# mem_port_arbiter

mem_port_arbiter/final_placement.png
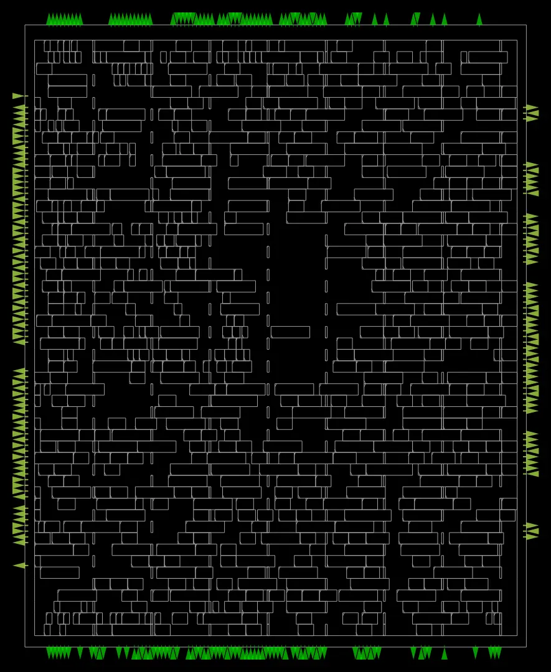

File: src/rtl/mem_port_arbiter.sv
// Shared instruction/data memory arbiter: IF vs DM request/grant with a fixed-latency access sequencer.
// Optional wait-cycle counters are enabled by defining ARB_PERF_CNT_EN.
//
// state  | meaning
// IDLE   | no transaction; grants are issued here only
// ACCESS | memory strobes active for MEM_LAT cycles (lat_cnt counts down)
// RESP   | owner's rvalid pulses for one cycle
module mem_port_arbiter #(
  parameter int ADDR_W     = 9,
  parameter int MEM_LAT    = 1,
  parameter int STARVE_LIM = 2
) (
  input  logic              clk,
  input  logic              rst,
  input  logic              if_req,
  input  logic [ADDR_W-1:0] if_addr,
  input  logic              if_flush,
  output logic              if_gnt,
  output logic              if_rvalid,
  output logic [31:0]       if_rdata,
  input  logic              dm_req,
  input  logic              dm_we,
  input  logic [ADDR_W-1:0] dm_addr,
  input  logic [31:0]       dm_wdata,
  input  logic [2:0]        dm_funct3,
  output logic              dm_gnt,
  output logic              dm_rvalid,
  output logic [31:0]       dm_rdata,
  output logic [ADDR_W-1:0] mem_addr,
  output logic              mem_read,
  output logic              mem_write,
  output logic [2:0]        mem_funct3,
  output logic [31:0]       mem_wdata,
  input  logic [31:0]       mem_rdata,
  output logic              busy,
  output logic [31:0]       if_wait_cnt,
  output logic [31:0]       dm_wait_cnt
);

  typedef enum logic [1:0] {IDLE, ACCESS, RESP} state_t;

  localparam logic [2:0] LAT_LD     = 3'(MEM_LAT - 1);
  localparam logic [3:0] STARVE_MAX = 4'(STARVE_LIM);

  state_t            state, state_nxt;
  logic [2:0]        lat_cnt;
  logic [3:0]        streak;
  logic              owner_dm, we_q, kill_q;
  logic [ADDR_W-1:0] addr_q;
  logic [31:0]       wdata_q, rd_q, if_rdata_q, dm_rdata_q;
  logic [2:0]        funct3_q;
  logic              lat_tc;

  assign lat_tc = (lat_cnt == 3'd0);

  always_comb begin
    state_nxt = state;
    if_gnt    = 1'b0;
    dm_gnt    = 1'b0;
    mem_read  = 1'b0;
    mem_write = 1'b0;
    if_rvalid = 1'b0;
    dm_rvalid = 1'b0;
    case (state)
      IDLE: begin
        dm_gnt = dm_req && (!if_req || streak != STARVE_MAX);
        if_gnt = if_req && !dm_gnt;
        if (if_gnt || dm_gnt) state_nxt = ACCESS;
      end
      ACCESS: begin
        mem_read  = ~we_q;
        mem_write = we_q && (lat_cnt == LAT_LD);
        if (lat_tc) state_nxt = RESP;
      end
      RESP: begin
        // a flush arriving in the RESP cycle itself must still suppress the fetch
        if_rvalid = !owner_dm && !kill_q && !if_flush;
        dm_rvalid = owner_dm;
        state_nxt = IDLE;
      end
      default: state_nxt = IDLE;
    endcase
  end

  always_ff @(posedge clk or posedge rst) begin
    if (rst) begin
      state      <= IDLE;
      lat_cnt    <= '0;
      streak     <= '0;
      owner_dm   <= 1'b0;
      we_q       <= 1'b0;
      kill_q     <= 1'b0;
      addr_q     <= '0;
      wdata_q    <= '0;
      funct3_q   <= '0;
      rd_q       <= '0;
      if_rdata_q <= '0;
      dm_rdata_q <= '0;
    end else begin
      state <= state_nxt;

      if (if_gnt || dm_gnt) begin
        owner_dm <= dm_gnt;
        addr_q   <= dm_gnt ? dm_addr : if_addr;
        we_q     <= dm_gnt && dm_we;
        funct3_q <= dm_gnt ? dm_funct3 : 3'b010;
        lat_cnt  <= LAT_LD;
        if (dm_gnt) wdata_q <= dm_wdata;
      end else if (state == ACCESS && !lat_tc) begin
        lat_cnt <= lat_cnt - 3'd1;
      end

      if (state == ACCESS && lat_tc && !we_q) rd_q <= mem_rdata;
      if (if_rvalid) if_rdata_q <= rd_q;
      if (dm_rvalid && !we_q) dm_rdata_q <= rd_q;

      if (state == RESP)
        kill_q <= 1'b0;
      else if (if_flush && (if_gnt || (state == ACCESS && !owner_dm)))
        kill_q <= 1'b1;

      if (!if_req || if_gnt)
        streak <= '0;
      else if (dm_gnt && streak != STARVE_MAX)
        streak <= streak + 4'd1;
    end
  end

  assign if_rdata   = if_rvalid ? rd_q : if_rdata_q;
  assign dm_rdata   = (dm_rvalid && !we_q) ? rd_q : dm_rdata_q;
  assign mem_addr   = addr_q;
  assign mem_funct3 = funct3_q;
  assign mem_wdata  = wdata_q;
  assign busy       = (state != IDLE);

`ifdef ARB_PERF_CNT_EN
  always_ff @(posedge clk or posedge rst) begin
    if (rst) begin
      if_wait_cnt <= '0;
      dm_wait_cnt <= '0;
    end else begin
      if (if_req && !if_gnt) if_wait_cnt <= if_wait_cnt + 32'd1;
      if (dm_req && !dm_gnt) dm_wait_cnt <= dm_wait_cnt + 32'd1;
    end
  end
`else
  assign if_wait_cnt = '0;
  assign dm_wait_cnt = '0;
`endif

endmodule

File: config.mk
export PLATFORM = sky130hd
export DESIGN_NAME = mem_port_arbiter
export DESIGN_NICKNAME = d
export VERILOG_FILES = /design/src/rtl/mem_port_arbiter.sv
export SDC_FILE = /design/constraint.sdc
export NUM_CORES = 1
export LEC_CHECK = 0
export CAP_MARGIN = 30
export CORE_ASPECT_RATIO = 1.25
export CORE_MARGIN = 2
export CORE_UTILIZATION = 40
export DETAILED_ROUTE_END_ITERATION = 16
export PLACE_DENSITY_LB_ADDON = 0.05
export SYNTH_ARGS = -nofsm -noshare
export SYNTH_HDL_FRONTEND = slang
export SYNTH_SLANG_ARGS = --single-unit
File: constraint.sdc
create_clock -name clk -period 6.33 [get_ports clk]
set_input_delay 1.266 -clock clk [delete_from_list [all_inputs] [get_ports clk]]
set_output_delay 1.266 -clock clk [all_outputs]
set_load 0.02 [all_outputs]
# shift_operand_stage

===== config.mk =====
export PLATFORM = sky130hd
export DESIGN_NAME = shift_operand_stage
export DESIGN_NICKNAME = d
export VERILOG_FILES = /design/src/rtl/shift_operand_stage.sv
export SDC_FILE = /design/constraint.sdc
export NUM_CORES = 1
export LEC_CHECK = 0
export ABC_AREA = 1
export CAP_MARGIN = 20
export CORE_MARGIN = 1.5
export CORE_UTILIZATION = 36
export CTS_CLUSTER_DIAMETER = 200
export CTS_CLUSTER_SIZE = 10
export DETAILED_ROUTE_END_ITERATION = 10
export GPL_TIMING_DRIVEN = 0
export PLACE_DENSITY = 0.82
export SLEW_MARGIN = 20
export SYNTH_ARGS = -nofsm -noshare
export SYNTH_HDL_FRONTEND = slang
export SYNTH_SLANG_ARGS = --single-unit

===== constraint.sdc =====
create_clock -name in_Clk -period 2.4 [get_ports in_Clk]
set_input_delay 0.48 -clock in_Clk [delete_from_list [all_inputs] [get_ports in_Clk]]
set_output_delay 0.48 -clock in_Clk [all_outputs]
set_load 0.05 [all_outputs]

===== src/rtl/shift_operand_stage.sv =====
// Operand-2 preparation stage ahead of the barrel shifter: maps imm/reg shift fields to shifter
// inputs, resolves out-of-range register amounts. Optional skid buffer via SHIFT_OPND_SKID_EN.
module shift_operand_stage #(
    parameter int TAG_W = 8
) (
    input  logic             in_Clk,
    input  logic             in_Rst,
    input  logic             in_Valid,
    output logic             out_Ready,
    input  logic             in_Flush,
    input  logic             in_Imm_op,
    input  logic [7:0]       in_Imm8,
    input  logic [3:0]       in_Rot,
    input  logic             in_Reg_shift,
    input  logic [1:0]       in_Shift_type,
    input  logic [4:0]       in_Shift_imm5,
    input  logic [31:0]      in_Rm_val,
    input  logic [31:0]      in_Rs_val,
    input  logic [TAG_W-1:0] in_Tag,
    output logic             out_Valid,
    input  logic             in_Ready,
    output logic [31:0]      out_Val,
    output logic [1:0]       out_Shift_type,
    output logic [4:0]       out_Shift_imm,
    output logic             out_Override,
    output logic [31:0]      out_Ovr_Op2,
    output logic             out_Ovr_Carry,
    output logic [TAG_W-1:0] out_Tag
);

    localparam logic [1:0] SH_LSL = 2'd0;
    localparam logic [1:0] SH_LSR = 2'd1;
    localparam logic [1:0] SH_ASR = 2'd2;
    localparam logic [1:0] SH_ROR = 2'd3;

    typedef struct packed {
        logic [31:0]      val;
        logic [1:0]       typ;
        logic [4:0]       amt;
        logic             ovr;
        logic [31:0]      op2;
        logic             carry;
        logic [TAG_W-1:0] tag;
    } bundle_t;

    bundle_t    map_d;
    logic [7:0] rs_amt;
    logic       unused_rs;

    assign rs_amt    = in_Rs_val[7:0];
    assign unused_rs = ^in_Rs_val[31:8];

    always_comb begin
        map_d     = '0;
        map_d.tag = in_Tag;
        map_d.typ = SH_LSL;
        if (in_Imm_op) begin
            map_d.val = {24'b0, in_Imm8};
            if (in_Rot != 4'd0) begin
                map_d.typ = SH_ROR;
                map_d.amt = {in_Rot, 1'b0};
            end
        end else if (!in_Reg_shift) begin
            map_d.val = in_Rm_val;
            map_d.typ = in_Shift_type;
            map_d.amt = in_Shift_imm5;
        end else begin
            map_d.val = in_Rm_val;
            if (rs_amt == 8'd0) begin
                map_d.typ = SH_LSL;
            end else if (rs_amt[7:5] == 3'b000) begin
                map_d.typ = in_Shift_type;
                map_d.amt = rs_amt[4:0];
            end else begin
                // Amounts >= 32: the 5-bit port cannot express these, so force or re-encode.
                case (in_Shift_type)
                    SH_LSL: begin
                        map_d.ovr   = 1'b1;
                        map_d.op2   = 32'd0;
                        map_d.carry = (rs_amt == 8'd32) ? in_Rm_val[0] : 1'b0;
                    end
                    SH_LSR: begin
                        if (rs_amt == 8'd32) begin
                            map_d.typ = SH_LSR;
                        end else begin
                            map_d.ovr   = 1'b1;
                            map_d.op2   = 32'd0;
                            map_d.carry = 1'b0;
                        end
                    end
                    SH_ASR: begin
                        map_d.typ = SH_ASR;
                    end
                    default: begin
                        if (rs_amt[4:0] == 5'd0) begin
                            map_d.ovr   = 1'b1;
                            map_d.op2   = in_Rm_val;
                            map_d.carry = in_Rm_val[31];
                        end else begin
                            map_d.typ = SH_ROR;
                            map_d.amt = rs_amt[4:0];
                        end
                    end
                endcase
            end
        end
    end

    logic    out_valid_q, out_valid_d;
    bundle_t out_q, out_d;
    logic    accept;
    logic    out_fire;

    assign accept   = in_Valid && out_Ready;
    assign out_fire = out_valid_q && in_Ready;

`ifdef SHIFT_OPND_SKID_EN
    logic    skid_valid_q, skid_valid_d;
    bundle_t skid_q, skid_d;

    // Ready depends only on skid occupancy, breaking the in_Ready -> out_Ready path.
    assign out_Ready = !skid_valid_q;

    always_comb begin
        out_valid_d  = out_valid_q;
        out_d        = out_q;
        skid_valid_d = skid_valid_q;
        skid_d       = skid_q;
        if (in_Flush) begin
            out_valid_d  = 1'b0;
            skid_valid_d = 1'b0;
        end else begin
            if (out_fire) begin
                if (skid_valid_q) begin
                    out_d        = skid_q;
                    skid_valid_d = 1'b0;
                end else begin
                    out_valid_d = 1'b0;
                end
            end
            if (accept) begin
                if (!out_valid_q || out_fire) begin
                    out_valid_d = 1'b1;
                    out_d       = map_d;
                end else begin
                    skid_valid_d = 1'b1;
                    skid_d       = map_d;
                end
            end
        end
    end

    always_ff @(posedge in_Clk or posedge in_Rst) begin
        if (in_Rst) begin
            out_valid_q  <= 1'b0;
            out_q        <= '0;
            skid_valid_q <= 1'b0;
            skid_q       <= '0;
        end else begin
            out_valid_q  <= out_valid_d;
            out_q        <= out_d;
            skid_valid_q <= skid_valid_d;
            skid_q       <= skid_d;
        end
    end
`else
    assign out_Ready = !out_valid_q || in_Ready;

    always_comb begin
        out_valid_d = out_valid_q;
        out_d       = out_q;
        if (in_Flush) begin
            out_valid_d = 1'b0;
        end else if (accept) begin
            out_valid_d = 1'b1;
            out_d       = map_d;
        end else if (out_fire) begin
            out_valid_d = 1'b0;
        end
    end

    always_ff @(posedge in_Clk or posedge in_Rst) begin
        if (in_Rst) begin
            out_valid_q <= 1'b0;
            out_q       <= '0;
        end else begin
            out_valid_q <= out_valid_d;
            out_q       <= out_d;
        end
    end
`endif

    assign out_Valid      = out_valid_q;
    assign out_Val        = out_q.val;
    assign out_Shift_type = out_q.typ;
    assign out_Shift_imm  = out_q.amt;
    assign out_Override   = out_q.ovr;
    assign out_Ovr_Op2    = out_q.op2;
    assign out_Ovr_Carry  = out_q.carry;
    assign out_Tag        = out_q.tag;

endmodule



## Gallery

Drive-strength map.
image #1
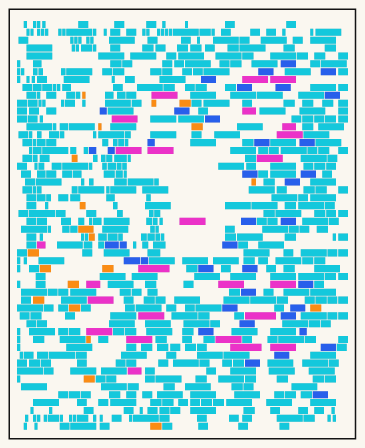
image #2
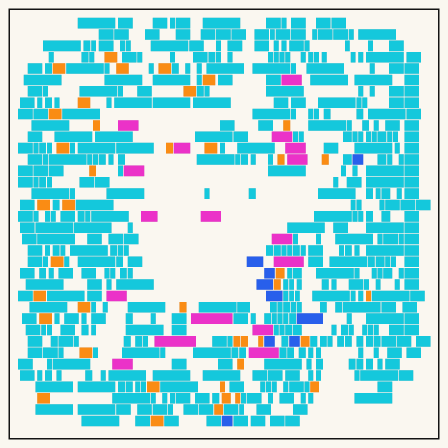
shift_operand_stage is image #2.
mem_port_arbiter is image #1.

Key to image #1:
Key: orange = drive 2 [cells 20, most used mux2_2]; cyan = drive 1 or less [cells 608, most used clkdlybuf4s50_1]; blue = drive 3 to 4 [cells 39, most used mux2_4]; magenta = drive 6 and up [cells 25, most used clkbuf_16]

shift_operand_stage/final_placement.png
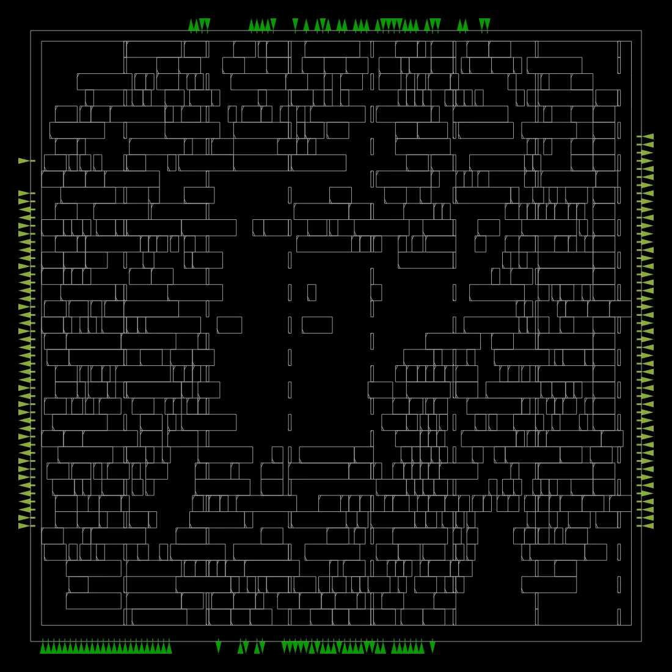
# rows: 36
fraction of area in registers: 37.1%
Layout Cells excl Fill: 705
FFs & Latches: 82

shift_operand_stage/density.png
10 x 10 tiles, from white (low) to dark blue (high), 0 to 100% covered.
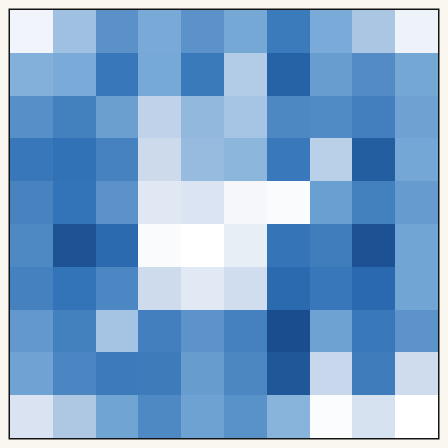
The emptiest ninth of the die: centre. 3.0% of the tiles are nearly empty. The fullest tile reaches 88%. 9.0% of the tiles are over 75% full. The mean over all tiles is 51%.
Core Util, Final: 57.1%
fp util: 36.7%
floorplan core area: 9680 sq um

==> results.txt, shift_operand_stage <==
Crit path time final: 2.32 ns
Grt ovf: 0
Seq cells post-synth: 82
Switching part of the total: 34.2%
Layout Skew: 0.00708 ns
Clock transition at the registers of the reported paths: 0.07 ns
Top cell category: flip-flops and latches
Layout cells sized above 1: 11.5%
Net Sw Power: 1.20 mW
Multiplexer share: 0%
First-pass GRT wire length: 16.5 mm
Cell type with the largest total area: dfrtp_1
Post-synth seq share: 57.7%
Cell count after synthesis: 399
Run status: completed
Worst hold endpoint: out_Shift_imm[2]$_DFFE_PP0P_
Signal inverters: 43
Setup slack at placement: 0.0830 ns
Count leader, synth: nand2_1
P_leak: 2.62 nW
Max Clk Rate: 431 MHz
Antenna cells: 0
Pwr Density: 633 nW/um^2
Max IR drop VDD: 0.330 mV
Detailed Route WL: 10.3 mm
Gr busiest metal: met2
Vias in the first global route: 3406
M3 GR Usage: 5.61%
Mapped Area: 3560 sq um
Yosys stat chip area: 3560 sq um
Synth area leaders: dfrtp_1 58%, nand2_1 14%, o21ai_2 4.9%
Worst-Margin Slew: 0.532 ns
Most numerous logic cells after layout: 155 x clkdlybuf4s50_1, 128 x nand2_1, 82 x dfrtp_1, 38 x inv_1, 34 x o21ai_0
Placed Cells incl. Taps: 690
Post-CTS resize count: 0
mem_port_arbiter/zoom.png
Window x 79 to 99, y 101 to 121 microns. Cells in grey, sequential cells in the stronger grey; small squares are vias.
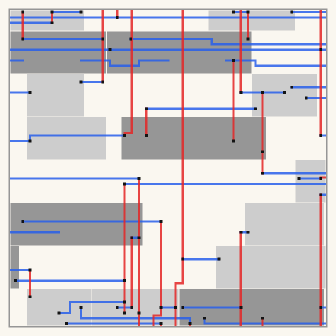
Key: red = met2; blue = met1
Most frequent: dfrtp_1 (5). 13 logic cells have their middle in the window. Sequential cells in the window: 5. Netlist names of flops here include `dm_rdata_q` (4), `rd_q` (1).

mem_port_arbiter/pins.png
Scale bar: 20 microns. Pins as bars across the die edge, other pins in grey.
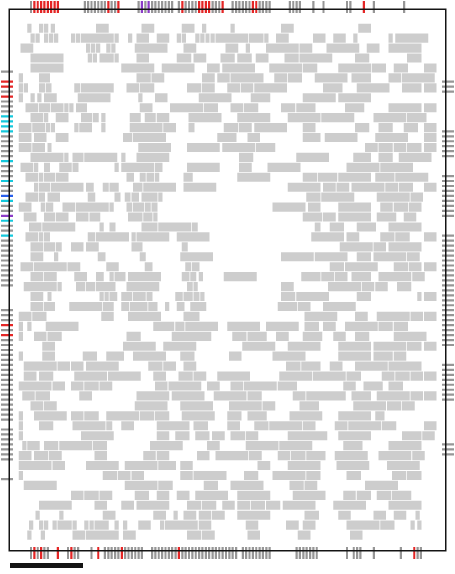
Key: purple = `dm_funct3` [pins 3, direction input, edge 2 top, 1 left]; red = `if_wait_cnt` [pins 32, direction output, edge 19 top, 8 bottom, 5 left]; cyan = `mem_addr` [pins 9, direction output, edge left]; blue = `if_gnt` [pins 1, direction output, edge left]
All pins by edge: 76 bottom, 74 left, 68 top, 52 right.
Die X: 119 microns
Die Ht: 148 microns
port buffer count: 205

Notes on mem_port_arbiter/final_placement.png above:
FFs & Latches: 152
fraction of area in registers: 41.2%
Filler Cell Count: 1346
Layout Cells excl Fill: 908

==> results.txt, mem_port_arbiter <==
Setup crit end kind: primary output
Design Area, Final: 9220 sq um
Area growth syn-to-layout: 39.4%
Layout Skew: 0.0123 ns
Cell count after synthesis: 473
Seq cells post-synth: 152
CP Max Fanout: 33
Slew margin rel.: 39.3%
Die area: 17600 sq um
CTS Buffer Depth: 2
Clock transition at the registers of the reported paths: 0.06 ns
Setup-failing EPs final: 0
Run status: completed
CP dominant cell by count: clkdlybuf4s50_1
P_leak: 4.06 nW
Seq group: 1.64 mW
Synthesized area per cell: 14.0 sq um
RSZ-0062 raised after global routing: false
Well-Tap Cells: 216
Synth area leaders: dfrtp_1 57%, mux2_1 15%, buf_4 7.9%
Tcrit/Tclk final: 78.7%
Antenna violation net count after detailed routing: 0
Crit path time final: 4.98 ns
Top cell excl fill/tap: clkdlybuf4s50_1
Reg2reg setup slack: 4.05 ns
Fin Hold WS: 0.481 ns
Design internal power: 3.20 mW
Pwr Density: 532 nW/um^2
Hold buffer count at CTS: 0
Layout clock area frac: 6.55%
Placed Cells incl. Taps: 878
Cell type with the largest total area: dfrtp_1
Worst r2r dst: mem_wdata[29]$_DFFE_PP0P_
DR vias/cell: 4.59
Clock root buffer: clkbuf_16
Max Slew Vio Count: 0
Multiplexer share: 23.5%
OpenROAD warnings: 30
Worst path depth: 5
Biggest consumer: combinational logic
IO Pins: 270
Drc violations: 0
Detailed placer's ending HPWL: 10.6 mm
Top cell category: flip-flops and latches
Initial antenna violation count: 0

# seven_seg_scan_ctrl

## src/rtl/seven_seg_scan_ctrl.sv

```systemverilog
// Time-multiplexed seven-segment scan controller with frame-boundary double buffering.
// Optional macro SEVEN_SEG_HEX_EN: decode codes 10-15 as A,b,C,d,E,F instead of blank.
module seven_seg_scan_ctrl #(
  parameter int NUM_DIGITS  = 4,
  parameter int REFRESH_DIV = 1000
) (
  input  logic                    clk,
  input  logic                    reset_b,
  input  logic                    enable,
  input  logic                    load,
  input  logic [4*NUM_DIGITS-1:0] data_in,
  input  logic [NUM_DIGITS-1:0]   blank_mask,
  output logic [6:0]              seg_out,
  output logic [NUM_DIGITS-1:0]   dig_sel,
  output logic                    frame_done,
  output logic                    pending
);

  localparam int DW = $clog2(REFRESH_DIV);
  localparam int IW = $clog2(NUM_DIGITS);
  localparam logic [DW-1:0]         DIV_LAST = DW'(REFRESH_DIV - 1);
  localparam logic [IW-1:0]         IDX_LAST = IW'(NUM_DIGITS - 1);
  localparam logic [NUM_DIGITS-1:0] ONE_HOT0 = NUM_DIGITS'(1);

  localparam logic [0:0] IDLE = 1'b0;
  localparam logic [0:0] SCAN = 1'b1;

  logic [0:0]              state;
  logic [DW-1:0]           div;
  logic [IW-1:0]           idx;
  logic [4*NUM_DIGITS-1:0] active;
  logic [4*NUM_DIGITS-1:0] shadow;
  logic                    boundary_q;
  logic                    at_boundary;
  logic [3:0]              cur_code;

  function automatic logic [6:0] decode(input logic [3:0] code);
    logic [6:0] seg;
    // NOTE: every path assigns seg (default arm included), so no latch can be inferred.
    case (code)
      4'd0:    seg = 7'b1111110;
      4'd1:    seg = 7'b0110000;
      4'd2:    seg = 7'b1101101;
      4'd3:    seg = 7'b1111001;
      4'd4:    seg = 7'b0110011;
      4'd5:    seg = 7'b1011011;
      4'd6:    seg = 7'b1011111;
      4'd7:    seg = 7'b1110000;
      4'd8:    seg = 7'b1111111;
      4'd9:    seg = 7'b1111011;
`ifdef SEVEN_SEG_HEX_EN
      4'd10:   seg = 7'b1110111;
      4'd11:   seg = 7'b0011111;
      4'd12:   seg = 7'b1001110;
      4'd13:   seg = 7'b0111101;
      4'd14:   seg = 7'b1001111;
      4'd15:   seg = 7'b1000111;
`endif
      default: seg = 7'b0000000;
    endcase
    return seg;
  endfunction

  assign cur_code    = active[4*idx +: 4];
  // The frame ends when the last slot of the last digit expires while still scanning.
  assign at_boundary = (state == SCAN) && enable && (div == DIV_LAST) && (idx == IDX_LAST);

  // NOTE: sequential state uses non-blocking assignments so every register samples pre-edge values.
  always_ff @(posedge clk or negedge reset_b) begin
    if (!reset_b) begin
      // NOTE: the digit buffers are reset too; a display must never show power-up garbage.
      state      <= IDLE;
      div        <= '0;
      idx        <= '0;
      active     <= '0;
      shadow     <= '0;
      pending    <= 1'b0;
      boundary_q <= 1'b0;
      frame_done <= 1'b0;
      seg_out    <= '0;
      dig_sel    <= '0;
    end else begin
      // frame_done lines up with dig_sel returning to digit 0, one edge after the wrap.
      boundary_q <= at_boundary;
      frame_done <= boundary_q;

      case (state)
        IDLE: begin
          seg_out <= '0;
          dig_sel <= '0;
          div     <= '0;
          idx     <= '0;
          if (load) active <= data_in;
          if (enable) state <= SCAN;
        end

        SCAN: begin
          if (!enable) begin
            state   <= IDLE;
            div     <= '0;
            idx     <= '0;
            seg_out <= '0;
            dig_sel <= '0;
          end else begin
            dig_sel <= ONE_HOT0 << idx;
            seg_out <= blank_mask[idx] ? 7'b0000000 : decode(cur_code);
            if (div == DIV_LAST) begin
              div <= '0;
              idx <= (idx == IDX_LAST) ? '0 : idx + 1'b1;
            end else begin
              div <= div + 1'b1;
            end
          end

          // A load on the boundary itself bypasses the shadow and drops any older pending data.
          if (at_boundary) begin
            if (load)         active <= data_in;
            else if (pending) active <= shadow;
            pending <= 1'b0;
          end else if (load) begin
            shadow  <= data_in;
            pending <= 1'b1;
          end
        end

        default: state <= IDLE;
      endcase
    end
  end

endmodule
```

## config.mk

```make
export PLATFORM = sky130hd
export DESIGN_NAME = seven_seg_scan_ctrl
export DESIGN_NICKNAME = d
export VERILOG_FILES = /design/src/rtl/seven_seg_scan_ctrl.sv
export SDC_FILE = /design/constraint.sdc
export NUM_CORES = 1
export LEC_CHECK = 0
export CORE_MARGIN = 2
export CORE_UTILIZATION = 35
export CTS_CLUSTER_DIAMETER = 80
export DETAILED_ROUTE_END_ITERATION = 8
export DONT_BUFFER_PORTS = 1
export PLACE_DENSITY = 0.59
export SLEW_MARGIN = 25
export SYNTH_ARGS = -nofsm -noshare
export SYNTH_HDL_FRONTEND = slang
export SYNTH_SLANG_ARGS = --single-unit
```

## constraint.sdc

```tcl
create_clock -name clk -period 2.6 [get_ports clk]
set_clock_uncertainty 0.2 [all_clocks]
set_input_delay 0.52 -clock clk [delete_from_list [all_inputs] [get_ports clk]]
set_output_delay 0.52 -clock clk [all_outputs]
set_load 0.005 [all_outputs]
```

# serial_to_parallel_rx

### config.mk
export PLATFORM = sky130hd
export DESIGN_NAME = serial_to_parallel_rx
export DESIGN_NICKNAME = d
export VERILOG_FILES = /design/src/rtl/parallel_to_serial_params_pkg.sv /design/src/rtl/serial_rx_bit_timer.sv /design/src/rtl/serial_to_parallel_rx.sv
export SDC_FILE = /design/constraint.sdc
export NUM_CORES = 1
export LEC_CHECK = 0
export ABC_AREA = 1
export CAP_MARGIN = 30
export CELL_PAD_IN_SITES_DETAIL_PLACEMENT = 1
export CELL_PAD_IN_SITES_GLOBAL_PLACEMENT = 1
export CORE_ASPECT_RATIO = 0.5
export CORE_UTILIZATION = 44
export DETAILED_ROUTE_END_ITERATION = 16
export GPL_TIMING_DRIVEN = 0
export PLACE_DENSITY_LB_ADDON = 0.12
export REMOVE_ABC_BUFFERS = 1
export SLEW_MARGIN = 30
export SYNTH_ARGS = -nofsm -noshare
export SYNTH_HDL_FRONTEND = slang
export SYNTH_HIERARCHICAL = 1
export SYNTH_SLANG_ARGS = --single-unit
### constraint.sdc
create_clock -name clk -period 2.6 [get_ports clk]
set_input_delay 0.52 -clock clk [delete_from_list [all_inputs] [get_ports clk]]
set_output_delay 0.52 -clock clk [all_outputs]
set_load 0.005 [all_outputs]
### src/rtl/parallel_to_serial_params_pkg.sv
// Constants and helpers shared by both ends of the parallel-to-serial link:
// baud/parity encodings, receiver FSM states and the baud divisor.
package parallel_to_serial_params_pkg;

    localparam logic [1:0] BAUD_9600   = 2'd0;
    localparam logic [1:0] BAUD_19200  = 2'd1;
    localparam logic [1:0] BAUD_38400  = 2'd2;
    localparam logic [1:0] BAUD_115200 = 2'd3;

    localparam logic PARITY_DISABLED = 1'b0;
    localparam logic PARITY_ENABLED  = 1'b1;

    typedef enum logic [2:0] {IDLE, START, DATA, PARITY, STOP} rx_state_e;

    // Clock cycles per bit minus one; the bit timer counts DIV..0.
    function automatic logic [15:0] baud_div(int clk_hz, bit [1:0] sel);
        int baud;
        case (sel)
            2'd0:    baud = 9600;
            2'd1:    baud = 19200;
            2'd2:    baud = 38400;
            default: baud = 115200;
        endcase
        return 16'(clk_hz / baud - 1);
    endfunction

endpackage

### src/rtl/serial_rx_bit_timer.sv
// Loadable bit-period down-counter: ticks for one cycle at zero and reloads
// the full divisor so subsequent ticks land one bit apart.
module serial_rx_bit_timer (
    input  logic        clk,
    input  logic        rst,
    input  logic        en,
    input  logic        load,
    input  logic [15:0] load_val,
    input  logic [15:0] reload_val,
    output logic        tick
);

    logic [15:0] cnt;

    always_ff @(posedge clk or posedge rst) begin
        if (rst) begin
            cnt <= '0;
        end else if (load) begin
            cnt <= load_val;
        end else if (en) begin
            if (cnt == '0) cnt <= reload_val;
            else           cnt <= cnt - 16'd1;
        end
    end

    assign tick = en && !load && (cnt == '0);

endmodule

### src/rtl/serial_to_parallel_rx.sv
// Async serial receiver: start / DATA_W data bits LSB first / optional even
// parity / stop, sampled at mid-bit, delivered as a parallel byte with flags.
module serial_to_parallel_rx
    import parallel_to_serial_params_pkg::*;
#(
    parameter int CLK_FREQ_HZ = 50_000_000,
    parameter int DATA_W      = 8
) (
    input  logic              clk,
    input  logic              rst,
    input  logic [1:0]        baud_sel,
    input  logic              parity_en,
    input  logic              serial_in,
    output logic [DATA_W-1:0] rx_data,
    output logic              rx_valid,
    output logic              parity_err,
    output logic              frame_err,
    output logic              rx_busy
);

    localparam int BIDX_W = (DATA_W > 1) ? $clog2(DATA_W) : 1;

    localparam logic [15:0] DIV_9600   = baud_div(CLK_FREQ_HZ, BAUD_9600);
    localparam logic [15:0] DIV_19200  = baud_div(CLK_FREQ_HZ, BAUD_19200);
    localparam logic [15:0] DIV_38400  = baud_div(CLK_FREQ_HZ, BAUD_38400);
    localparam logic [15:0] DIV_115200 = baud_div(CLK_FREQ_HZ, BAUD_115200);

    rx_state_e          state, state_n;
    logic               sync1, sync2, line_prev, fall;
    logic [15:0]        start_div, div_q;
    logic               par_en_q, par_bad;
    logic [DATA_W-1:0]  shreg;
    logic [BIDX_W-1:0]  bit_idx;
    logic               timer_load, tick;

    always_comb begin
        case (baud_sel)
            BAUD_9600:  start_div = DIV_9600;
            BAUD_19200: start_div = DIV_19200;
            BAUD_38400: start_div = DIV_38400;
            default:    start_div = DIV_115200;
        endcase
    end

    // line_prev follows the synced line in every state, so after a break the
    // receiver only re-arms once the line has actually returned high.
    always_ff @(posedge clk or posedge rst) begin
        if (rst) begin
            sync1     <= 1'b1;
            sync2     <= 1'b1;
            line_prev <= 1'b1;
        end else begin
            sync1     <= serial_in;
            sync2     <= sync1;
            line_prev <= sync2;
        end
    end

    assign fall = line_prev && !sync2;

    serial_rx_bit_timer u_timer (
        .clk        (clk),
        .rst        (rst),
        .en         (state != IDLE),
        .load       (timer_load),
        .load_val   ({1'b0, start_div[15:1]}),
        .reload_val (div_q),
        .tick       (tick)
    );

    always_ff @(posedge clk or posedge rst) begin
        if (rst) state <= IDLE;
        else     state <= state_n;
    end

    always_comb begin
        state_n    = state;
        timer_load = 1'b0;
        case (state)
            IDLE:   if (fall) begin
                        state_n    = START;
                        timer_load = 1'b1;
                    end
            START:  if (tick) state_n = sync2 ? IDLE : DATA;
            DATA:   if (tick && bit_idx == BIDX_W'(DATA_W - 1))
                        state_n = par_en_q ? PARITY : STOP;
            PARITY: if (tick) state_n = STOP;
            STOP:   if (tick) state_n = IDLE;
            default: state_n = IDLE;
        endcase
    end

    always_ff @(posedge clk or posedge rst) begin
        if (rst) begin
            div_q      <= '0;
            par_en_q   <= 1'b0;
            par_bad    <= 1'b0;
            shreg      <= '0;
            bit_idx    <= '0;
            rx_data    <= '0;
            rx_valid   <= 1'b0;
            parity_err <= 1'b0;
            frame_err  <= 1'b0;
        end else begin
            rx_valid <= 1'b0;
            if (state == IDLE && fall) begin
                div_q    <= start_div;
                par_en_q <= parity_en;
                par_bad  <= 1'b0;
                bit_idx  <= '0;
            end
            if (state == DATA && tick) begin
                shreg   <= {sync2, shreg[DATA_W-1:1]};
                bit_idx <= bit_idx + 1'b1;
            end
            if (state == PARITY && tick)
                par_bad <= (^shreg) ^ sync2;
            if (state == STOP && tick) begin
                rx_data    <= shreg;
                rx_valid   <= 1'b1;
                parity_err <= par_en_q && par_bad;
                frame_err  <= !sync2;
            end
        end
    end

    assign rx_busy = (state != IDLE);

endmodule

# mio_bus_ctrl

**src/rtl/mio_bus_ctrl.sv**
```systemverilog
// rtl/mio_bus_ctrl.sv - memory/IO bus controller between CPU core, block RAM and IO port
module mio_bus_ctrl #(
   parameter int RAM_AW     = 12,
   parameter int RAM_LAT    = 1,
   parameter int IO_TIMEOUT = 255
) (
   input  logic              clk,
   input  logic              reset,
   input  logic              breq,
   input  logic              mem_w,
   input  logic [31:0]       addr_in,
   input  logic [31:0]       data_from_cpu,
   output logic [31:0]       data_to_cpu,
   output logic              MIO_ready,
   output logic              ram_en,
   output logic              ram_we,
   output logic [RAM_AW-1:0] ram_addr,
   output logic [31:0]       ram_din,
   input  logic [31:0]       ram_dout,
   output logic              io_sel,
   output logic              io_we,
   output logic [7:0]        io_addr,
   output logic [31:0]       io_wdata,
   input  logic [31:0]       io_rdata,
   input  logic              io_ack,
   output logic              bus_err,
   output logic              busy
);

   typedef enum logic [1:0] {IDLE, RAM_WAIT, IO_WAIT, DONE} state_t;

   state_t     state;
   logic [2:0] ram_cnt;
   logic [7:0] io_cnt;
   logic       we_q;

   // Only a subset of the address bits is decoded; the rest alias.
   logic unused_addr;
   assign unused_addr = ^addr_in;

   always_ff @(posedge clk) begin
      if (reset) begin
         state       <= IDLE;
         ram_cnt     <= '0;
         io_cnt      <= '0;
         we_q        <= 1'b0;
         data_to_cpu <= '0;
         MIO_ready   <= 1'b0;
         ram_en      <= 1'b0;
         ram_we      <= 1'b0;
         ram_addr    <= '0;
         ram_din     <= '0;
         io_sel      <= 1'b0;
         io_we       <= 1'b0;
         io_addr     <= '0;
         io_wdata    <= '0;
         bus_err     <= 1'b0;
         busy        <= 1'b0;
      end else begin
         ram_en    <= 1'b0;
         ram_we    <= 1'b0;
         MIO_ready <= 1'b0;
         bus_err   <= 1'b0;
         case (state)
            IDLE: begin
               if (breq) begin
                  we_q <= mem_w;
                  busy <= 1'b1;
                  if (addr_in[31:29] == 3'b111) begin
                     state    <= IO_WAIT;
                     io_sel   <= 1'b1;
                     io_we    <= mem_w;
                     io_addr  <= addr_in[9:2];
                     io_wdata <= data_from_cpu;
                     io_cnt   <= '0;
                  end else begin
                     state    <= RAM_WAIT;
                     ram_en   <= 1'b1;
                     ram_we   <= mem_w;
                     ram_addr <= addr_in[RAM_AW+1:2];
                     ram_din  <= data_from_cpu;
                     ram_cnt  <= RAM_LAT[2:0];
                  end
               end
            end
            RAM_WAIT: begin
               if (ram_cnt == 3'd0) begin
                  data_to_cpu <= we_q ? 32'h0 : ram_dout;
                  MIO_ready   <= 1'b1;
                  state       <= DONE;
               end else begin
                  ram_cnt <= ram_cnt - 3'd1;
               end
            end
            IO_WAIT: begin
               // Ack is checked first so a same-cycle ack beats the timeout.
               if (io_ack) begin
                  data_to_cpu <= we_q ? 32'h0 : io_rdata;
                  MIO_ready   <= 1'b1;
                  io_sel      <= 1'b0;
                  io_we       <= 1'b0;
                  state       <= DONE;
               end else if (io_cnt == IO_TIMEOUT[7:0]) begin
                  data_to_cpu <= 32'h0;
                  MIO_ready   <= 1'b1;
                  bus_err     <= 1'b1;
                  io_sel      <= 1'b0;
                  io_we       <= 1'b0;
                  state       <= DONE;
               end else begin
                  io_cnt <= io_cnt + 8'd1;
               end
            end
            DONE: begin
               busy  <= 1'b0;
               state <= IDLE;
            end
            default: state <= IDLE;
         endcase
      end
   end

endmodule

```
**config.mk**
```make
export PLATFORM = sky130hd
export DESIGN_NAME = mio_bus_ctrl
export DESIGN_NICKNAME = d
export VERILOG_FILES = /design/src/rtl/mio_bus_ctrl.sv
export SDC_FILE = /design/constraint.sdc
export NUM_CORES = 1
export LEC_CHECK = 0
export ABC_AREA = 1
export CAP_MARGIN = 20
export CORE_ASPECT_RATIO = 2
export CORE_MARGIN = 5
export CORE_UTILIZATION = 38
export DETAILED_ROUTE_END_ITERATION = 6
export PLACE_DENSITY = 0.77
export SYNTH_ARGS = -nofsm -noshare
export SYNTH_HDL_FRONTEND = slang
export SYNTH_SLANG_ARGS = --single-unit
```
**constraint.sdc**
```tcl
create_clock -name clk -period 1.85 [get_ports clk]
set_clock_uncertainty 0.2 [all_clocks]
set_input_delay 0.185 -clock clk [delete_from_list [all_inputs] [get_ports clk]]
set_output_delay 0.185 -clock clk [all_outputs]
set_load 0.02 [all_outputs]
```
# hex_scan_ctrl

==> config.mk <==
export PLATFORM = sky130hd
export DESIGN_NAME = hex_scan_ctrl
export DESIGN_NICKNAME = d
export VERILOG_FILES = /design/src/rtl/hex_scan_ctrl.sv
export SDC_FILE = /design/constraint.sdc
export NUM_CORES = 1
export LEC_CHECK = 0
export CORE_ASPECT_RATIO = 1.1
export CORE_MARGIN = 4
export CORE_UTILIZATION = 56
export CTS_CLUSTER_SIZE = 10
export DETAILED_ROUTE_END_ITERATION = 12
export HOLD_SLACK_MARGIN = 0.15
export PLACE_DENSITY = 0.79
export SETUP_SLACK_MARGIN = 0.2
export SYNTH_ARGS = -nofsm -noshare
export SYNTH_HDL_FRONTEND = slang
export SYNTH_SLANG_ARGS = --single-unit
==> constraint.sdc <==
create_clock -name clk -period 3.06 [get_ports clk]
set_clock_uncertainty 0.15 [all_clocks]
set_input_delay 0.918 -clock clk [delete_from_list [all_inputs] [get_ports clk]]
set_output_delay 0.918 -clock clk [all_outputs]
set_load 0.02 [all_outputs]
==> src/rtl/hex_scan_ctrl.sv <==
`default_nettype none
// ============================================================================
// Module      : hex_scan_ctrl
// Description : Time-multiplexed scan controller for a multi-digit 7-segment
//               display sharing one hex decoder, with a one-deep load buffer.
// Revision    : 1.0 - initial release
// ============================================================================
module hex_scan_ctrl #(
    parameter int NUM_DIGITS = 4,
    parameter int SCAN_DIV   = 50000,
    parameter int GAP_CYC    = 50
) (
    input  logic                    clk,
    input  logic                    rst_n,
    input  logic                    load_valid,
    input  logic [4*NUM_DIGITS-1:0] load_data,
    output logic                    load_ready,
    input  logic                    blank_lz,
    output logic [3:0]              nibble,
    output logic [NUM_DIGITS-1:0]   digit_en_n,
    output logic                    seg_blank,
    output logic                    frame_done
);

    localparam int c_data_w = 4 * NUM_DIGITS;
    localparam int c_idx_w  = $clog2(NUM_DIGITS);
    localparam int c_scan_w = (SCAN_DIV > 1) ? $clog2(SCAN_DIV) : 1;
    localparam int c_gap_w  = (GAP_CYC > 1) ? $clog2(GAP_CYC) : 1;
    localparam int c_cnt_w  = (c_scan_w > c_gap_w) ? c_scan_w : c_gap_w;

    localparam logic [c_cnt_w-1:0] c_scan_last = c_cnt_w'(SCAN_DIV - 1);
    localparam logic [c_cnt_w-1:0] c_gap_last  = c_cnt_w'(GAP_CYC - 1);
    localparam logic [c_cnt_w-1:0] c_cnt_one   = c_cnt_w'(1);
    localparam logic [c_idx_w-1:0] c_idx_last  = c_idx_w'(NUM_DIGITS - 1);
    localparam logic [c_idx_w-1:0] c_idx_one   = c_idx_w'(1);

    typedef enum logic [1:0] {
        ST_IDLE = 2'd0,
        ST_ON   = 2'd1,
        ST_GAP  = 2'd2
    } state_t;

    state_t                r_state;
    logic [c_idx_w-1:0]    r_idx;
    logic [c_cnt_w-1:0]    r_cnt;
    logic [c_data_w-1:0]   r_disp;
    logic [c_data_w-1:0]   r_pend;
    logic                  r_pend_full;
    logic [3:0]            r_nibble;
    logic [NUM_DIGITS-1:0] r_digit_en_n;
    logic                  r_seg_blank;
    logic                  r_frame_done;

    state_t                w_state_nx;
    logic [c_idx_w-1:0]    w_idx_nx;
    logic [c_cnt_w-1:0]    w_cnt_nx;
    logic [c_data_w-1:0]   w_disp_nx;
    logic                  w_take_pend;
    logic                  w_boundary;
    logic                  w_accept;
    logic [NUM_DIGITS-1:0] w_sup;
    logic                  w_zrun;
    logic [3:0]            w_nibble_nx;
    logic [NUM_DIGITS-1:0] w_digit_en_n_nx;
    logic                  w_seg_blank_nx;

    assign load_ready = rst_n & ~r_pend_full;
    assign w_accept   = load_valid & load_ready;

    // Next-state: scan sequencing and pending-value transfer
    always_comb begin
        w_state_nx  = r_state;
        w_idx_nx    = r_idx;
        w_cnt_nx    = r_cnt;
        w_take_pend = 1'b0;
        w_boundary  = 1'b0;
        case (r_state)
            ST_IDLE: begin
                if (r_pend_full) begin
                    w_take_pend = 1'b1;
                    w_idx_nx    = '0;
                    w_cnt_nx    = '0;
                    w_state_nx  = ST_ON;
                end
            end
            ST_ON: begin
                if (r_cnt == c_scan_last) begin
                    w_cnt_nx   = '0;
                    w_state_nx = ST_GAP;
                end else begin
                    w_cnt_nx = r_cnt + c_cnt_one;
                end
            end
            ST_GAP: begin
                if (r_cnt == c_gap_last) begin
                    w_cnt_nx   = '0;
                    w_state_nx = ST_ON;
                    if (r_idx == c_idx_last) begin
                        w_idx_nx    = '0;
                        w_boundary  = 1'b1;
                        w_take_pend = r_pend_full;
                    end else begin
                        w_idx_nx = r_idx + c_idx_one;
                    end
                end else begin
                    w_cnt_nx = r_cnt + c_cnt_one;
                end
            end
            default: begin
                w_state_nx = ST_IDLE;
            end
        endcase
        w_disp_nx = w_take_pend ? r_pend : r_disp;
    end

    // A digit is suppressed when it and every more significant nibble are zero
    always_comb begin
        w_sup  = '0;
        w_zrun = blank_lz;
        for (int i = NUM_DIGITS - 1; i > 0; i--) begin
            w_zrun   = w_zrun & (w_disp_nx[i*4 +: 4] == 4'h0);
            w_sup[i] = w_zrun;
        end
    end

    // Outputs are derived from post-edge state so they register in step
    always_comb begin
        w_nibble_nx     = 4'h0;
        w_digit_en_n_nx = '1;
        w_seg_blank_nx  = 1'b1;
        if (w_state_nx == ST_ON) begin
            for (int i = 0; i < NUM_DIGITS; i++) begin
                if (w_idx_nx == c_idx_w'(i) && !w_sup[i]) begin
                    w_nibble_nx        = w_disp_nx[i*4 +: 4];
                    w_digit_en_n_nx[i] = 1'b0;
                    w_seg_blank_nx     = 1'b0;
                end
            end
        end
    end

    always_ff @(posedge clk) begin
        if (!rst_n) begin
            r_state      <= ST_IDLE;
            r_idx        <= '0;
            r_cnt        <= '0;
            r_disp       <= '0;
            r_pend       <= '0;
            r_pend_full  <= 1'b0;
            r_nibble     <= 4'h0;
            r_digit_en_n <= '1;
            r_seg_blank  <= 1'b1;
            r_frame_done <= 1'b0;
        end else begin
            r_state      <= w_state_nx;
            r_idx        <= w_idx_nx;
            r_cnt        <= w_cnt_nx;
            r_disp       <= w_disp_nx;
            r_nibble     <= w_nibble_nx;
            r_digit_en_n <= w_digit_en_n_nx;
            r_seg_blank  <= w_seg_blank_nx;
            r_frame_done <= w_boundary;
            if (w_accept) begin
                r_pend <= load_data;
            end
            // Accept needs an empty buffer and take needs a full one, so these never collide
            if (w_take_pend) begin
                r_pend_full <= 1'b0;
            end else if (w_accept) begin
                r_pend_full <= 1'b1;
            end
        end
    end

    assign nibble     = r_nibble;
    assign digit_en_n = r_digit_en_n;
    assign seg_blank  = r_seg_blank;
    assign frame_done = r_frame_done;

endmodule
`default_nettype wire

# serial_rx

[src/rtl/serial_pkg.sv]
// Shared definitions for the serial link receiver and transmitter.
// The PAR state exists only when SERIAL_RX_PARITY_EN is defined.
package serial_pkg;

    localparam int   DEF_DATA_W = 8;
    localparam logic START_LVL  = 1'b1;

`ifdef SERIAL_RX_PARITY_EN
    typedef enum logic [1:0] {IDLE, DATA, PAR} rx_state_t;
`else
    typedef enum logic [1:0] {IDLE, DATA} rx_state_t;
`endif

endpackage

[src/rtl/serial_rx.sv]
// Serial frame receiver: start bit, DATA_W bits MSB first, optional even parity bit.
// Optional parity checking and the ParErr port are enabled with SERIAL_RX_PARITY_EN.
module serial_rx
    import serial_pkg::*;
#(
    parameter int DATA_W = DEF_DATA_W
) (
    input  logic              Clk,
    input  logic              Rst,
    input  logic              SDin,
    output logic [DATA_W-1:0] PDout,
    output logic              Valid,
    output logic              Busy,
`ifdef SERIAL_RX_PARITY_EN
    output logic              ParErr,
`endif
    output logic [7:0]        FrameCnt
);

    localparam int              CNT_W    = $clog2(DATA_W + 1);
    localparam logic [CNT_W-1:0] LAST_CNT = CNT_W'(DATA_W - 1);

    rx_state_t         state, state_nxt;
    logic [CNT_W-1:0]  cnt, cnt_nxt;
    logic [DATA_W-1:0] shift, shift_nxt;
    logic              word_done;

    always_ff @(posedge Clk) begin
        if (Rst) begin
            state <= IDLE;
        end else begin
            state <= state_nxt;
        end
    end

    always_comb begin
        state_nxt = state;
        cnt_nxt   = cnt;
        shift_nxt = shift;
        word_done = 1'b0;
        case (state)
            IDLE: begin
                if (SDin == START_LVL) begin
                    state_nxt = DATA;
                    cnt_nxt   = '0;
                end
            end
            DATA: begin
                shift_nxt = {shift[DATA_W-2:0], SDin};
                cnt_nxt   = cnt + CNT_W'(1);
                if (cnt == LAST_CNT) begin
                    cnt_nxt = '0;
`ifdef SERIAL_RX_PARITY_EN
                    state_nxt = PAR;
`else
                    state_nxt = IDLE;
                    word_done = 1'b1;
`endif
                end
            end
`ifdef SERIAL_RX_PARITY_EN
            PAR: begin
                state_nxt = IDLE;
                word_done = 1'b1;
            end
`endif
            default: state_nxt = IDLE;
        endcase
    end

    // Datapath: shift_nxt already holds the full word on the completing edge.
    always_ff @(posedge Clk) begin
        if (Rst) begin
            cnt      <= '0;
            shift    <= '0;
            PDout    <= '0;
            Valid    <= 1'b0;
            FrameCnt <= '0;
`ifdef SERIAL_RX_PARITY_EN
            ParErr   <= 1'b0;
`endif
        end else begin
            cnt   <= cnt_nxt;
            shift <= shift_nxt;
            Valid <= word_done;
            if (word_done) begin
                PDout    <= shift_nxt;
                FrameCnt <= FrameCnt + 8'd1;
`ifdef SERIAL_RX_PARITY_EN
                ParErr   <= (SDin != ^shift);
`endif
            end
        end
    end

    assign Busy = (state != IDLE);

endmodule

[config.mk]
export PLATFORM = sky130hd
export DESIGN_NAME = serial_rx
export DESIGN_NICKNAME = d
export VERILOG_FILES = /design/src/rtl/serial_pkg.sv /design/src/rtl/serial_rx.sv
export SDC_FILE = /design/constraint.sdc
export NUM_CORES = 1
export LEC_CHECK = 0
export ABC_AREA = 1
export CAP_MARGIN = 30
export CORE_MARGIN = 2
export CORE_UTILIZATION = 39
export CTS_BUF_LIST = sky130_fd_sc_hd__clkbuf_4 sky130_fd_sc_hd__clkbuf_8
export DETAILED_ROUTE_END_ITERATION = 6
export GPL_ROUTABILITY_DRIVEN = 0
export PLACE_DENSITY = 0.66
export REMOVE_ABC_BUFFERS = 1
export SYNTH_ARGS = -nofsm -noshare
export SYNTH_HDL_FRONTEND = slang
export SYNTH_SLANG_ARGS = --single-unit
[constraint.sdc]
create_clock -name Clk -period 1.15 [get_ports Clk]
set_input_delay 0.115 -clock Clk [delete_from_list [all_inputs] [get_ports Clk]]
set_output_delay 0.115 -clock Clk [all_outputs]
set_load 0.1 [all_outputs]

## Gallery

Close-up of the layout.
shot_01.png
Window x 48 to 68, y 53 to 73 microns. Cells in grey, sequential cells in the stronger grey; small squares are vias.
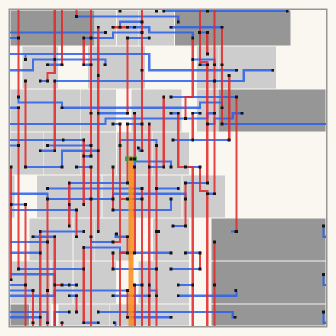
shot_02.png
Window x 63 to 83, y 128 to 148 microns. Cells in grey, sequential cells in the stronger grey; small squares are vias.
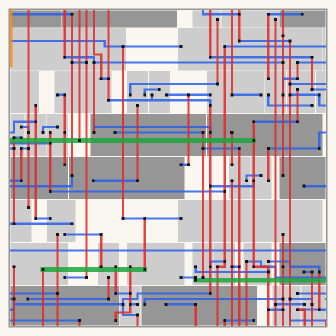
shot_03.png
Window x 34 to 54, y 34 to 54 microns. Cells in grey, sequential cells in the stronger grey; small squares are vias.
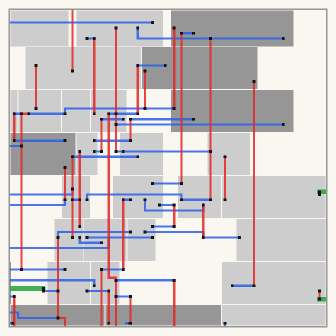
shot_04.png
Window x 59 to 79, y 59 to 79 microns. Cells in grey, sequential cells in the stronger grey; small squares are vias.
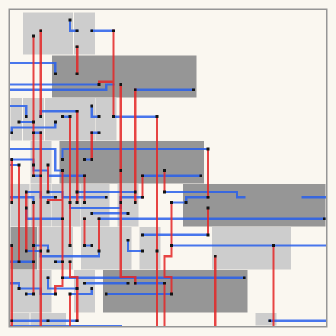
shot_05.png
Window x 82 to 102, y 37 to 57 microns. Cells in grey, sequential cells in the stronger grey; small squares are vias.
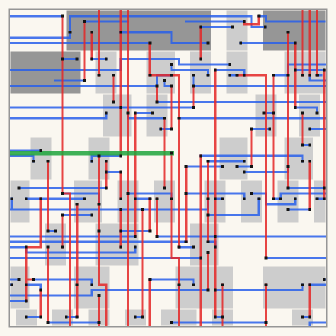
mio_bus_ctrl: shot_02.png
hex_scan_ctrl: shot_01.png
seven_seg_scan_ctrl: shot_04.png
serial_to_parallel_rx: shot_05.png
serial_rx: shot_03.png

Key to shot_03.png:
Key: green = met3; blue = met1; red = met2
27 logic cells have their middle in the window. Netlist names of flops here include `FrameCnt` (3). Most frequent: buf_12 (6), buf_4 (5). Sequential cells in the window: 6.

mio_bus_ctrl/density.png
10 x 18 tiles, from white (low) to dark blue (high), 0 to 100% covered.
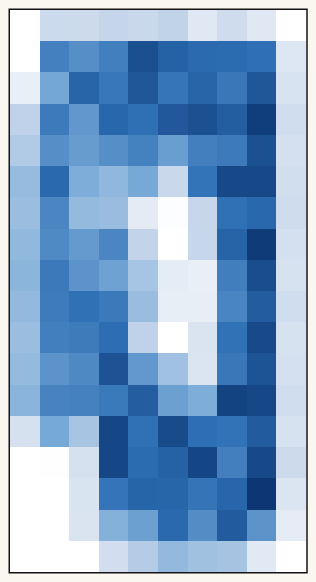
The emptiest ninth of the die: lower left. The mean over all tiles is 50%. The densest ninth of the die: bottom centre. 8.9% of the tiles are nearly empty.
floorplan core area: 14800 sq um
Core Util, Final: 61.3%
fp util: 38.8%

mio_bus_ctrl/final_placement.png
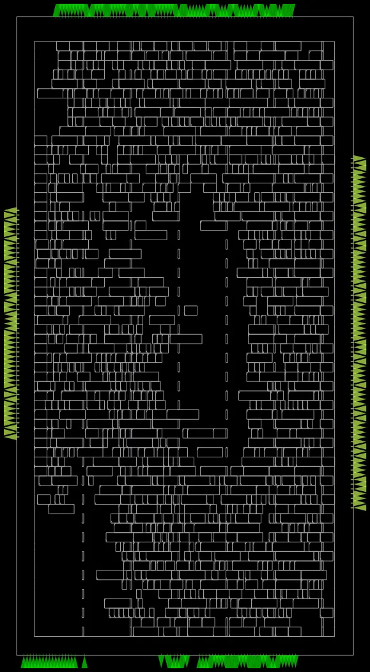
FFs & Latches: 137
Layout Cells excl Fill: 1241

==> results.txt, mio_bus_ctrl <==
CTS tree: done
Complex Gates by Area: 14.8%
Count of plain and timing-repair buffers: 270
Mi-comb count: 574
Layout clock area frac: 6.44%
Run status: completed
Regs by FF count: data_to_cpu: 32 flops, io_wdata: 32 flops, ram_din: 32 flops
Die X: 97.0 microns
Avg WL per Cell: 15.2 microns
Detailed placer's ending HPWL: 13.3 mm
Largest net degree at the start of global routing: 48
Multiplexer share: 0%
Iter 0 DRT Violations: 218
Worst-Margin Slew: 0.368 ns
Combinational Area: 2610 sq um
Post-CTS resize count: 4
CP Data Required Time: 1.46 ns
First-pass GRT wire length: 28.7 mm
Dominant flop cell: dfxtp_1
Signal inverters: 33
Top cell excl fill/tap: nor2_1
Filler Cell Count: 1356
OpenROAD warnings: 50
Die Ht: 184 microns
M2 GR Usage: 39.1%
Worst hold endpoint: ram_addr[11]$_SDFFE_PP0P_
Final net count: 1174
Most numerous logic cells after layout: 252 x nor2_1, 237 x clkdlybuf4s50_1, 135 x dfxtp_1, 91 x o21ai_0, 71 x nand2_1
Critical Path Start Type: flip-flop
P_leak: 3.59 nW
Area leader share: 47.7%
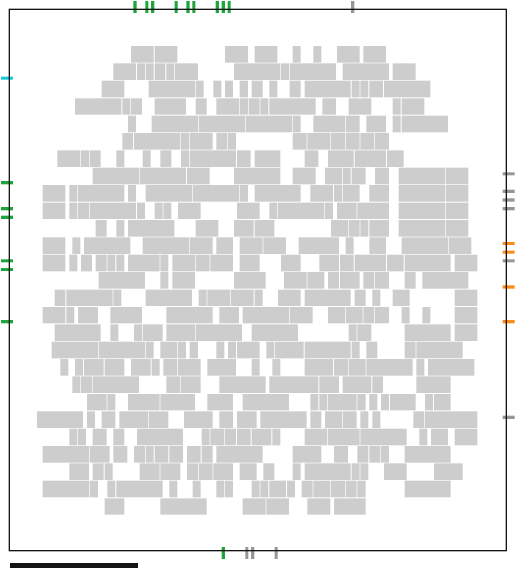
hex_scan_ctrl/pins.png
Scale bar: 20 microns. Pins as bars across the die edge, other pins in grey.
Key: green = `load_data` [pins 16, direction input, edge 9 top, 6 left, 1 bottom]; orange = `digit_en_n` [pins 4, direction output, edge right]; cyan = `clk` [pins 1, direction input, edge left]
All pins by edge: 10 top, 10 right, 7 left, 4 bottom.
port buffer count: 30
Die Ht: 84.5 microns
Die X: 77.5 microns

==> results.txt, hex_scan_ctrl <==
Run status: completed
M3 GR Usage: 4.72%
Cell Area, Placed: 3300 sq um
Placer Congestion: 0.828
Synthesized area per cell: 9.02 sq um
Fp util: 58.7%
Final net count: 392
Antenna violation net count after detailed routing: 0
Switching part of the total: 24.7%
Yosys Warn Count: 0
CTS Sinks: 63
Die area: 6540 sq um
Placed Cells incl. Taps: 409
Comb. pwr: 183 uW
Grt ovf: 0
# rows: 27
Filler Cell Count: 414
Sequential cell area: 1260 sq um
Well-Tap Cells: 58
Worst hold endpoint: r_pend[11]$_SDFFE_PN0P_
Yosys simple share: 25.0%
Comb/total area: 46.0%
Seq pwr share: 52.9%
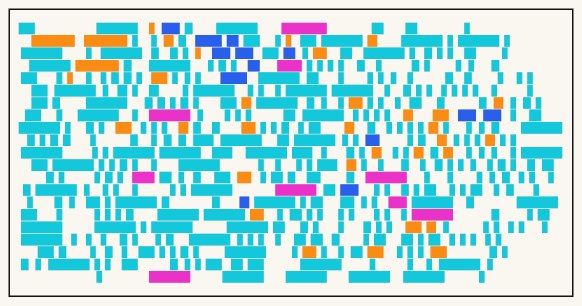
serial_to_parallel_rx/drive_strength.png
Key: cyan = drive 1 or less [cells 393, most used nand2_1]; magenta = drive 6 and up [cells 9, most used clkbuf_16]; orange = drive 2 [cells 34, most used nor2_2]; blue = drive 3 to 4 [cells 13, most used nor2_4]
count of plain and timing-repair buffers: 22
setup slack after layout: 0.248 ns

==> results.txt, serial_to_parallel_rx <==
Run status: completed
Initial antenna violation count: 0
Ordered list of cells on the worst path: inv_1, ha_1, nand2_1, nor2_1, nand2_1, nor3_4, inv_1, o21ai_0, nand3_1, nand2_1, o21ai_0
Hold Path Stages: 0
Multiplexer share: 0%
Count leader, synth: nand2_1
Sequential cell area: 1380 sq um
Slew margin rel.: 44.9%
Hold Crit Start: sync1$_DFF_PP1_
Floorplan core area: 6880 sq um
Critical Path End: state[1]$_DFFE_PP0P_
Pwr Density: 1020 nW/um^2
Postcts setup bufs: 0
Dominant flop cell: dfrtp_1
M3 GR Usage: 4.74%
CTS tree: done
Class of the worst hold path: reg2reg
Seq pwr share: 35.0%
Switching part of the total: 45.8%
Design Area, Final: 3680 sq um
Seq cells post-synth: 55
RSZ-0062 raised after global routing: false
Cell count after synthesis: 425
Combinational Area: 1560 sq um
Crit path max-delay family: simple AND/OR/NAND/NOR gates
Avg WL per Cell: 16.3 microns
Clock transition at the registers of the reported paths: 0.08 ns
Drc violations: 0
Die X: 123 microns
Power consumption: 3.75 mW
Antenna cells: 0
# rows: 21
Placed Cells incl. Taps: 530
Comb/total area: 42.5%
Max IR drop VDD: 0.307 mV
Cell Area, Placed: 3480 sq um
Port buffer count: 17
serial_rx/pins.png
Scale bar: 20 microns. Pins as bars across the die edge, other pins in grey.
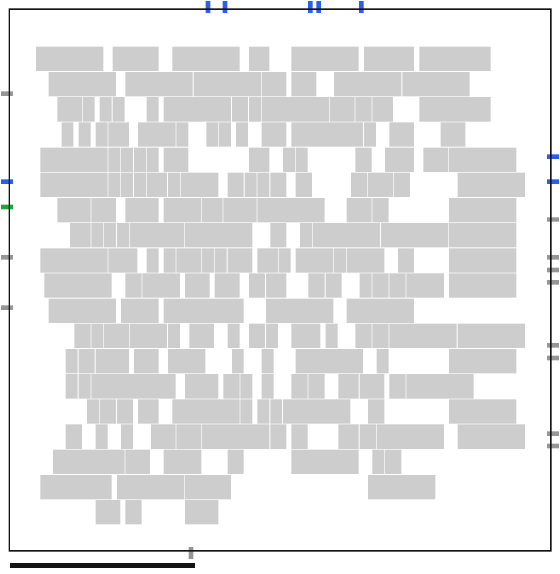
Key: green = `Rst` [pins 1, direction input, edge left]; blue = `FrameCnt` [pins 8, direction output, edge 5 top, 2 right, 1 left]
Die Ht: 58.3 microns
port buffer count: 20
Die X: 58.3 microns

==> results.txt, serial_rx <==
Comb/total area: 30.2%
Largest net degree at the start of global routing: 21
Detailed placer's ending HPWL: 1.84 mm
Run status: complete, but fails checks
Complex Gates by Area: 12.2%
Post-CTS resize count: 24
Worst path depth: 8
P_leak: 0.833 nW
OpenROAD warnings: 27
Tcrit/Tclk final: 112%
Ordered list of cells on the worst path: ha_4, nand2_4, buf_6, nor3_4, buf_6, nand4_1, nand2_1, nor2_1
Vias in the first global route: 1056
Synthesized area per cell: 7.62 sq um
IO Pins: 21
Initial antenna violation count: 0
Postcts setup bufs: 4
Yosys stat cell total: 151
Drc violations: 0
Design Area, Final: 1930 sq um
Net Sw Power: 495 uW
Top cell excl fill/tap: dfxtp_1
M3 GR Usage: 7.25%
Power share of the combinational group: 8.5%
Met1 GRT Util: 19.3%
Data buffer area share: 30.6%
Count of plain and timing-repair buffers: 45
FFs & Latches: 29
CTS buffer count: 5
Failing checks: negative setup slack
Max IR drop VDD: 1.13 mV
Top cell category: flip-flops and latches
Area growth syn-to-layout: 67.6%
CP Max Fanout: 7
Cell count after synthesis: 151
Well-Tap Cells: 31
Setup slack after layout: -0.139 ns
Fp util: 41.4%
R2R cell count: 8
P_clk: 731 uW
First-pass GRT wire length: 4.53 mm
Clock root buffer: clkbuf_4
Setup-failing EPs final: 18
Post-synth seq share: 50.4%
Worst path max stage delay: 0.37 ns
DR vias/cell: 4.99
seven_seg_scan_ctrl/drive_strength.png
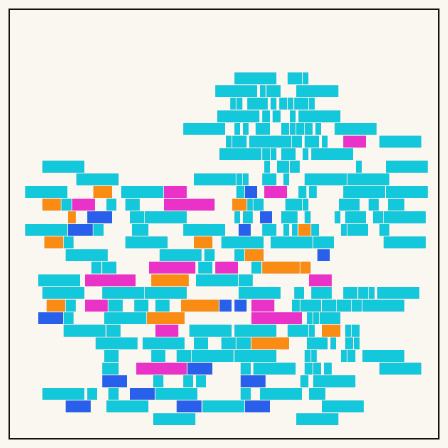
Key: cyan = drive 1 or less [cells 188, most used dfrtp_1]; blue = drive 3 to 4 [cells 16, most used mux2_4]; magenta = drive 6 and up [cells 14, most used clkbuf_8]; orange = drive 2 [cells 16, most used mux2_2]
Design Area, Final: 3130 sq um
setup slack after layout: 0.228 ns

seven_seg_scan_ctrl/density.png
9 x 9 tiles, from white (low) to dark blue (high), 0 to 100% covered.
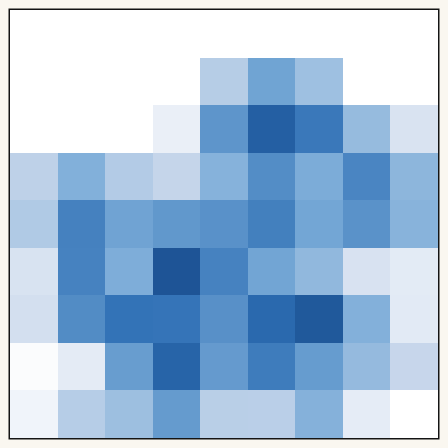
25% of the tiles are nearly empty. The emptiest ninth of the die: upper left. The mean over all tiles is 35%. The fullest tile reaches 85%. 6.2% of the tiles are over 75% full.
fp util: 35.7%
floorplan core area: 7650 sq um
Core Util, Final: 40.9%

==> results.txt, seven_seg_scan_ctrl <==
Fraction of area in registers: 47.2%
Well-Tap Cells: 102
Top cell category: flip-flops and latches
Power consumption: 2.40 mW
Fin Hold WS: 0.123 ns
Bufs and invs on worst path: 1
Reg2reg start: idx[0]$_DFFE_PN0P_
OpenROAD warnings: 33
Area growth syn-to-layout: 14.7%
Synth area leaders: dfrtp_1 54%, mux2_4 5.5%, a2bb2oi_1 5.1%
Global Route Usage Sum: 14.2%
Critical Path Start Type: flip-flop
Postcts setup bufs: 0
Setup-failing EPs final: 0
Complex Gates by Area: 12.0%
Post-synth seq share: 54.1%
Largest net degree at the start of global routing: 60
Run status: completed
Synthesized area per cell: 12.3 sq um
Regs by FF count: active: 16 flops, shadow: 16 flops, div: 10 flops
Final Hold Vio Count: 0
Cell Area, Placed: 2830 sq um

# mem_rr_arbiter

### config.mk
export PLATFORM = sky130hd
export DESIGN_NAME = mem_rr_arbiter
export DESIGN_NICKNAME = d
export VERILOG_FILES = /design/src/rtl/mem_rr_arbiter.sv
export SDC_FILE = /design/constraint.sdc
export NUM_CORES = 1
export LEC_CHECK = 0
export CORE_AREA = 3 3 269 271
export CTS_BUF_LIST = sky130_fd_sc_hd__clkbuf_8
export DETAILED_ROUTE_END_ITERATION = 6
export DIE_AREA = 0 0 272 274
export GPL_TIMING_DRIVEN = 1
export HOLD_SLACK_MARGIN = 0.02
export PLACE_DENSITY = 0.3
export SLEW_MARGIN = 30
export SYNTH_ARGS = -nofsm -noshare
export SYNTH_HDL_FRONTEND = slang
export SYNTH_SLANG_ARGS = --single-unit
### constraint.sdc
create_clock -name clk_i -period 1.81 [get_ports clk_i]
set_input_delay 0.362 -clock clk_i [delete_from_list [all_inputs] [get_ports clk_i]]
set_output_delay 0.362 -clock clk_i [all_outputs]
set_load 0.1 [all_outputs]
### src/rtl/mem_rr_arbiter.sv
// rtl/mem_rr_arbiter.sv - round-robin arbiter sharing one single-port memory between requesters
//
// Purpose:
//   N_REQ requesters share one SRAM-style port (req/we/be/addr/wdata/rdata).
//   Grant is combinational, in the same cycle as the request. The winner is the
//   first asserted request at or above prio_q, wrapping from N_REQ-1 to 0.
//   prio_q moves one past the winner after each grant, so every requester
//   is served within N_REQ cycles. The read data of a granted read returns
//   MEM_LATENCY cycles later. It is steered back to its issuer through a
//   shift register of {valid, id}.
//
// Ports:
//   clk_i, rst_ni        clock, asynchronous active-low reset
//   req_i/we_i           per-requester request and write enable
//   be_i/addr_i/wdata_i  per-requester byte enables, address and write data (flattened)
//   gnt_o                one-hot grant
//   rvalid_o             one-hot read-data valid
//   rdata_o              shared read data (mem_rdata_i passed through)
//   mem_*_o              memory request, write enable, byte enables, address, write data
//   mem_rdata_i          memory read data
//
// Optional feature, macro MEM_ARB_PERF_CNT_EN:
//   cnt_clear_i          synchronous clear of all counters (wins over increment)
//   grant_cnt_o          per-requester saturating grant counters, 32 bits each
//   stall_cnt_o          saturating count of cycles where any request was left waiting

module mem_rr_arbiter #(
    parameter int N_REQ       = 3,
    parameter int ADDR_WIDTH  = 64,
    parameter int DATA_WIDTH  = 64,
    parameter int MEM_LATENCY = 1
) (
    input  logic                         clk_i,
    input  logic                         rst_ni,
    input  logic [N_REQ-1:0]             req_i,
    input  logic [N_REQ-1:0]             we_i,
    input  logic [N_REQ*DATA_WIDTH/8-1:0] be_i,
    input  logic [N_REQ*ADDR_WIDTH-1:0]  addr_i,
    input  logic [N_REQ*DATA_WIDTH-1:0]  wdata_i,
    output logic [N_REQ-1:0]             gnt_o,
    output logic [N_REQ-1:0]             rvalid_o,
    output logic [DATA_WIDTH-1:0]        rdata_o,
    output logic                         mem_req_o,
    output logic                         mem_we_o,
    output logic [DATA_WIDTH/8-1:0]      mem_be_o,
    output logic [ADDR_WIDTH-1:0]        mem_addr_o,
    output logic [DATA_WIDTH-1:0]        mem_wdata_o,
`ifdef MEM_ARB_PERF_CNT_EN
    input  logic                         cnt_clear_i,
    output logic [N_REQ*32-1:0]          grant_cnt_o,
    output logic [31:0]                  stall_cnt_o,
`endif
    input  logic [DATA_WIDTH-1:0]        mem_rdata_i
);

    localparam int BE_W   = DATA_WIDTH / 8;
    localparam int PRIO_W = (N_REQ > 1) ? $clog2(N_REQ) : 1;

    logic [PRIO_W-1:0] prio_q;
    logic [N_REQ-1:0]  prio_mask;
    logic [N_REQ-1:0]  req_hi;
    logic              found_hi;
    logic              found_any;
    logic [PRIO_W-1:0] idx_hi;
    logic [PRIO_W-1:0] idx_any;
    logic [PRIO_W-1:0] winner;
    logic              active;

    // Two-level priority search: requests at or above prio_q win first,
    // otherwise the lowest request overall wins (the wrapped part of the scan).
    always_comb begin
        prio_mask = '0;
        found_hi  = 1'b0;
        found_any = 1'b0;
        idx_hi    = '0;
        idx_any   = '0;
        for (int i = 0; i < N_REQ; i++) begin
            if (i >= int'(prio_q)) begin
                prio_mask[i] = 1'b1;
            end
        end
        req_hi = req_i & prio_mask;
        // Scanning downward leaves the lowest set index in idx_*.
        for (int i = N_REQ - 1; i >= 0; i--) begin
            if (req_hi[i]) begin
                found_hi = 1'b1;
                idx_hi   = PRIO_W'(i);
            end
            if (req_i[i]) begin
                found_any = 1'b1;
                idx_any   = PRIO_W'(i);
            end
        end
    end

    assign winner = found_hi ? idx_hi : idx_any;
    // Reset masks the combinational grant path so nothing reaches memory while held.
    assign active = rst_ni & found_any;

    always_comb begin
        for (int i = 0; i < N_REQ; i++) begin
            gnt_o[i] = active & (winner == PRIO_W'(i));
        end
    end

    // AND-OR mux keyed on the one-hot grant; all fields are zero with no grant.
    always_comb begin
        mem_we_o    = 1'b0;
        mem_be_o    = '0;
        mem_addr_o  = '0;
        mem_wdata_o = '0;
        for (int i = 0; i < N_REQ; i++) begin
            mem_we_o    = mem_we_o | (we_i[i] & gnt_o[i]);
            mem_be_o    = mem_be_o | (be_i[i*BE_W +: BE_W] & {BE_W{gnt_o[i]}});
            mem_addr_o  = mem_addr_o | (addr_i[i*ADDR_WIDTH +: ADDR_WIDTH] & {ADDR_WIDTH{gnt_o[i]}});
            mem_wdata_o = mem_wdata_o | (wdata_i[i*DATA_WIDTH +: DATA_WIDTH] & {DATA_WIDTH{gnt_o[i]}});
        end
    end

    assign mem_req_o = active;

    always_ff @(posedge clk_i or negedge rst_ni) begin
        if (!rst_ni) begin
            prio_q <= '0;
        end else if (active) begin
            prio_q <= (winner == PRIO_W'(N_REQ - 1)) ? '0 : winner + 1'b1;
        end
    end

    // Read-return tracking: one stage per cycle of memory latency.
    logic [MEM_LATENCY-1:0]             rd_valid_q;
    logic [MEM_LATENCY-1:0][PRIO_W-1:0] rd_id_q;

    always_ff @(posedge clk_i or negedge rst_ni) begin
        if (!rst_ni) begin
            rd_valid_q <= '0;
            rd_id_q    <= '0;
        end else begin
            rd_valid_q[0] <= active & ~mem_we_o;
            rd_id_q[0]    <= winner;
            for (int s = 1; s < MEM_LATENCY; s++) begin
                rd_valid_q[s] <= rd_valid_q[s-1];
                rd_id_q[s]    <= rd_id_q[s-1];
            end
        end
    end

    always_comb begin
        for (int i = 0; i < N_REQ; i++) begin
            rvalid_o[i] = rst_ni & rd_valid_q[MEM_LATENCY-1]
                        & (rd_id_q[MEM_LATENCY-1] == PRIO_W'(i));
        end
    end

    assign rdata_o = mem_rdata_i;

`ifdef MEM_ARB_PERF_CNT_EN
    logic [N_REQ-1:0][31:0] grant_cnt_q;
    logic [31:0]            stall_cnt_q;
    logic                   stall;

    // One stall per cycle no matter how many requesters are waiting.
    assign stall = rst_ni & (|(req_i & ~gnt_o));

    always_ff @(posedge clk_i or negedge rst_ni) begin
        if (!rst_ni) begin
            grant_cnt_q <= '0;
            stall_cnt_q <= '0;
        end else if (cnt_clear_i) begin
            grant_cnt_q <= '0;
            stall_cnt_q <= '0;
        end else begin
            for (int i = 0; i < N_REQ; i++) begin
                if (gnt_o[i] && (grant_cnt_q[i] != 32'hFFFF_FFFF)) begin
                    grant_cnt_q[i] <= grant_cnt_q[i] + 32'd1;
                end
            end
            if (stall && (stall_cnt_q != 32'hFFFF_FFFF)) begin
                stall_cnt_q <= stall_cnt_q + 32'd1;
            end
        end
    end

    assign grant_cnt_o = grant_cnt_q;
    assign stall_cnt_o = stall_cnt_q;
`endif

endmodule

# dac_batch_buffer

[config.mk]
export PLATFORM = sky130hd
export DESIGN_NAME = dac_batch_buffer
export DESIGN_NICKNAME = d
export VERILOG_FILES = /design/src/rtl/dac_batch_buffer.sv
export SDC_FILE = /design/constraint.sdc
export NUM_CORES = 2
export LEC_CHECK = 0
export ABC_CLOCK_PERIOD_IN_PS = 30600
export CAP_MARGIN = 10
export CORE_ASPECT_RATIO = 2
export CORE_MARGIN = 1
export CORE_UTILIZATION = 58
export DETAILED_ROUTE_END_ITERATION = 6
export PLACE_DENSITY = 0.79
export SKIP_LAST_GASP = 1
export SLEW_MARGIN = 20
export SYNTH_ARGS = -nofsm -noshare
export SYNTH_HDL_FRONTEND = slang
export SYNTH_SLANG_ARGS = --single-unit
[constraint.sdc]
create_clock -name clk -period 30.6 [get_ports clk]
set_clock_uncertainty 0.05 [all_clocks]
set_input_delay 4.59 -clock clk [delete_from_list [all_inputs] [get_ports clk]]
set_output_delay 4.59 -clock clk [all_outputs]
set_load 0.02 [all_outputs]
[src/rtl/dac_batch_buffer.sv]
// Elastic FWFT batch FIFO feeding the RF DAC AXI-Stream port.
// Primes before streaming, throttles the generator, counts under/overflows.
module dac_batch_buffer #(
    parameter int BATCH_WIDTH = 256,
    parameter int DEPTH       = 8,
    parameter int RDY_MARGIN  = 2,
    parameter int PRIME_LEVEL = 4
) (
    input  logic                       clk,
    input  logic                       rst_n,
    input  logic                       flush,
    input  logic                       clr_counts,
    input  logic [BATCH_WIDTH-1:0]     batch_in,
    input  logic                       batch_in_valid,
    output logic                       dac_rdy,
    output logic [BATCH_WIDTH-1:0]     m_tdata,
    output logic                       m_tvalid,
    input  logic                       m_tready,
    output logic [$clog2(DEPTH):0]     occupancy,
    output logic [1:0]                 state,
    output logic [15:0]                underflow_cnt,
    output logic [15:0]                overflow_cnt
);

    localparam int AW = $clog2(DEPTH);
    localparam int OW = AW + 1;

    localparam logic [OW-1:0] FULL_LVL  = OW'(DEPTH);
    localparam logic [OW-1:0] RDY_LVL   = OW'(DEPTH - RDY_MARGIN);
    localparam logic [OW-1:0] PRIME_LVL = OW'(PRIME_LEVEL);

    localparam logic [1:0] S_IDLE   = 2'd0;
    localparam logic [1:0] S_PRIME  = 2'd1;
    localparam logic [1:0] S_STREAM = 2'd2;

    logic [BATCH_WIDTH-1:0] mem [DEPTH];

    logic [AW-1:0] wr_ptr_q, wr_ptr_d;
    logic [AW-1:0] rd_ptr_q, rd_ptr_d;
    logic [OW-1:0] occ_q, occ_d;
    logic [1:0]    state_q, state_d;
    logic          dac_rdy_q, dac_rdy_d;
    logic [15:0]   uf_cnt_q, uf_cnt_d;
    logic [15:0]   of_cnt_q, of_cnt_d;

    logic full, empty, push, pop, ovf_ev, uf_ev;

    assign full  = (occ_q == FULL_LVL);
    assign empty = (occ_q == '0);

    assign m_tvalid = (state_q == S_STREAM) && !empty;
    assign m_tdata  = mem[rd_ptr_q];
    assign pop      = m_tvalid && m_tready;

    // Flush swallows the write strobe entirely: no push, no overflow.
    assign push   = !flush && batch_in_valid && (!full || pop);
    assign ovf_ev = !flush && batch_in_valid && full && !pop;
    assign uf_ev  = !flush && (state_q == S_STREAM) && empty && m_tready;

    always_comb begin
        wr_ptr_d = wr_ptr_q;
        rd_ptr_d = rd_ptr_q;
        occ_d    = occ_q;
        state_d  = state_q;
        if (flush) begin
            wr_ptr_d = '0;
            rd_ptr_d = '0;
            occ_d    = '0;
            state_d  = S_IDLE;
        end else begin
            if (push) wr_ptr_d = wr_ptr_q + AW'(1);
            if (pop)  rd_ptr_d = rd_ptr_q + AW'(1);
            occ_d = occ_q + OW'(push) - OW'(pop);
            case (state_q)
                S_IDLE:   if (push) state_d = S_PRIME;
                S_PRIME:  if (occ_d >= PRIME_LVL) state_d = S_STREAM;
                S_STREAM: if (uf_ev) state_d = S_PRIME;
                default:  state_d = S_IDLE;
            endcase
        end
        dac_rdy_d = (occ_d < RDY_LVL);
    end

    always_comb begin
        uf_cnt_d = uf_cnt_q;
        of_cnt_d = of_cnt_q;
        if (clr_counts) begin
            uf_cnt_d = '0;
            of_cnt_d = '0;
        end else begin
            if (uf_ev && uf_cnt_q != 16'hFFFF) uf_cnt_d = uf_cnt_q + 16'd1;
            if (ovf_ev && of_cnt_q != 16'hFFFF) of_cnt_d = of_cnt_q + 16'd1;
        end
    end

    always_ff @(posedge clk) begin
        if (push) mem[wr_ptr_q] <= batch_in;
    end

    always_ff @(posedge clk or negedge rst_n) begin
        if (!rst_n) begin
            wr_ptr_q  <= '0;
            rd_ptr_q  <= '0;
            occ_q     <= '0;
            state_q   <= S_IDLE;
            dac_rdy_q <= 1'b0;
            uf_cnt_q  <= '0;
            of_cnt_q  <= '0;
        end else begin
            wr_ptr_q  <= wr_ptr_d;
            rd_ptr_q  <= rd_ptr_d;
            occ_q     <= occ_d;
            state_q   <= state_d;
            dac_rdy_q <= dac_rdy_d;
            uf_cnt_q  <= uf_cnt_d;
            of_cnt_q  <= of_cnt_d;
        end
    end

    assign dac_rdy       = dac_rdy_q;
    assign occupancy     = occ_q;
    assign state         = state_q;
    assign underflow_cnt = uf_cnt_q;
    assign overflow_cnt  = of_cnt_q;

endmodule
mem_rr_arbiter/cell_classes.png
Scale bar: 100 microns. Fill, decap, tap and diode cells in grey.
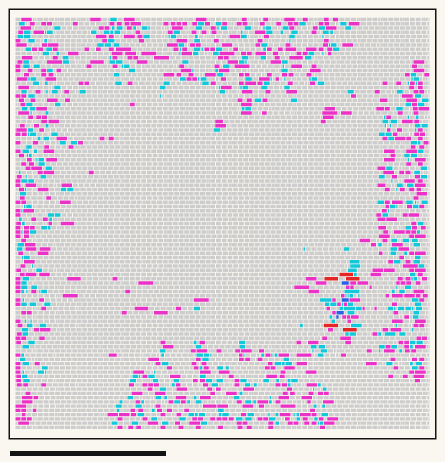
Key: red = flip-flops [cells 5]; magenta = other buffers and delay cells [cells 637]; blue = clock drivers and dummy loads [cells 4]; cyan = all other logic [cells 436]
Core Util, Final: 19.8%
fraction of area in registers: 0.913%

mem_rr_arbiter/pins.png
Scale bar: 100 microns. Pins as bars across the die edge, other pins in grey.
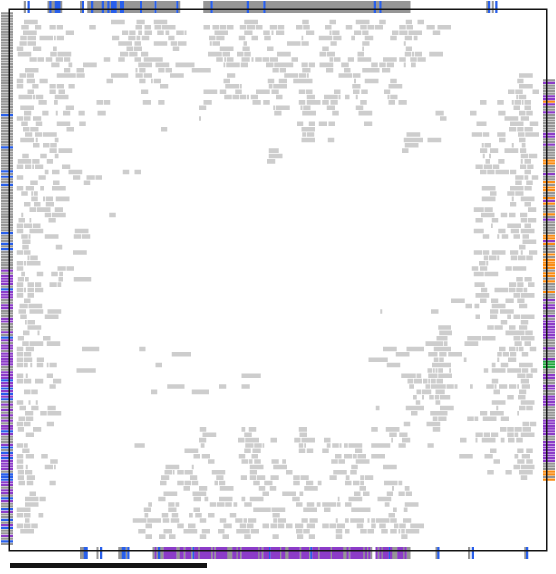
Key: orange = `be_i` [pins 24, direction input, edge right]; green = `rvalid_o` [pins 3, direction output, edge right]; purple = `wdata_i` [pins 192, direction input, edge 96 bottom, 49 left, 47 right]; blue = `rdata_o` [pins 64, direction output, edge 26 left, 24 top, 14 bottom]
All pins by edge: 199 left, 181 top, 158 bottom, 150 right.
Die Ht: 274 microns
Die X: 272 microns
port buffer count: 559

==> results.txt, mem_rr_arbiter <==
R2R cell count: 6
Antenna violation net count after detailed routing: 0
Top comb family, area: AND-OR/OR-AND gates
Setup-failing EPs final: 140
Yosys stat chip area: 3040 sq um
Final Hold Vio Count: 0
Final TNS setup: -80.48 ns
Slew margin rel.: 75.8%
Most numerous logic cells after layout: 411 x clkdlybuf4s50_1, 161 x buf_12, 132 x nand2_4, 131 x a22oi_2, 79 x nand2_1
Met1 GRT Util: 10.4%
Post-synth ARST share: 100%
Failing checks: negative setup slack
CTS Sinks: 5
Run status: complete, but fails checks
Regs by FF count: prio_q: 2 flops, rd_id_q: 2 flops, rd_valid_q: 1 flops
Top cell category: buffers
OpenROAD warnings: 29
Post-synth seq share: 4.12%
Fp util: 4.34%
Vias in the first global route: 6970
Distinct lib cells: 22
Combinational Area: 4150 sq um
Count leader, synth: nand2_1
First-pass GRT wire length: 52.0 mm
Die area: 74500 sq um
Gr busiest metal: met2
Floorplan core area: 70000 sq um
Clock transition at the registers of the reported paths: 0.04 ns
Synthesized area per cell: 5.55 sq um
Comb/total area: 30.0%
Clock buf count: 3
Reg2reg start: prio_q[1]$_DFFE_PN0P_
Grt ovf: 0
Yosys stat cell total: 548
Setup slack after layout: -0.623 ns
Clock power frac: 2.6%
dac_batch_buffer/final_placement.png
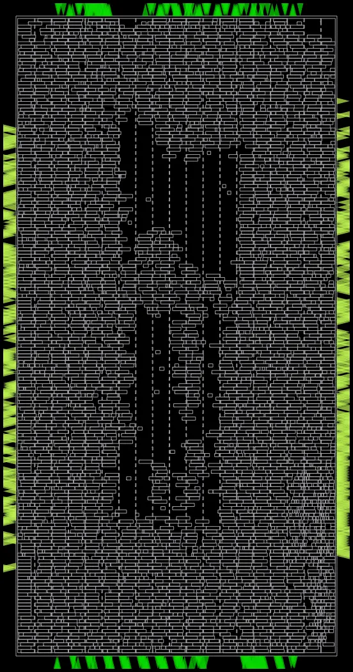
fraction of area in registers: 67.8%
FFs & Latches: 2093
Layout Cells excl Fill: 5759
Well-Tap Cells: 1737

dac_batch_buffer/zoom.png
Window x 187 to 207, y 383 to 403 microns. Cells in grey, sequential cells in the stronger grey; small squares are vias.
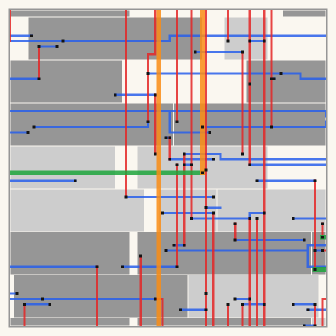
Key: orange = met4; green = met3; blue = met1; red = met2
14 logic cells have their middle in the window. Sequential cells in the window: 7. Netlist names of flops here include `mem` (7). Most frequent: edfxtp_1 (7), mux4_2 (3).

==> results.txt, dac_batch_buffer <==
Detailed placer's ending HPWL: 92.7 mm
P_leak: 28.3 nW
Setup slack at placement: 18.37 ns
Postcts setup bufs: 0
Syn nets: 3501
Critical Path End: m_tdata[135]
Post-CTS resize count: 0
DR vias/cell: 6.20
Largest net degree at the start of global routing: 132
Signal inverters: 6
Max IR drop VDD: 0.0646 mV
Run status: completed
Post-synth seq share: 79.2%
Setup slack after layout: 17.87 ns
Hold Crit Start: overflow_cnt[14]$_DFFE_PN0P_
P_clk: 2.19 mW
Initial antenna violation count: 31
Vias in the first global route: 37799
Fin Hold WS: 0.525 ns
Routed metal-1 wire length: 61.5 mm
Gr busiest metal: met2
Placer Congestion: 0.771
Pwr Density: 64.2 nW/um^2
Max Clk Rate: 78.5 MHz
Cell count after synthesis: 3229
Grt ovf: 0
Filler Cell Count: 8009
M2 GR Usage: 41.3%
Sequential cell area: 62600 sq um
Critical Path Start Type: flip-flop
Ordered list of cells on the worst path: buf_4, buf_4, buf_4, buf_4, buf_4, buf_4, mux4_2, mux2_2, clkdlybuf4s50_1
Class of the worst hold path: reg2reg
Biggest consumer: sequential cells
Hold buffer count at CTS: 0
Commonest cells post-synth: 2048 x edfxtp_1, 512 x mux4_2, 256 x mux2_2
Combinational Area: 15900 sq um
Xor/xnor share: 0.233%
Crit path max-delay family: buffers and inverters
Yosys simple share: 0.967%
Clock transition at the registers of the reported paths: 0.07 ns
Final Hold Vio Count: 0
Antenna cells: 12
Area growth syn-to-layout: 16.9%
CTS Sinks: 2093

# alu_ctrl_pipe

alu_ctrl_pipe/final_placement.png
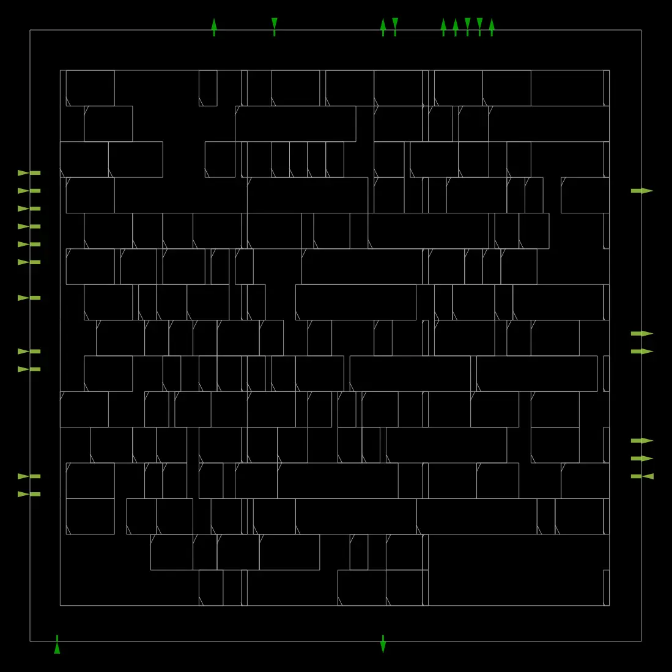

### src/rtl/alu_ctrl_pipe_pkg.sv
// Shared ALU control encodings and decode helpers for the registered ALU control stage.
package alu_ctrl_pipe_pkg;

  // Base codes occupy 5'b00xxx / 5'b01xxx; M-extension ops are {2'b10, funct3}.
  localparam logic [4:0] ALU_ADD    = 5'b00000;
  localparam logic [4:0] ALU_SUB    = 5'b00001;
  localparam logic [4:0] ALU_SLL    = 5'b00010;
  localparam logic [4:0] ALU_SLT    = 5'b00011;
  localparam logic [4:0] ALU_SLTU   = 5'b00100;
  localparam logic [4:0] ALU_XOR    = 5'b00101;
  localparam logic [4:0] ALU_SRL    = 5'b00110;
  localparam logic [4:0] ALU_SRA    = 5'b00111;
  localparam logic [4:0] ALU_OR     = 5'b01000;
  localparam logic [4:0] ALU_AND    = 5'b01001;
  localparam logic [4:0] ALU_MUL    = 5'b10000;
  localparam logic [4:0] ALU_MULH   = 5'b10001;
  localparam logic [4:0] ALU_MULHSU = 5'b10010;
  localparam logic [4:0] ALU_MULHU  = 5'b10011;
  localparam logic [4:0] ALU_DIV    = 5'b10100;
  localparam logic [4:0] ALU_DIVU   = 5'b10101;
  localparam logic [4:0] ALU_REM    = 5'b10110;
  localparam logic [4:0] ALU_REMU   = 5'b10111;

  localparam logic [1:0] ALUOP_LS = 2'b00;
  localparam logic [1:0] ALUOP_BR = 2'b01;
  localparam logic [1:0] ALUOP_R  = 2'b10;
  localparam logic [1:0] ALUOP_I  = 2'b11;

  localparam logic [6:0] F7_ZERO = 7'b0000000;
  localparam logic [6:0] F7_ALT  = 7'b0100000;
  localparam logic [6:0] F7_MEXT = 7'b0000001;

  typedef struct packed {
    logic [4:0] code;
    logic       word;
    logic       mext;
    logic       illegal;
  } dec_t;

  function automatic logic [4:0] base_code(input logic [2:0] f3);
    case (f3)
      3'b000:  return ALU_ADD;
      3'b001:  return ALU_SLL;
      3'b010:  return ALU_SLT;
      3'b011:  return ALU_SLTU;
      3'b100:  return ALU_XOR;
      3'b101:  return ALU_SRL;
      3'b110:  return ALU_OR;
      default: return ALU_AND;
    endcase
  endfunction

  function automatic logic word_base_ok(input logic [2:0] f3);
    return (f3 == 3'b000) || (f3 == 3'b001) || (f3 == 3'b101);
  endfunction

  // Word M ops drop MULH/MULHSU/MULHU.
  function automatic logic word_mext_ok(input logic [2:0] f3);
    return (f3 == 3'b000) || f3[2];
  endfunction

endpackage

### src/rtl/alu_ctrl_pipe_decode.sv
// Pure combinational ALUOp/funct7/funct3 decode into a 5-bit ALU control word.
module alu_ctrl_decode
  import alu_ctrl_pipe_pkg::*;
#(
  parameter int XLEN = 32,
  parameter bit MEXT = 1'b1
) (
  input  logic [1:0] ALUOp,
  input  logic [6:0] funct7,
  input  logic [2:0] funct3,
  input  logic       is_word,
  output logic [4:0] code,
  output logic       word,
  output logic       mext,
  output logic       illegal
);

  localparam bit RV64 = (XLEN == 64);

  logic       wop;
  logic [6:0] shkey;

  assign wop   = RV64 && is_word;
  // RV64 non-word immediate shifts carry shamt[5] in funct7[0].
  assign shkey = (RV64 && !is_word) ? {funct7[6:1], 1'b0} : funct7;

  always_comb begin
    code    = ALU_ADD;
    word    = 1'b0;
    mext    = 1'b0;
    illegal = 1'b0;
    case (ALUOp)
      ALUOP_LS: code = ALU_ADD;
      ALUOP_BR: code = ALU_SUB;
      ALUOP_R: begin
        if (funct7 == F7_ZERO) begin
          code    = base_code(funct3);
          illegal = wop && !word_base_ok(funct3);
        end else if (funct7 == F7_ALT && funct3 == 3'b000) begin
          code = ALU_SUB;
        end else if (funct7 == F7_ALT && funct3 == 3'b101) begin
          code = ALU_SRA;
        end else if (MEXT && funct7 == F7_MEXT) begin
          code    = {2'b10, funct3};
          mext    = 1'b1;
          illegal = wop && !word_mext_ok(funct3);
        end else begin
          illegal = 1'b1;
        end
        word = wop;
      end
      default: begin
        if (wop && !word_base_ok(funct3)) begin
          illegal = 1'b1;
        end else if (funct3 == 3'b001) begin
          code    = ALU_SLL;
          illegal = (shkey != F7_ZERO);
        end else if (funct3 == 3'b101) begin
          if (shkey == F7_ZERO)     code = ALU_SRL;
          else if (shkey == F7_ALT) code = ALU_SRA;
          else                      illegal = 1'b1;
        end else begin
          code = base_code(funct3);
        end
        word = wop;
      end
    endcase
    if (illegal) begin
      code = ALU_ADD;
      mext = 1'b0;
      word = 1'b0;
    end
  end

endmodule

### src/rtl/alu_ctrl_pipe.sv
// Registered ALU control stage: valid/ready in and out, one hold register, MUL/DIV issue stall.
module alu_ctrl_pipe
  import alu_ctrl_pipe_pkg::*;
#(
  parameter int XLEN    = 32,
  parameter bit MEXT    = 1'b1,
  parameter int MUL_LAT = 2,
  parameter int DIV_LAT = 8
) (
  input  logic       clk,
  input  logic       rst_n,
  input  logic       in_valid,
  output logic       in_ready,
  input  logic [1:0] ALUOp,
  input  logic [6:0] funct7,
  input  logic [2:0] funct3,
  input  logic       is_word,
  output logic       out_valid,
  input  logic       out_ready,
  output logic [4:0] ALUCtrl,
  output logic       out_word,
  output logic       out_mext,
  output logic       out_illegal,
  output logic       mc_busy
);

  localparam logic [3:0] MUL_CNT = 4'(MUL_LAT);
  localparam logic [3:0] DIV_CNT = 4'(DIV_LAT);

  dec_t       dec;
  dec_t       out_q, out_d;
  logic       hold_q, hold_d;
  logic [3:0] cnt_q, cnt_d;
  logic       in_hs, out_hs;

  alu_ctrl_decode #(.XLEN(XLEN), .MEXT(MEXT)) u_dec (
    .ALUOp   (ALUOp),
    .funct7  (funct7),
    .funct3  (funct3),
    .is_word (is_word),
    .code    (dec.code),
    .word    (dec.word),
    .mext    (dec.mext),
    .illegal (dec.illegal)
  );

  assign mc_busy     = (cnt_q != 4'd0);
  assign out_valid   = hold_q && !mc_busy;
  assign in_ready    = !hold_q || (out_ready && !mc_busy);
  assign in_hs       = in_valid && in_ready;
  assign out_hs      = out_valid && out_ready;
  assign ALUCtrl     = out_q.code;
  assign out_word    = out_q.word;
  assign out_mext    = out_q.mext;
  assign out_illegal = out_q.illegal;

  always_comb begin
    hold_d = hold_q;
    out_d  = out_q;
    cnt_d  = cnt_q;
    if (out_hs) hold_d = 1'b0;
    if (in_hs) begin
      hold_d = 1'b1;
      out_d  = dec;
    end
    // Latency class follows funct3[2], which lands in code[2] for M ops.
    if (out_hs && out_q.mext)  cnt_d = out_q.code[2] ? DIV_CNT : MUL_CNT;
    else if (cnt_q != 4'd0)    cnt_d = cnt_q - 4'd1;
  end

  always_ff @(posedge clk or negedge rst_n) begin
    if (!rst_n) begin
      hold_q <= 1'b0;
      out_q  <= '{code: ALU_ADD, word: 1'b0, mext: 1'b0, illegal: 1'b0};
      cnt_q  <= 4'd0;
    end else begin
      hold_q <= hold_d;
      out_q  <= out_d;
      cnt_q  <= cnt_d;
    end
  end

endmodule

### config.mk
export PLATFORM = sky130hd
export DESIGN_NAME = alu_ctrl_pipe
export DESIGN_NICKNAME = d
export VERILOG_FILES = /design/src/rtl/alu_ctrl_pipe_pkg.sv /design/src/rtl/alu_ctrl_pipe_decode.sv /design/src/rtl/alu_ctrl_pipe.sv
export SDC_FILE = /design/constraint.sdc
export NUM_CORES = 1
export LEC_CHECK = 0
export CORE_MARGIN = 2
export CORE_UTILIZATION = 48
export DETAILED_ROUTE_END_ITERATION = 8
export PLACE_DENSITY = 0.85
export SLEW_MARGIN = 20
export SYNTH_ARGS = -nofsm -noshare
export SYNTH_HDL_FRONTEND = slang
export SYNTH_SLANG_ARGS = --single-unit
### constraint.sdc
create_clock -name clk -period 4.1 [get_ports clk]
set_input_delay 0.41 -clock clk [delete_from_list [all_inputs] [get_ports clk]]
set_output_delay 0.41 -clock clk [all_outputs]
set_load 0.005 [all_outputs]
# score_scan_n

--- config.mk ---
export PLATFORM = sky130hd
export DESIGN_NAME = score_scan_n
export DESIGN_NICKNAME = d
export VERILOG_FILES = /design/src/rtl/score_scan_n.sv
export SDC_FILE = /design/constraint.sdc
export NUM_CORES = 1
export LEC_CHECK = 0
export CORE_UTILIZATION = 50
export CTS_BUF_LIST = sky130_fd_sc_hd__clkbuf_4 sky130_fd_sc_hd__clkbuf_8
export CTS_CLUSTER_SIZE = 25
export DETAILED_ROUTE_END_ITERATION = 8
export GPL_TIMING_DRIVEN = 1
export PLACE_DENSITY_LB_ADDON = 0.1
export SLEW_MARGIN = 20
export SYNTH_ARGS = -nofsm -noshare
export SYNTH_HDL_FRONTEND = slang
export SYNTH_SLANG_ARGS = --single-unit
--- constraint.sdc ---
create_clock -name clk_25MHz -period 2.95 [get_ports clk_25MHz]
set_clock_uncertainty 0.2 [all_clocks]
set_input_delay 0.4425 -clock clk_25MHz [delete_from_list [all_inputs] [get_ports clk_25MHz]]
set_output_delay 0.4425 -clock clk_25MHz [all_outputs]
set_load 0.02 [all_outputs]
--- src/rtl/score_scan_n.sv ---
// Multi-channel BCD scoreboard with multiplexed, leading-zero-blanked 7-segment scan.
// Latency: point rise -> score_bcd 2 cycles; index change -> seg/scan_en 1 cycle.
// Backpressure: none; point is a level input and edges are never queued.
// Ports: clk_25MHz (sole clock), reset (sync active-low full reset),
//        reset_game (sync active-low score/win clear, scan keeps running),
//        point[NUM_PLAYERS] (rising edge = +1), score_bcd (packed BCD, ch0 in LSBs),
//        win (one-hot winner), game_over, seg (active-low {g,f,e,d,c,b,a}),
//        scan_en (active-low one-hot digit enable).
// Option: define SCORE_BLINK_EN to blink the winner's digits in 2^24-cycle periods.
module score_scan_n #(
  parameter int NUM_PLAYERS = 2,
  parameter int DIGITS      = 2,
  parameter int WIN_SCORE   = 11,
  parameter int SCAN_DIV    = 25000
) (
  input  logic                            clk_25MHz,
  input  logic                            reset,
  input  logic                            reset_game,
  input  logic [NUM_PLAYERS-1:0]          point,
  output logic [NUM_PLAYERS*DIGITS*4-1:0] score_bcd,
  output logic [NUM_PLAYERS-1:0]          win,
  output logic                            game_over,
  output logic [6:0]                      seg,
  output logic [NUM_PLAYERS*DIGITS-1:0]   scan_en
);

  localparam int ND = NUM_PLAYERS * DIGITS;
  localparam int SW = DIGITS * 4;
  localparam int IW = $clog2(ND);
  localparam int PW = (SCAN_DIV > 1) ? $clog2(SCAN_DIV) : 1;
  localparam logic [IW-1:0] IDX_LAST = IW'(ND - 1);
  localparam logic [PW-1:0] PRE_LAST = PW'(SCAN_DIV - 1);

  function automatic logic [SW-1:0] to_bcd(input int n);
    logic [SW-1:0] r;
    r = '0;
    for (int i = 0; i < DIGITS; i++) r[i*4 +: 4] = 4'((n / (10 ** i)) % 10);
    return r;
  endfunction

  localparam logic [SW-1:0] WIN_BCD = to_bcd(WIN_SCORE);

  // Ripple BCD increment; a carry out of the top digit means all nines, so hold.
  function automatic logic [SW-1:0] bcd_inc(input logic [SW-1:0] v);
    logic [SW-1:0] r;
    logic          carry;
    r     = v;
    carry = 1'b1;
    for (int i = 0; i < DIGITS; i++) begin
      if (carry) begin
        if (v[i*4 +: 4] == 4'd9) begin
          r[i*4 +: 4] = 4'd0;
        end else begin
          r[i*4 +: 4] = v[i*4 +: 4] + 4'd1;
          carry       = 1'b0;
        end
      end
    end
    return carry ? v : r;
  endfunction

  function automatic logic [6:0] seg_decode(input logic [3:0] d);
    case (d)
      4'd0:    seg_decode = 7'h40;
      4'd1:    seg_decode = 7'h79;
      4'd2:    seg_decode = 7'h24;
      4'd3:    seg_decode = 7'h30;
      4'd4:    seg_decode = 7'h19;
      4'd5:    seg_decode = 7'h12;
      4'd6:    seg_decode = 7'h02;
      4'd7:    seg_decode = 7'h78;
      4'd8:    seg_decode = 7'h00;
      4'd9:    seg_decode = 7'h10;
      default: seg_decode = 7'h7F;
    endcase
  endfunction

  // ---------------- scoring ----------------
  logic [NUM_PLAYERS-1:0]         point_r, point_d, pt_edge;
  logic [NUM_PLAYERS-1:0][SW-1:0] score, score_nxt;
  logic [NUM_PLAYERS-1:0]         win_nxt;
  logic                           won;

  assign pt_edge   = point_r & ~point_d;
  assign score_bcd = score;
  assign game_over = |win;

  // Channels are scanned low to high so the lowest index claims a shared win.
  always_comb begin
    score_nxt = score;
    win_nxt   = win;
    won       = 1'b0;
    if (!game_over) begin
      for (int i = 0; i < NUM_PLAYERS; i++) begin
        if (pt_edge[i]) begin
          score_nxt[i] = bcd_inc(score[i]);
          if (WIN_SCORE != 0 && !won && score_nxt[i] == WIN_BCD) begin
            win_nxt[i] = 1'b1;
            won        = 1'b1;
          end
        end
      end
    end
  end

  // Edge registers clear to zero so a point held through reset still scores once.
  always_ff @(posedge clk_25MHz) begin
    if (!reset || !reset_game) begin
      point_r <= '0;
      point_d <= '0;
      score   <= '0;
      win     <= '0;
    end else begin
      point_r <= point;
      point_d <= point_r;
      score   <= score_nxt;
      win     <= win_nxt;
    end
  end

`ifdef SCORE_BLINK_EN
  logic [24:0] blink_cnt;

  always_ff @(posedge clk_25MHz) begin
    if (!reset || !reset_game) blink_cnt <= '0;
    else                       blink_cnt <= blink_cnt + 25'd1;
  end
`endif

  // ---------------- display scan ----------------
  logic [PW-1:0] pre;
  logic [IW-1:0] idx;
  logic [3:0]    nib;
  logic          blank;
  logic [6:0]    seg_nxt;
  logic [ND-1:0] scan_nxt;

  // A non-units digit is blank when it and every more significant digit are zero.
  always_comb begin
    nib   = '0;
    blank = 1'b0;
    for (int k = 0; k < ND; k++) begin
      if (idx == IW'(k)) begin
        nib   = score[k / DIGITS][(k % DIGITS)*4 +: 4];
        blank = (k % DIGITS) != 0;
        for (int j = 0; j < DIGITS; j++) begin
          if (j >= (k % DIGITS) && score[k / DIGITS][j*4 +: 4] != 4'd0) blank = 1'b0;
        end
`ifdef SCORE_BLINK_EN
        if (blink_cnt[24] && win[k / DIGITS]) blank = 1'b1;
`endif
      end
    end
    seg_nxt  = blank ? 7'h7F : seg_decode(nib);
    scan_nxt = ~(ND'(1) << idx);
  end

  always_ff @(posedge clk_25MHz) begin
    if (!reset) begin
      pre     <= '0;
      idx     <= '0;
      seg     <= 7'h7F;
      scan_en <= '1;
    end else begin
      if (pre == PRE_LAST) begin
        pre <= '0;
        idx <= (idx == IDX_LAST) ? '0 : idx + IW'(1);
      end else begin
        pre <= pre + PW'(1);
      end
      seg     <= seg_nxt;
      scan_en <= scan_nxt;
    end
  end

endmodule

# mult_scheduler

`config.mk`:
```
export PLATFORM = sky130hd
export DESIGN_NAME = mult_scheduler
export DESIGN_NICKNAME = d
export VERILOG_FILES = /design/src/rtl/mult_scheduler.sv
export SDC_FILE = /design/constraint.sdc
export NUM_CORES = 1
export LEC_CHECK = 0
export CORE_AREA = 2 2 128 130
export CTS_CLUSTER_DIAMETER = 60
export DETAILED_ROUTE_END_ITERATION = 8
export DIE_AREA = 0 0 130 132
export HOLD_SLACK_MARGIN = 0.12
export MAX_ROUTING_LAYER = met4
export PLACE_DENSITY = 0.9
export SYNTH_ARGS = -nofsm -noshare
export SYNTH_HDL_FRONTEND = slang
export SYNTH_SLANG_ARGS = --single-unit
```
`constraint.sdc`:
```
create_clock -name clk -period 2.05 [get_ports clk]
set_input_delay 0.41 -clock clk [delete_from_list [all_inputs] [get_ports clk]]
set_output_delay 0.41 -clock clk [all_outputs]
set_load 0.02 [all_outputs]
```
`src/rtl/mult_scheduler.sv`:
```
// mult_scheduler: two-requester round-robin front end for an external combinational
// 32x32 multiplier. Operands are registered onto mul_a/mul_b, held for MUL_LAT cycles,
// then the product is captured and offered back to the granted requester.
// Optional feature: define MULT_SCHED_SIGNED_EN to add per-requester signed operation.
module mult_scheduler #(
    parameter int unsigned MUL_LAT = 2
) (
    input  logic        clk,
    input  logic        rst_n,
    input  logic [1:0]  req_valid,
    output logic [1:0]  req_ready,
    input  logic [31:0] req0_a,
    input  logic [31:0] req0_b,
    input  logic [31:0] req1_a,
    input  logic [31:0] req1_b,
`ifdef MULT_SCHED_SIGNED_EN
    input  logic [1:0]  req_signed,
`endif
    output logic [1:0]  rsp_valid,
    input  logic [1:0]  rsp_ready,
    output logic [63:0] rsp_data,
    output logic [31:0] mul_a,
    output logic [31:0] mul_b,
    input  logic [63:0] mul_result,
    output logic        busy
);

    typedef enum logic [1:0] {
        StIdle,
        StWait,
        StResp
    } state_e;

    state_e      state_q, state_d;
    logic [3:0]  cnt_q, cnt_d;
    logic        last_grant_q, last_grant_d;
    logic        gnt_q, gnt_d;
    logic        neg_q, neg_d;
    logic [1:0]  rsp_valid_q, rsp_valid_d;
    logic [63:0] rsp_data_q, rsp_data_d;
    logic [31:0] mul_a_q, mul_a_d;
    logic [31:0] mul_b_q, mul_b_d;
    logic        busy_q, busy_d;

    logic        gnt_sel;
    logic        fire;
    logic [31:0] sel_a, sel_b;
    logic [31:0] op_a, op_b;
    logic        op_neg;

    // Round-robin pick: on contention the requester not served last wins.
    always_comb begin
        if (req_valid == 2'b11) begin
            gnt_sel = ~last_grant_q;
        end else begin
            gnt_sel = req_valid[1];
        end
    end

    // Accept only in idle; gated by rst_n so the port reads zero during reset.
    always_comb begin
        req_ready = 2'b00;
        if (state_q == StIdle && (|req_valid) && rst_n) begin
            req_ready = gnt_sel ? 2'b10 : 2'b01;
        end
        fire = |(req_valid & req_ready);
    end

    // Operand select plus optional sign-magnitude conversion.
    always_comb begin
        sel_a = gnt_sel ? req1_a : req0_a;
        sel_b = gnt_sel ? req1_b : req0_b;
`ifdef MULT_SCHED_SIGNED_EN
        // -2^31 negates to itself, which as unsigned is the correct magnitude 2^31.
        op_a   = (req_signed[gnt_sel] && sel_a[31]) ? (~sel_a + 32'd1) : sel_a;
        op_b   = (req_signed[gnt_sel] && sel_b[31]) ? (~sel_b + 32'd1) : sel_b;
        op_neg = req_signed[gnt_sel] && (sel_a[31] ^ sel_b[31]);
`else
        op_a   = sel_a;
        op_b   = sel_b;
        op_neg = 1'b0;
`endif
    end

    // Next-state and registered-output computation for the three-state FSM.
    always_comb begin
        state_d      = state_q;
        cnt_d        = cnt_q;
        last_grant_d = last_grant_q;
        gnt_d        = gnt_q;
        neg_d        = neg_q;
        rsp_valid_d  = rsp_valid_q;
        rsp_data_d   = rsp_data_q;
        mul_a_d      = mul_a_q;
        mul_b_d      = mul_b_q;
        unique case (state_q)
            StIdle: begin
                if (fire) begin
                    mul_a_d = op_a;
                    mul_b_d = op_b;
                    neg_d   = op_neg;
                    gnt_d   = gnt_sel;
                    cnt_d   = 4'(MUL_LAT);
                    state_d = StWait;
                end
            end
            StWait: begin
                if (cnt_q == 4'd1) begin
                    rsp_data_d  = neg_q ? (~mul_result + 64'd1) : mul_result;
                    rsp_valid_d = gnt_q ? 2'b10 : 2'b01;
                    cnt_d       = 4'd0;
                    state_d     = StResp;
                end else begin
                    cnt_d = cnt_q - 4'd1;
                end
            end
            StResp: begin
                // Only the served requester's ready completes the response.
                if (rsp_ready[gnt_q]) begin
                    last_grant_d = gnt_q;
                    rsp_valid_d  = 2'b00;
                    state_d      = StIdle;
                end
            end
            default: begin
                state_d = StIdle;
            end
        endcase
        busy_d = (state_d != StIdle);
    end

    // State register with asynchronous active-low reset; last_grant resets to 1 so
    // requester 0 wins the first contention.
    always_ff @(posedge clk or negedge rst_n) begin
        if (!rst_n) begin
            state_q      <= StIdle;
            cnt_q        <= 4'd0;
            last_grant_q <= 1'b1;
            gnt_q        <= 1'b0;
            neg_q        <= 1'b0;
            rsp_valid_q  <= 2'b00;
            rsp_data_q   <= 64'd0;
            mul_a_q      <= 32'd0;
            mul_b_q      <= 32'd0;
            busy_q       <= 1'b0;
        end else begin
            state_q      <= state_d;
            cnt_q        <= cnt_d;
            last_grant_q <= last_grant_d;
            gnt_q        <= gnt_d;
            neg_q        <= neg_d;
            rsp_valid_q  <= rsp_valid_d;
            rsp_data_q   <= rsp_data_d;
            mul_a_q      <= mul_a_d;
            mul_b_q      <= mul_b_d;
            busy_q       <= busy_d;
        end
    end

    assign rsp_valid = rsp_valid_q;
    assign rsp_data  = rsp_data_q;
    assign mul_a     = mul_a_q;
    assign mul_b     = mul_b_q;
    assign busy      = busy_q;

endmodule

```
alu_ctrl_pipe/pins.png
Scale bar: 10 microns. Pins as bars across the die edge, other pins in grey.
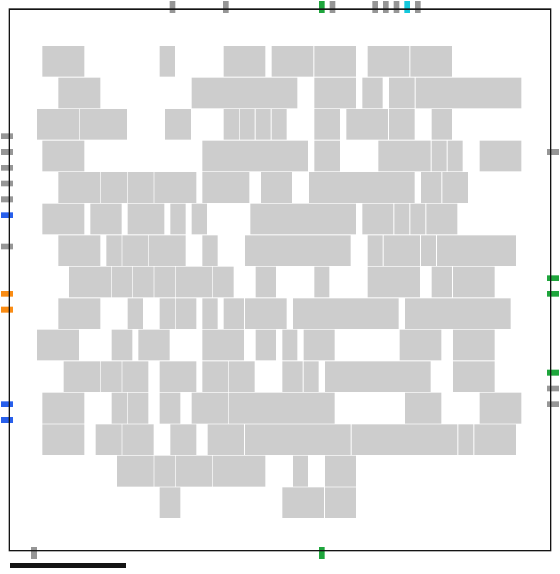
Key: orange = `ALUOp` [pins 2, direction input, edge left]; cyan = `clk` [pins 1, direction input, edge top]; green = `ALUCtrl` [pins 5, direction output, edge 3 right, 1 bottom, 1 top]; blue = `funct3` [pins 3, direction input, edge left]
All pins by edge: 11 left, 9 top, 6 right, 2 bottom.
port buffer count: 25
Die X: 46.6 microns
Die Ht: 46.6 microns

About alu_ctrl_pipe/final_placement.png:
# rows: 15
Well-Tap Cells: 25
floorplan core area: 1710 sq um

==> results.txt, alu_ctrl_pipe <==
Crit path from: cnt_q[0]$_DFFE_PN0P_
Most numerous logic cells after layout: 25 x clkdlybuf4s50_1, 13 x nand2_1, 12 x dfrtp_1, 9 x inv_1, 6 x o21ai_0
M2 GR Usage: 35.0%
Biggest consumer: combinational logic
Final Hold Vio Count: 0
Max FFs per register: 5
CTS Sinks: 12
Worst Setup Path Type: reg2out
Top comb family, area: AND-OR/OR-AND gates
RSZ-0062 raised after global routing: false
Commonest cells post-synth: 13 x nand2_1, 12 x dfrtp_1, 9 x inv_1
Layout Cells excl Fill: 150
OpenROAD warnings: 28
Data buffer area share: 21.8%
Xor/xnor share: 4.02%
Antenna violation net count after detailed routing: 0
Dominant flop cell: dfrtp_1
Final net count: 146
Layout clock area frac: 1.96%
Worst-Margin Slew: 0.525 ns
Clock buf count: 3
Die area: 2170 sq um
R2R cell count: 7
Fin Hold WS: 0.480 ns
Worst r2r dst: ALUCtrl[0]$_DFFE_PN0P_
Top cell category: logic gates
Met1 GRT Util: 25.5%
Setup slack after layout: 1.73 ns
Clock root buffer: clkbuf_4
Run status: completed
Iter 0 DRT Violations: 18
Count of plain and timing-repair buffers: 25
Adder Area Share: 2.87%
CP Data Required Time: 3.69 ns
Distinct lib cells: 44
Reg2reg setup slack: 2.04 ns
Post-CTS resize count: 0
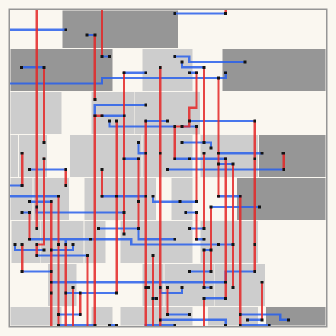
score_scan_n/zoom.png
Window x 45 to 65, y 45 to 65 microns. Cells in grey, sequential cells in the stronger grey; small squares are vias.
Key: red = met2; blue = met1
26 logic cells have their middle in the window. Most frequent: dfxtp_1 (5). Sequential cells in the window: 5. Netlist names of flops here include `seg` (5).

==> results.txt, score_scan_n <==
Cell count after synthesis: 280
Cell Area, Placed: 2920 sq um
Antenna cells: 0
Complex Gates by Area: 14.8%
M3 GR Usage: 3.87%
Setup slack after layout: 0.428 ns
Area growth syn-to-layout: 19.2%
Routed metal-1 wire length: 2.51 mm
Run status: completed
Yosys Warn Count: 0
CP Data Required Time: 2.98 ns
Final TNS setup: 0 ns
Clock power frac: 35.1%
Layout clock area frac: 3.16%
Die X: 73.1 microns
Tcrit/Tclk final: 85.5%
Net Sw Power: 265 uW
Cell type with the largest total area: dfxtp_1
Yosys stat cell total: 280
CP max-delay cell: a221oi_4
EDFF count, synth: 0
Fin Hold WS: 0.263 ns
Max Slew Vio Count: 0
Commonest cells post-synth: 50 x dfxtp_1, 27 x nor2_1, 20 x nand2_1
FFs & Latches: 50
Avg WL per Cell: 13.3 microns
Reg2reg setup slack: 0.43 ns
Dominant flop cell: dfxtp_1
Initial antenna violation count: 0
Mapped Area: 2530 sq um
Data buffer area share: 12.3%
Seq group: 694 uW
Slew margin rel.: 62.4%
Worst hold endpoint: pre[0]$_SDFF_PP0_
Max cap viols: 0
mult_scheduler/zoom.png
Window x 88 to 108, y 89 to 109 microns. Cells in grey, sequential cells in the stronger grey; small squares are vias.
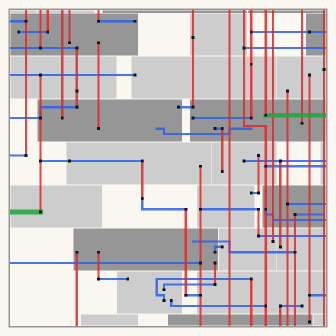
Key: red = met2; blue = met1; green = met3
16 logic cells have their middle in the window. Most frequent: clkbuf_16 (4), clkdlybuf4s50_1 (4), dfrtp_1 (4). Sequential cells in the window: 4. Netlist names of flops here include `rsp_data` (4).

mult_scheduler/final_placement.png
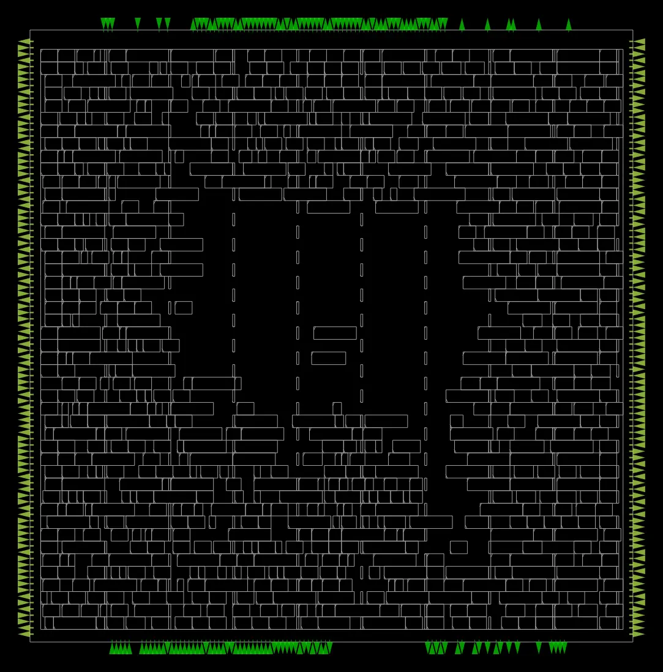
floorplan core area: 15700 sq um
Layout Cells excl Fill: 1045
Filler Cell Count: 1169

==> results.txt, mult_scheduler <==
Mi-comb count: 304
Setup slack after layout: 0.0864 ns
CTS Sinks: 139
Top cell category: buffers
Run status: completed
OpenROAD warnings: 35
Routed wl met3: 1.68 mm
Area leader share: 57.6%
Setup slack at placement: -0.314 ns
Switching part of the total: 35.9%
M2 GR Usage: 35.4%
Combinational Area: 2330 sq um
Clock root buffer: clkbuf_16
Slew margin rel.: 43.6%
FFs & Latches: 139
Pwr Density: 1460 nW/um^2
Fp util: 38.2%
Design Area, Final: 10200 sq um
Dominant flop cell: dfrtp_1
Avg WL per Cell: 16.7 microns

==> layout pictures side by side <==
Drive-strength map.
Plate I
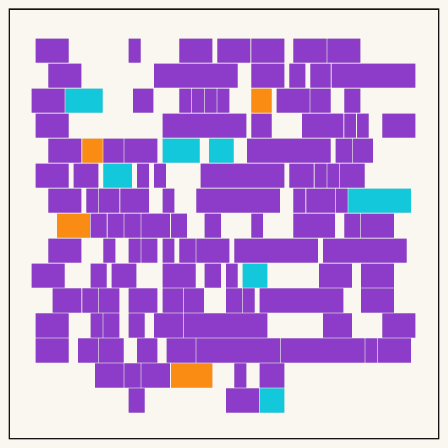
Plate II
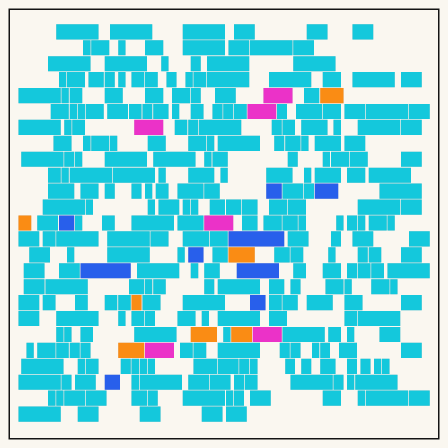
Plate III
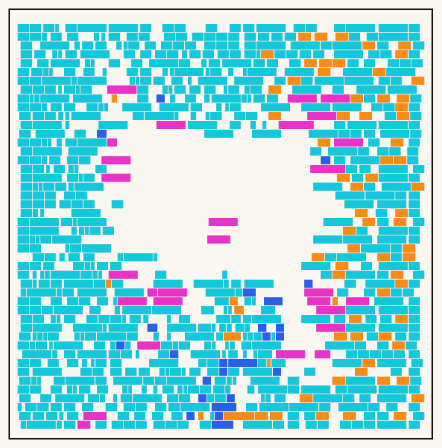
The one with the fewest cells is Plate I.
The one with the most cells is Plate III.
alu_ctrl_pipe is Plate I.
score_scan_n is Plate II.
mult_scheduler is Plate III.

Key to Plate I:
Key: orange = drive 2 [cells 4]; cyan = drive 3 to 4 [cells 7, most used clkbuf_4]; purple = drive 1 or less [cells 114, most used clkdlybuf4s50_1]



## Gallery

Drive-strength map.
picture 1
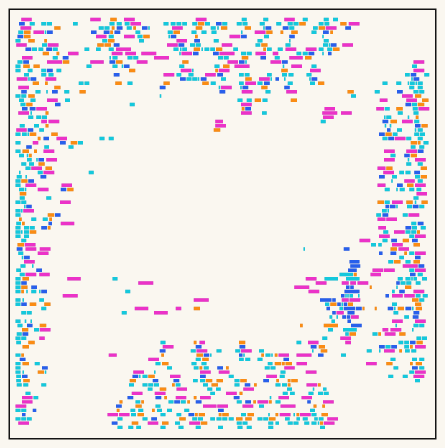
picture 2
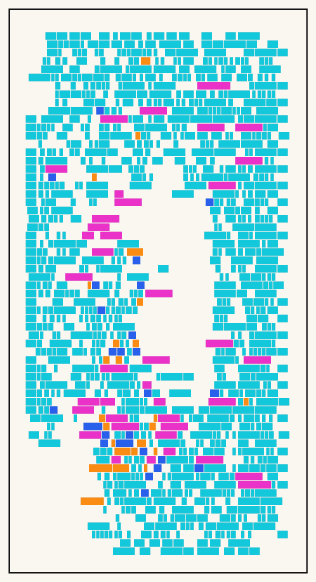
picture 3
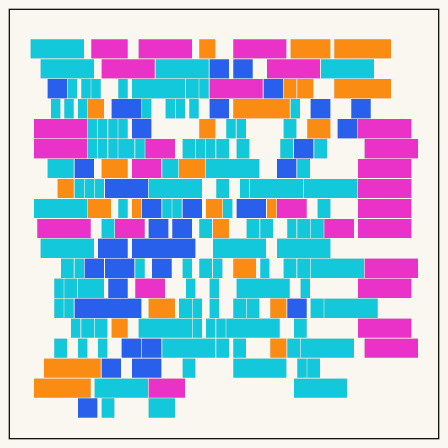
picture 4
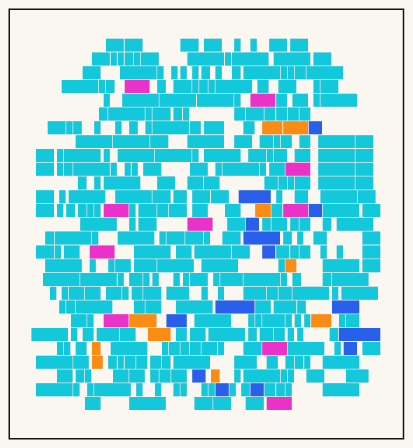
For hex_scan_ctrl, see picture 4.
For serial_rx, see picture 3.
For mio_bus_ctrl, see picture 2.
For mem_rr_arbiter, see picture 1.
The one with the most cells is picture 1.


==> screenshots <==
Local utilization.
(a)
12 x 15 tiles, from white (low) to dark blue (high), 0 to 100% covered.
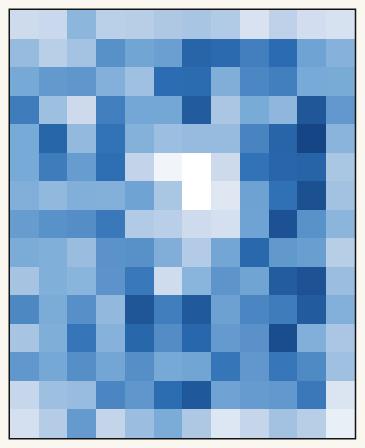
(b)
13 x 13 tiles, from white (low) to dark blue (high), 0 to 100% covered.
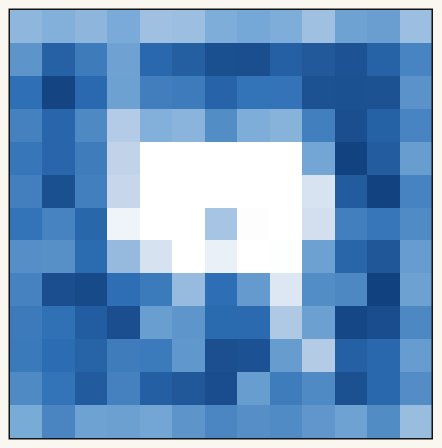
(c)
9 x 9 tiles, from white (low) to dark blue (high), 0 to 100% covered.
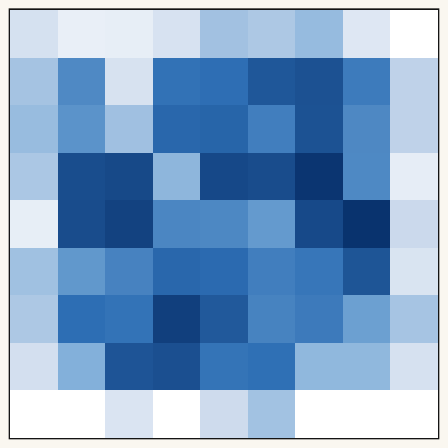
(d)
27 x 27 tiles, from white (low) to dark blue (high), 0 to 100% covered.
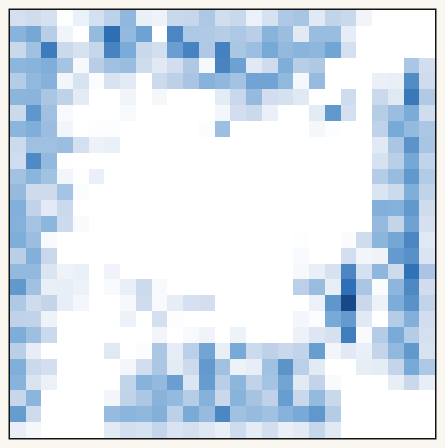
(e)
12 x 6 tiles, from white (low) to dark blue (high), 0 to 100% covered.
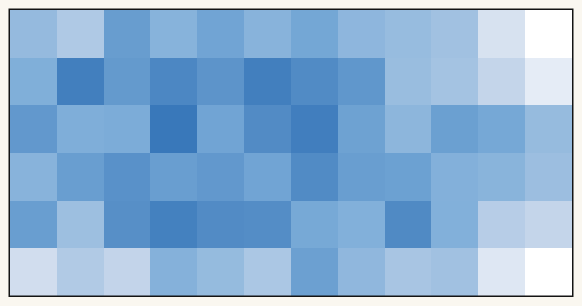
(f)
8 x 8 tiles, from white (low) to dark blue (high), 0 to 100% covered.
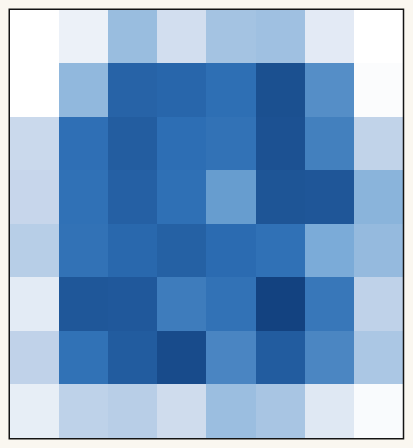
- mem_rr_arbiter = (d)
- mult_scheduler = (b)
- serial_to_parallel_rx = (e)
- alu_ctrl_pipe = (c)
- mem_port_arbiter = (a)
- hex_scan_ctrl = (f)
The one with the lowest utilization is (d).

Power is estimated from default activity; no workload was simulated.
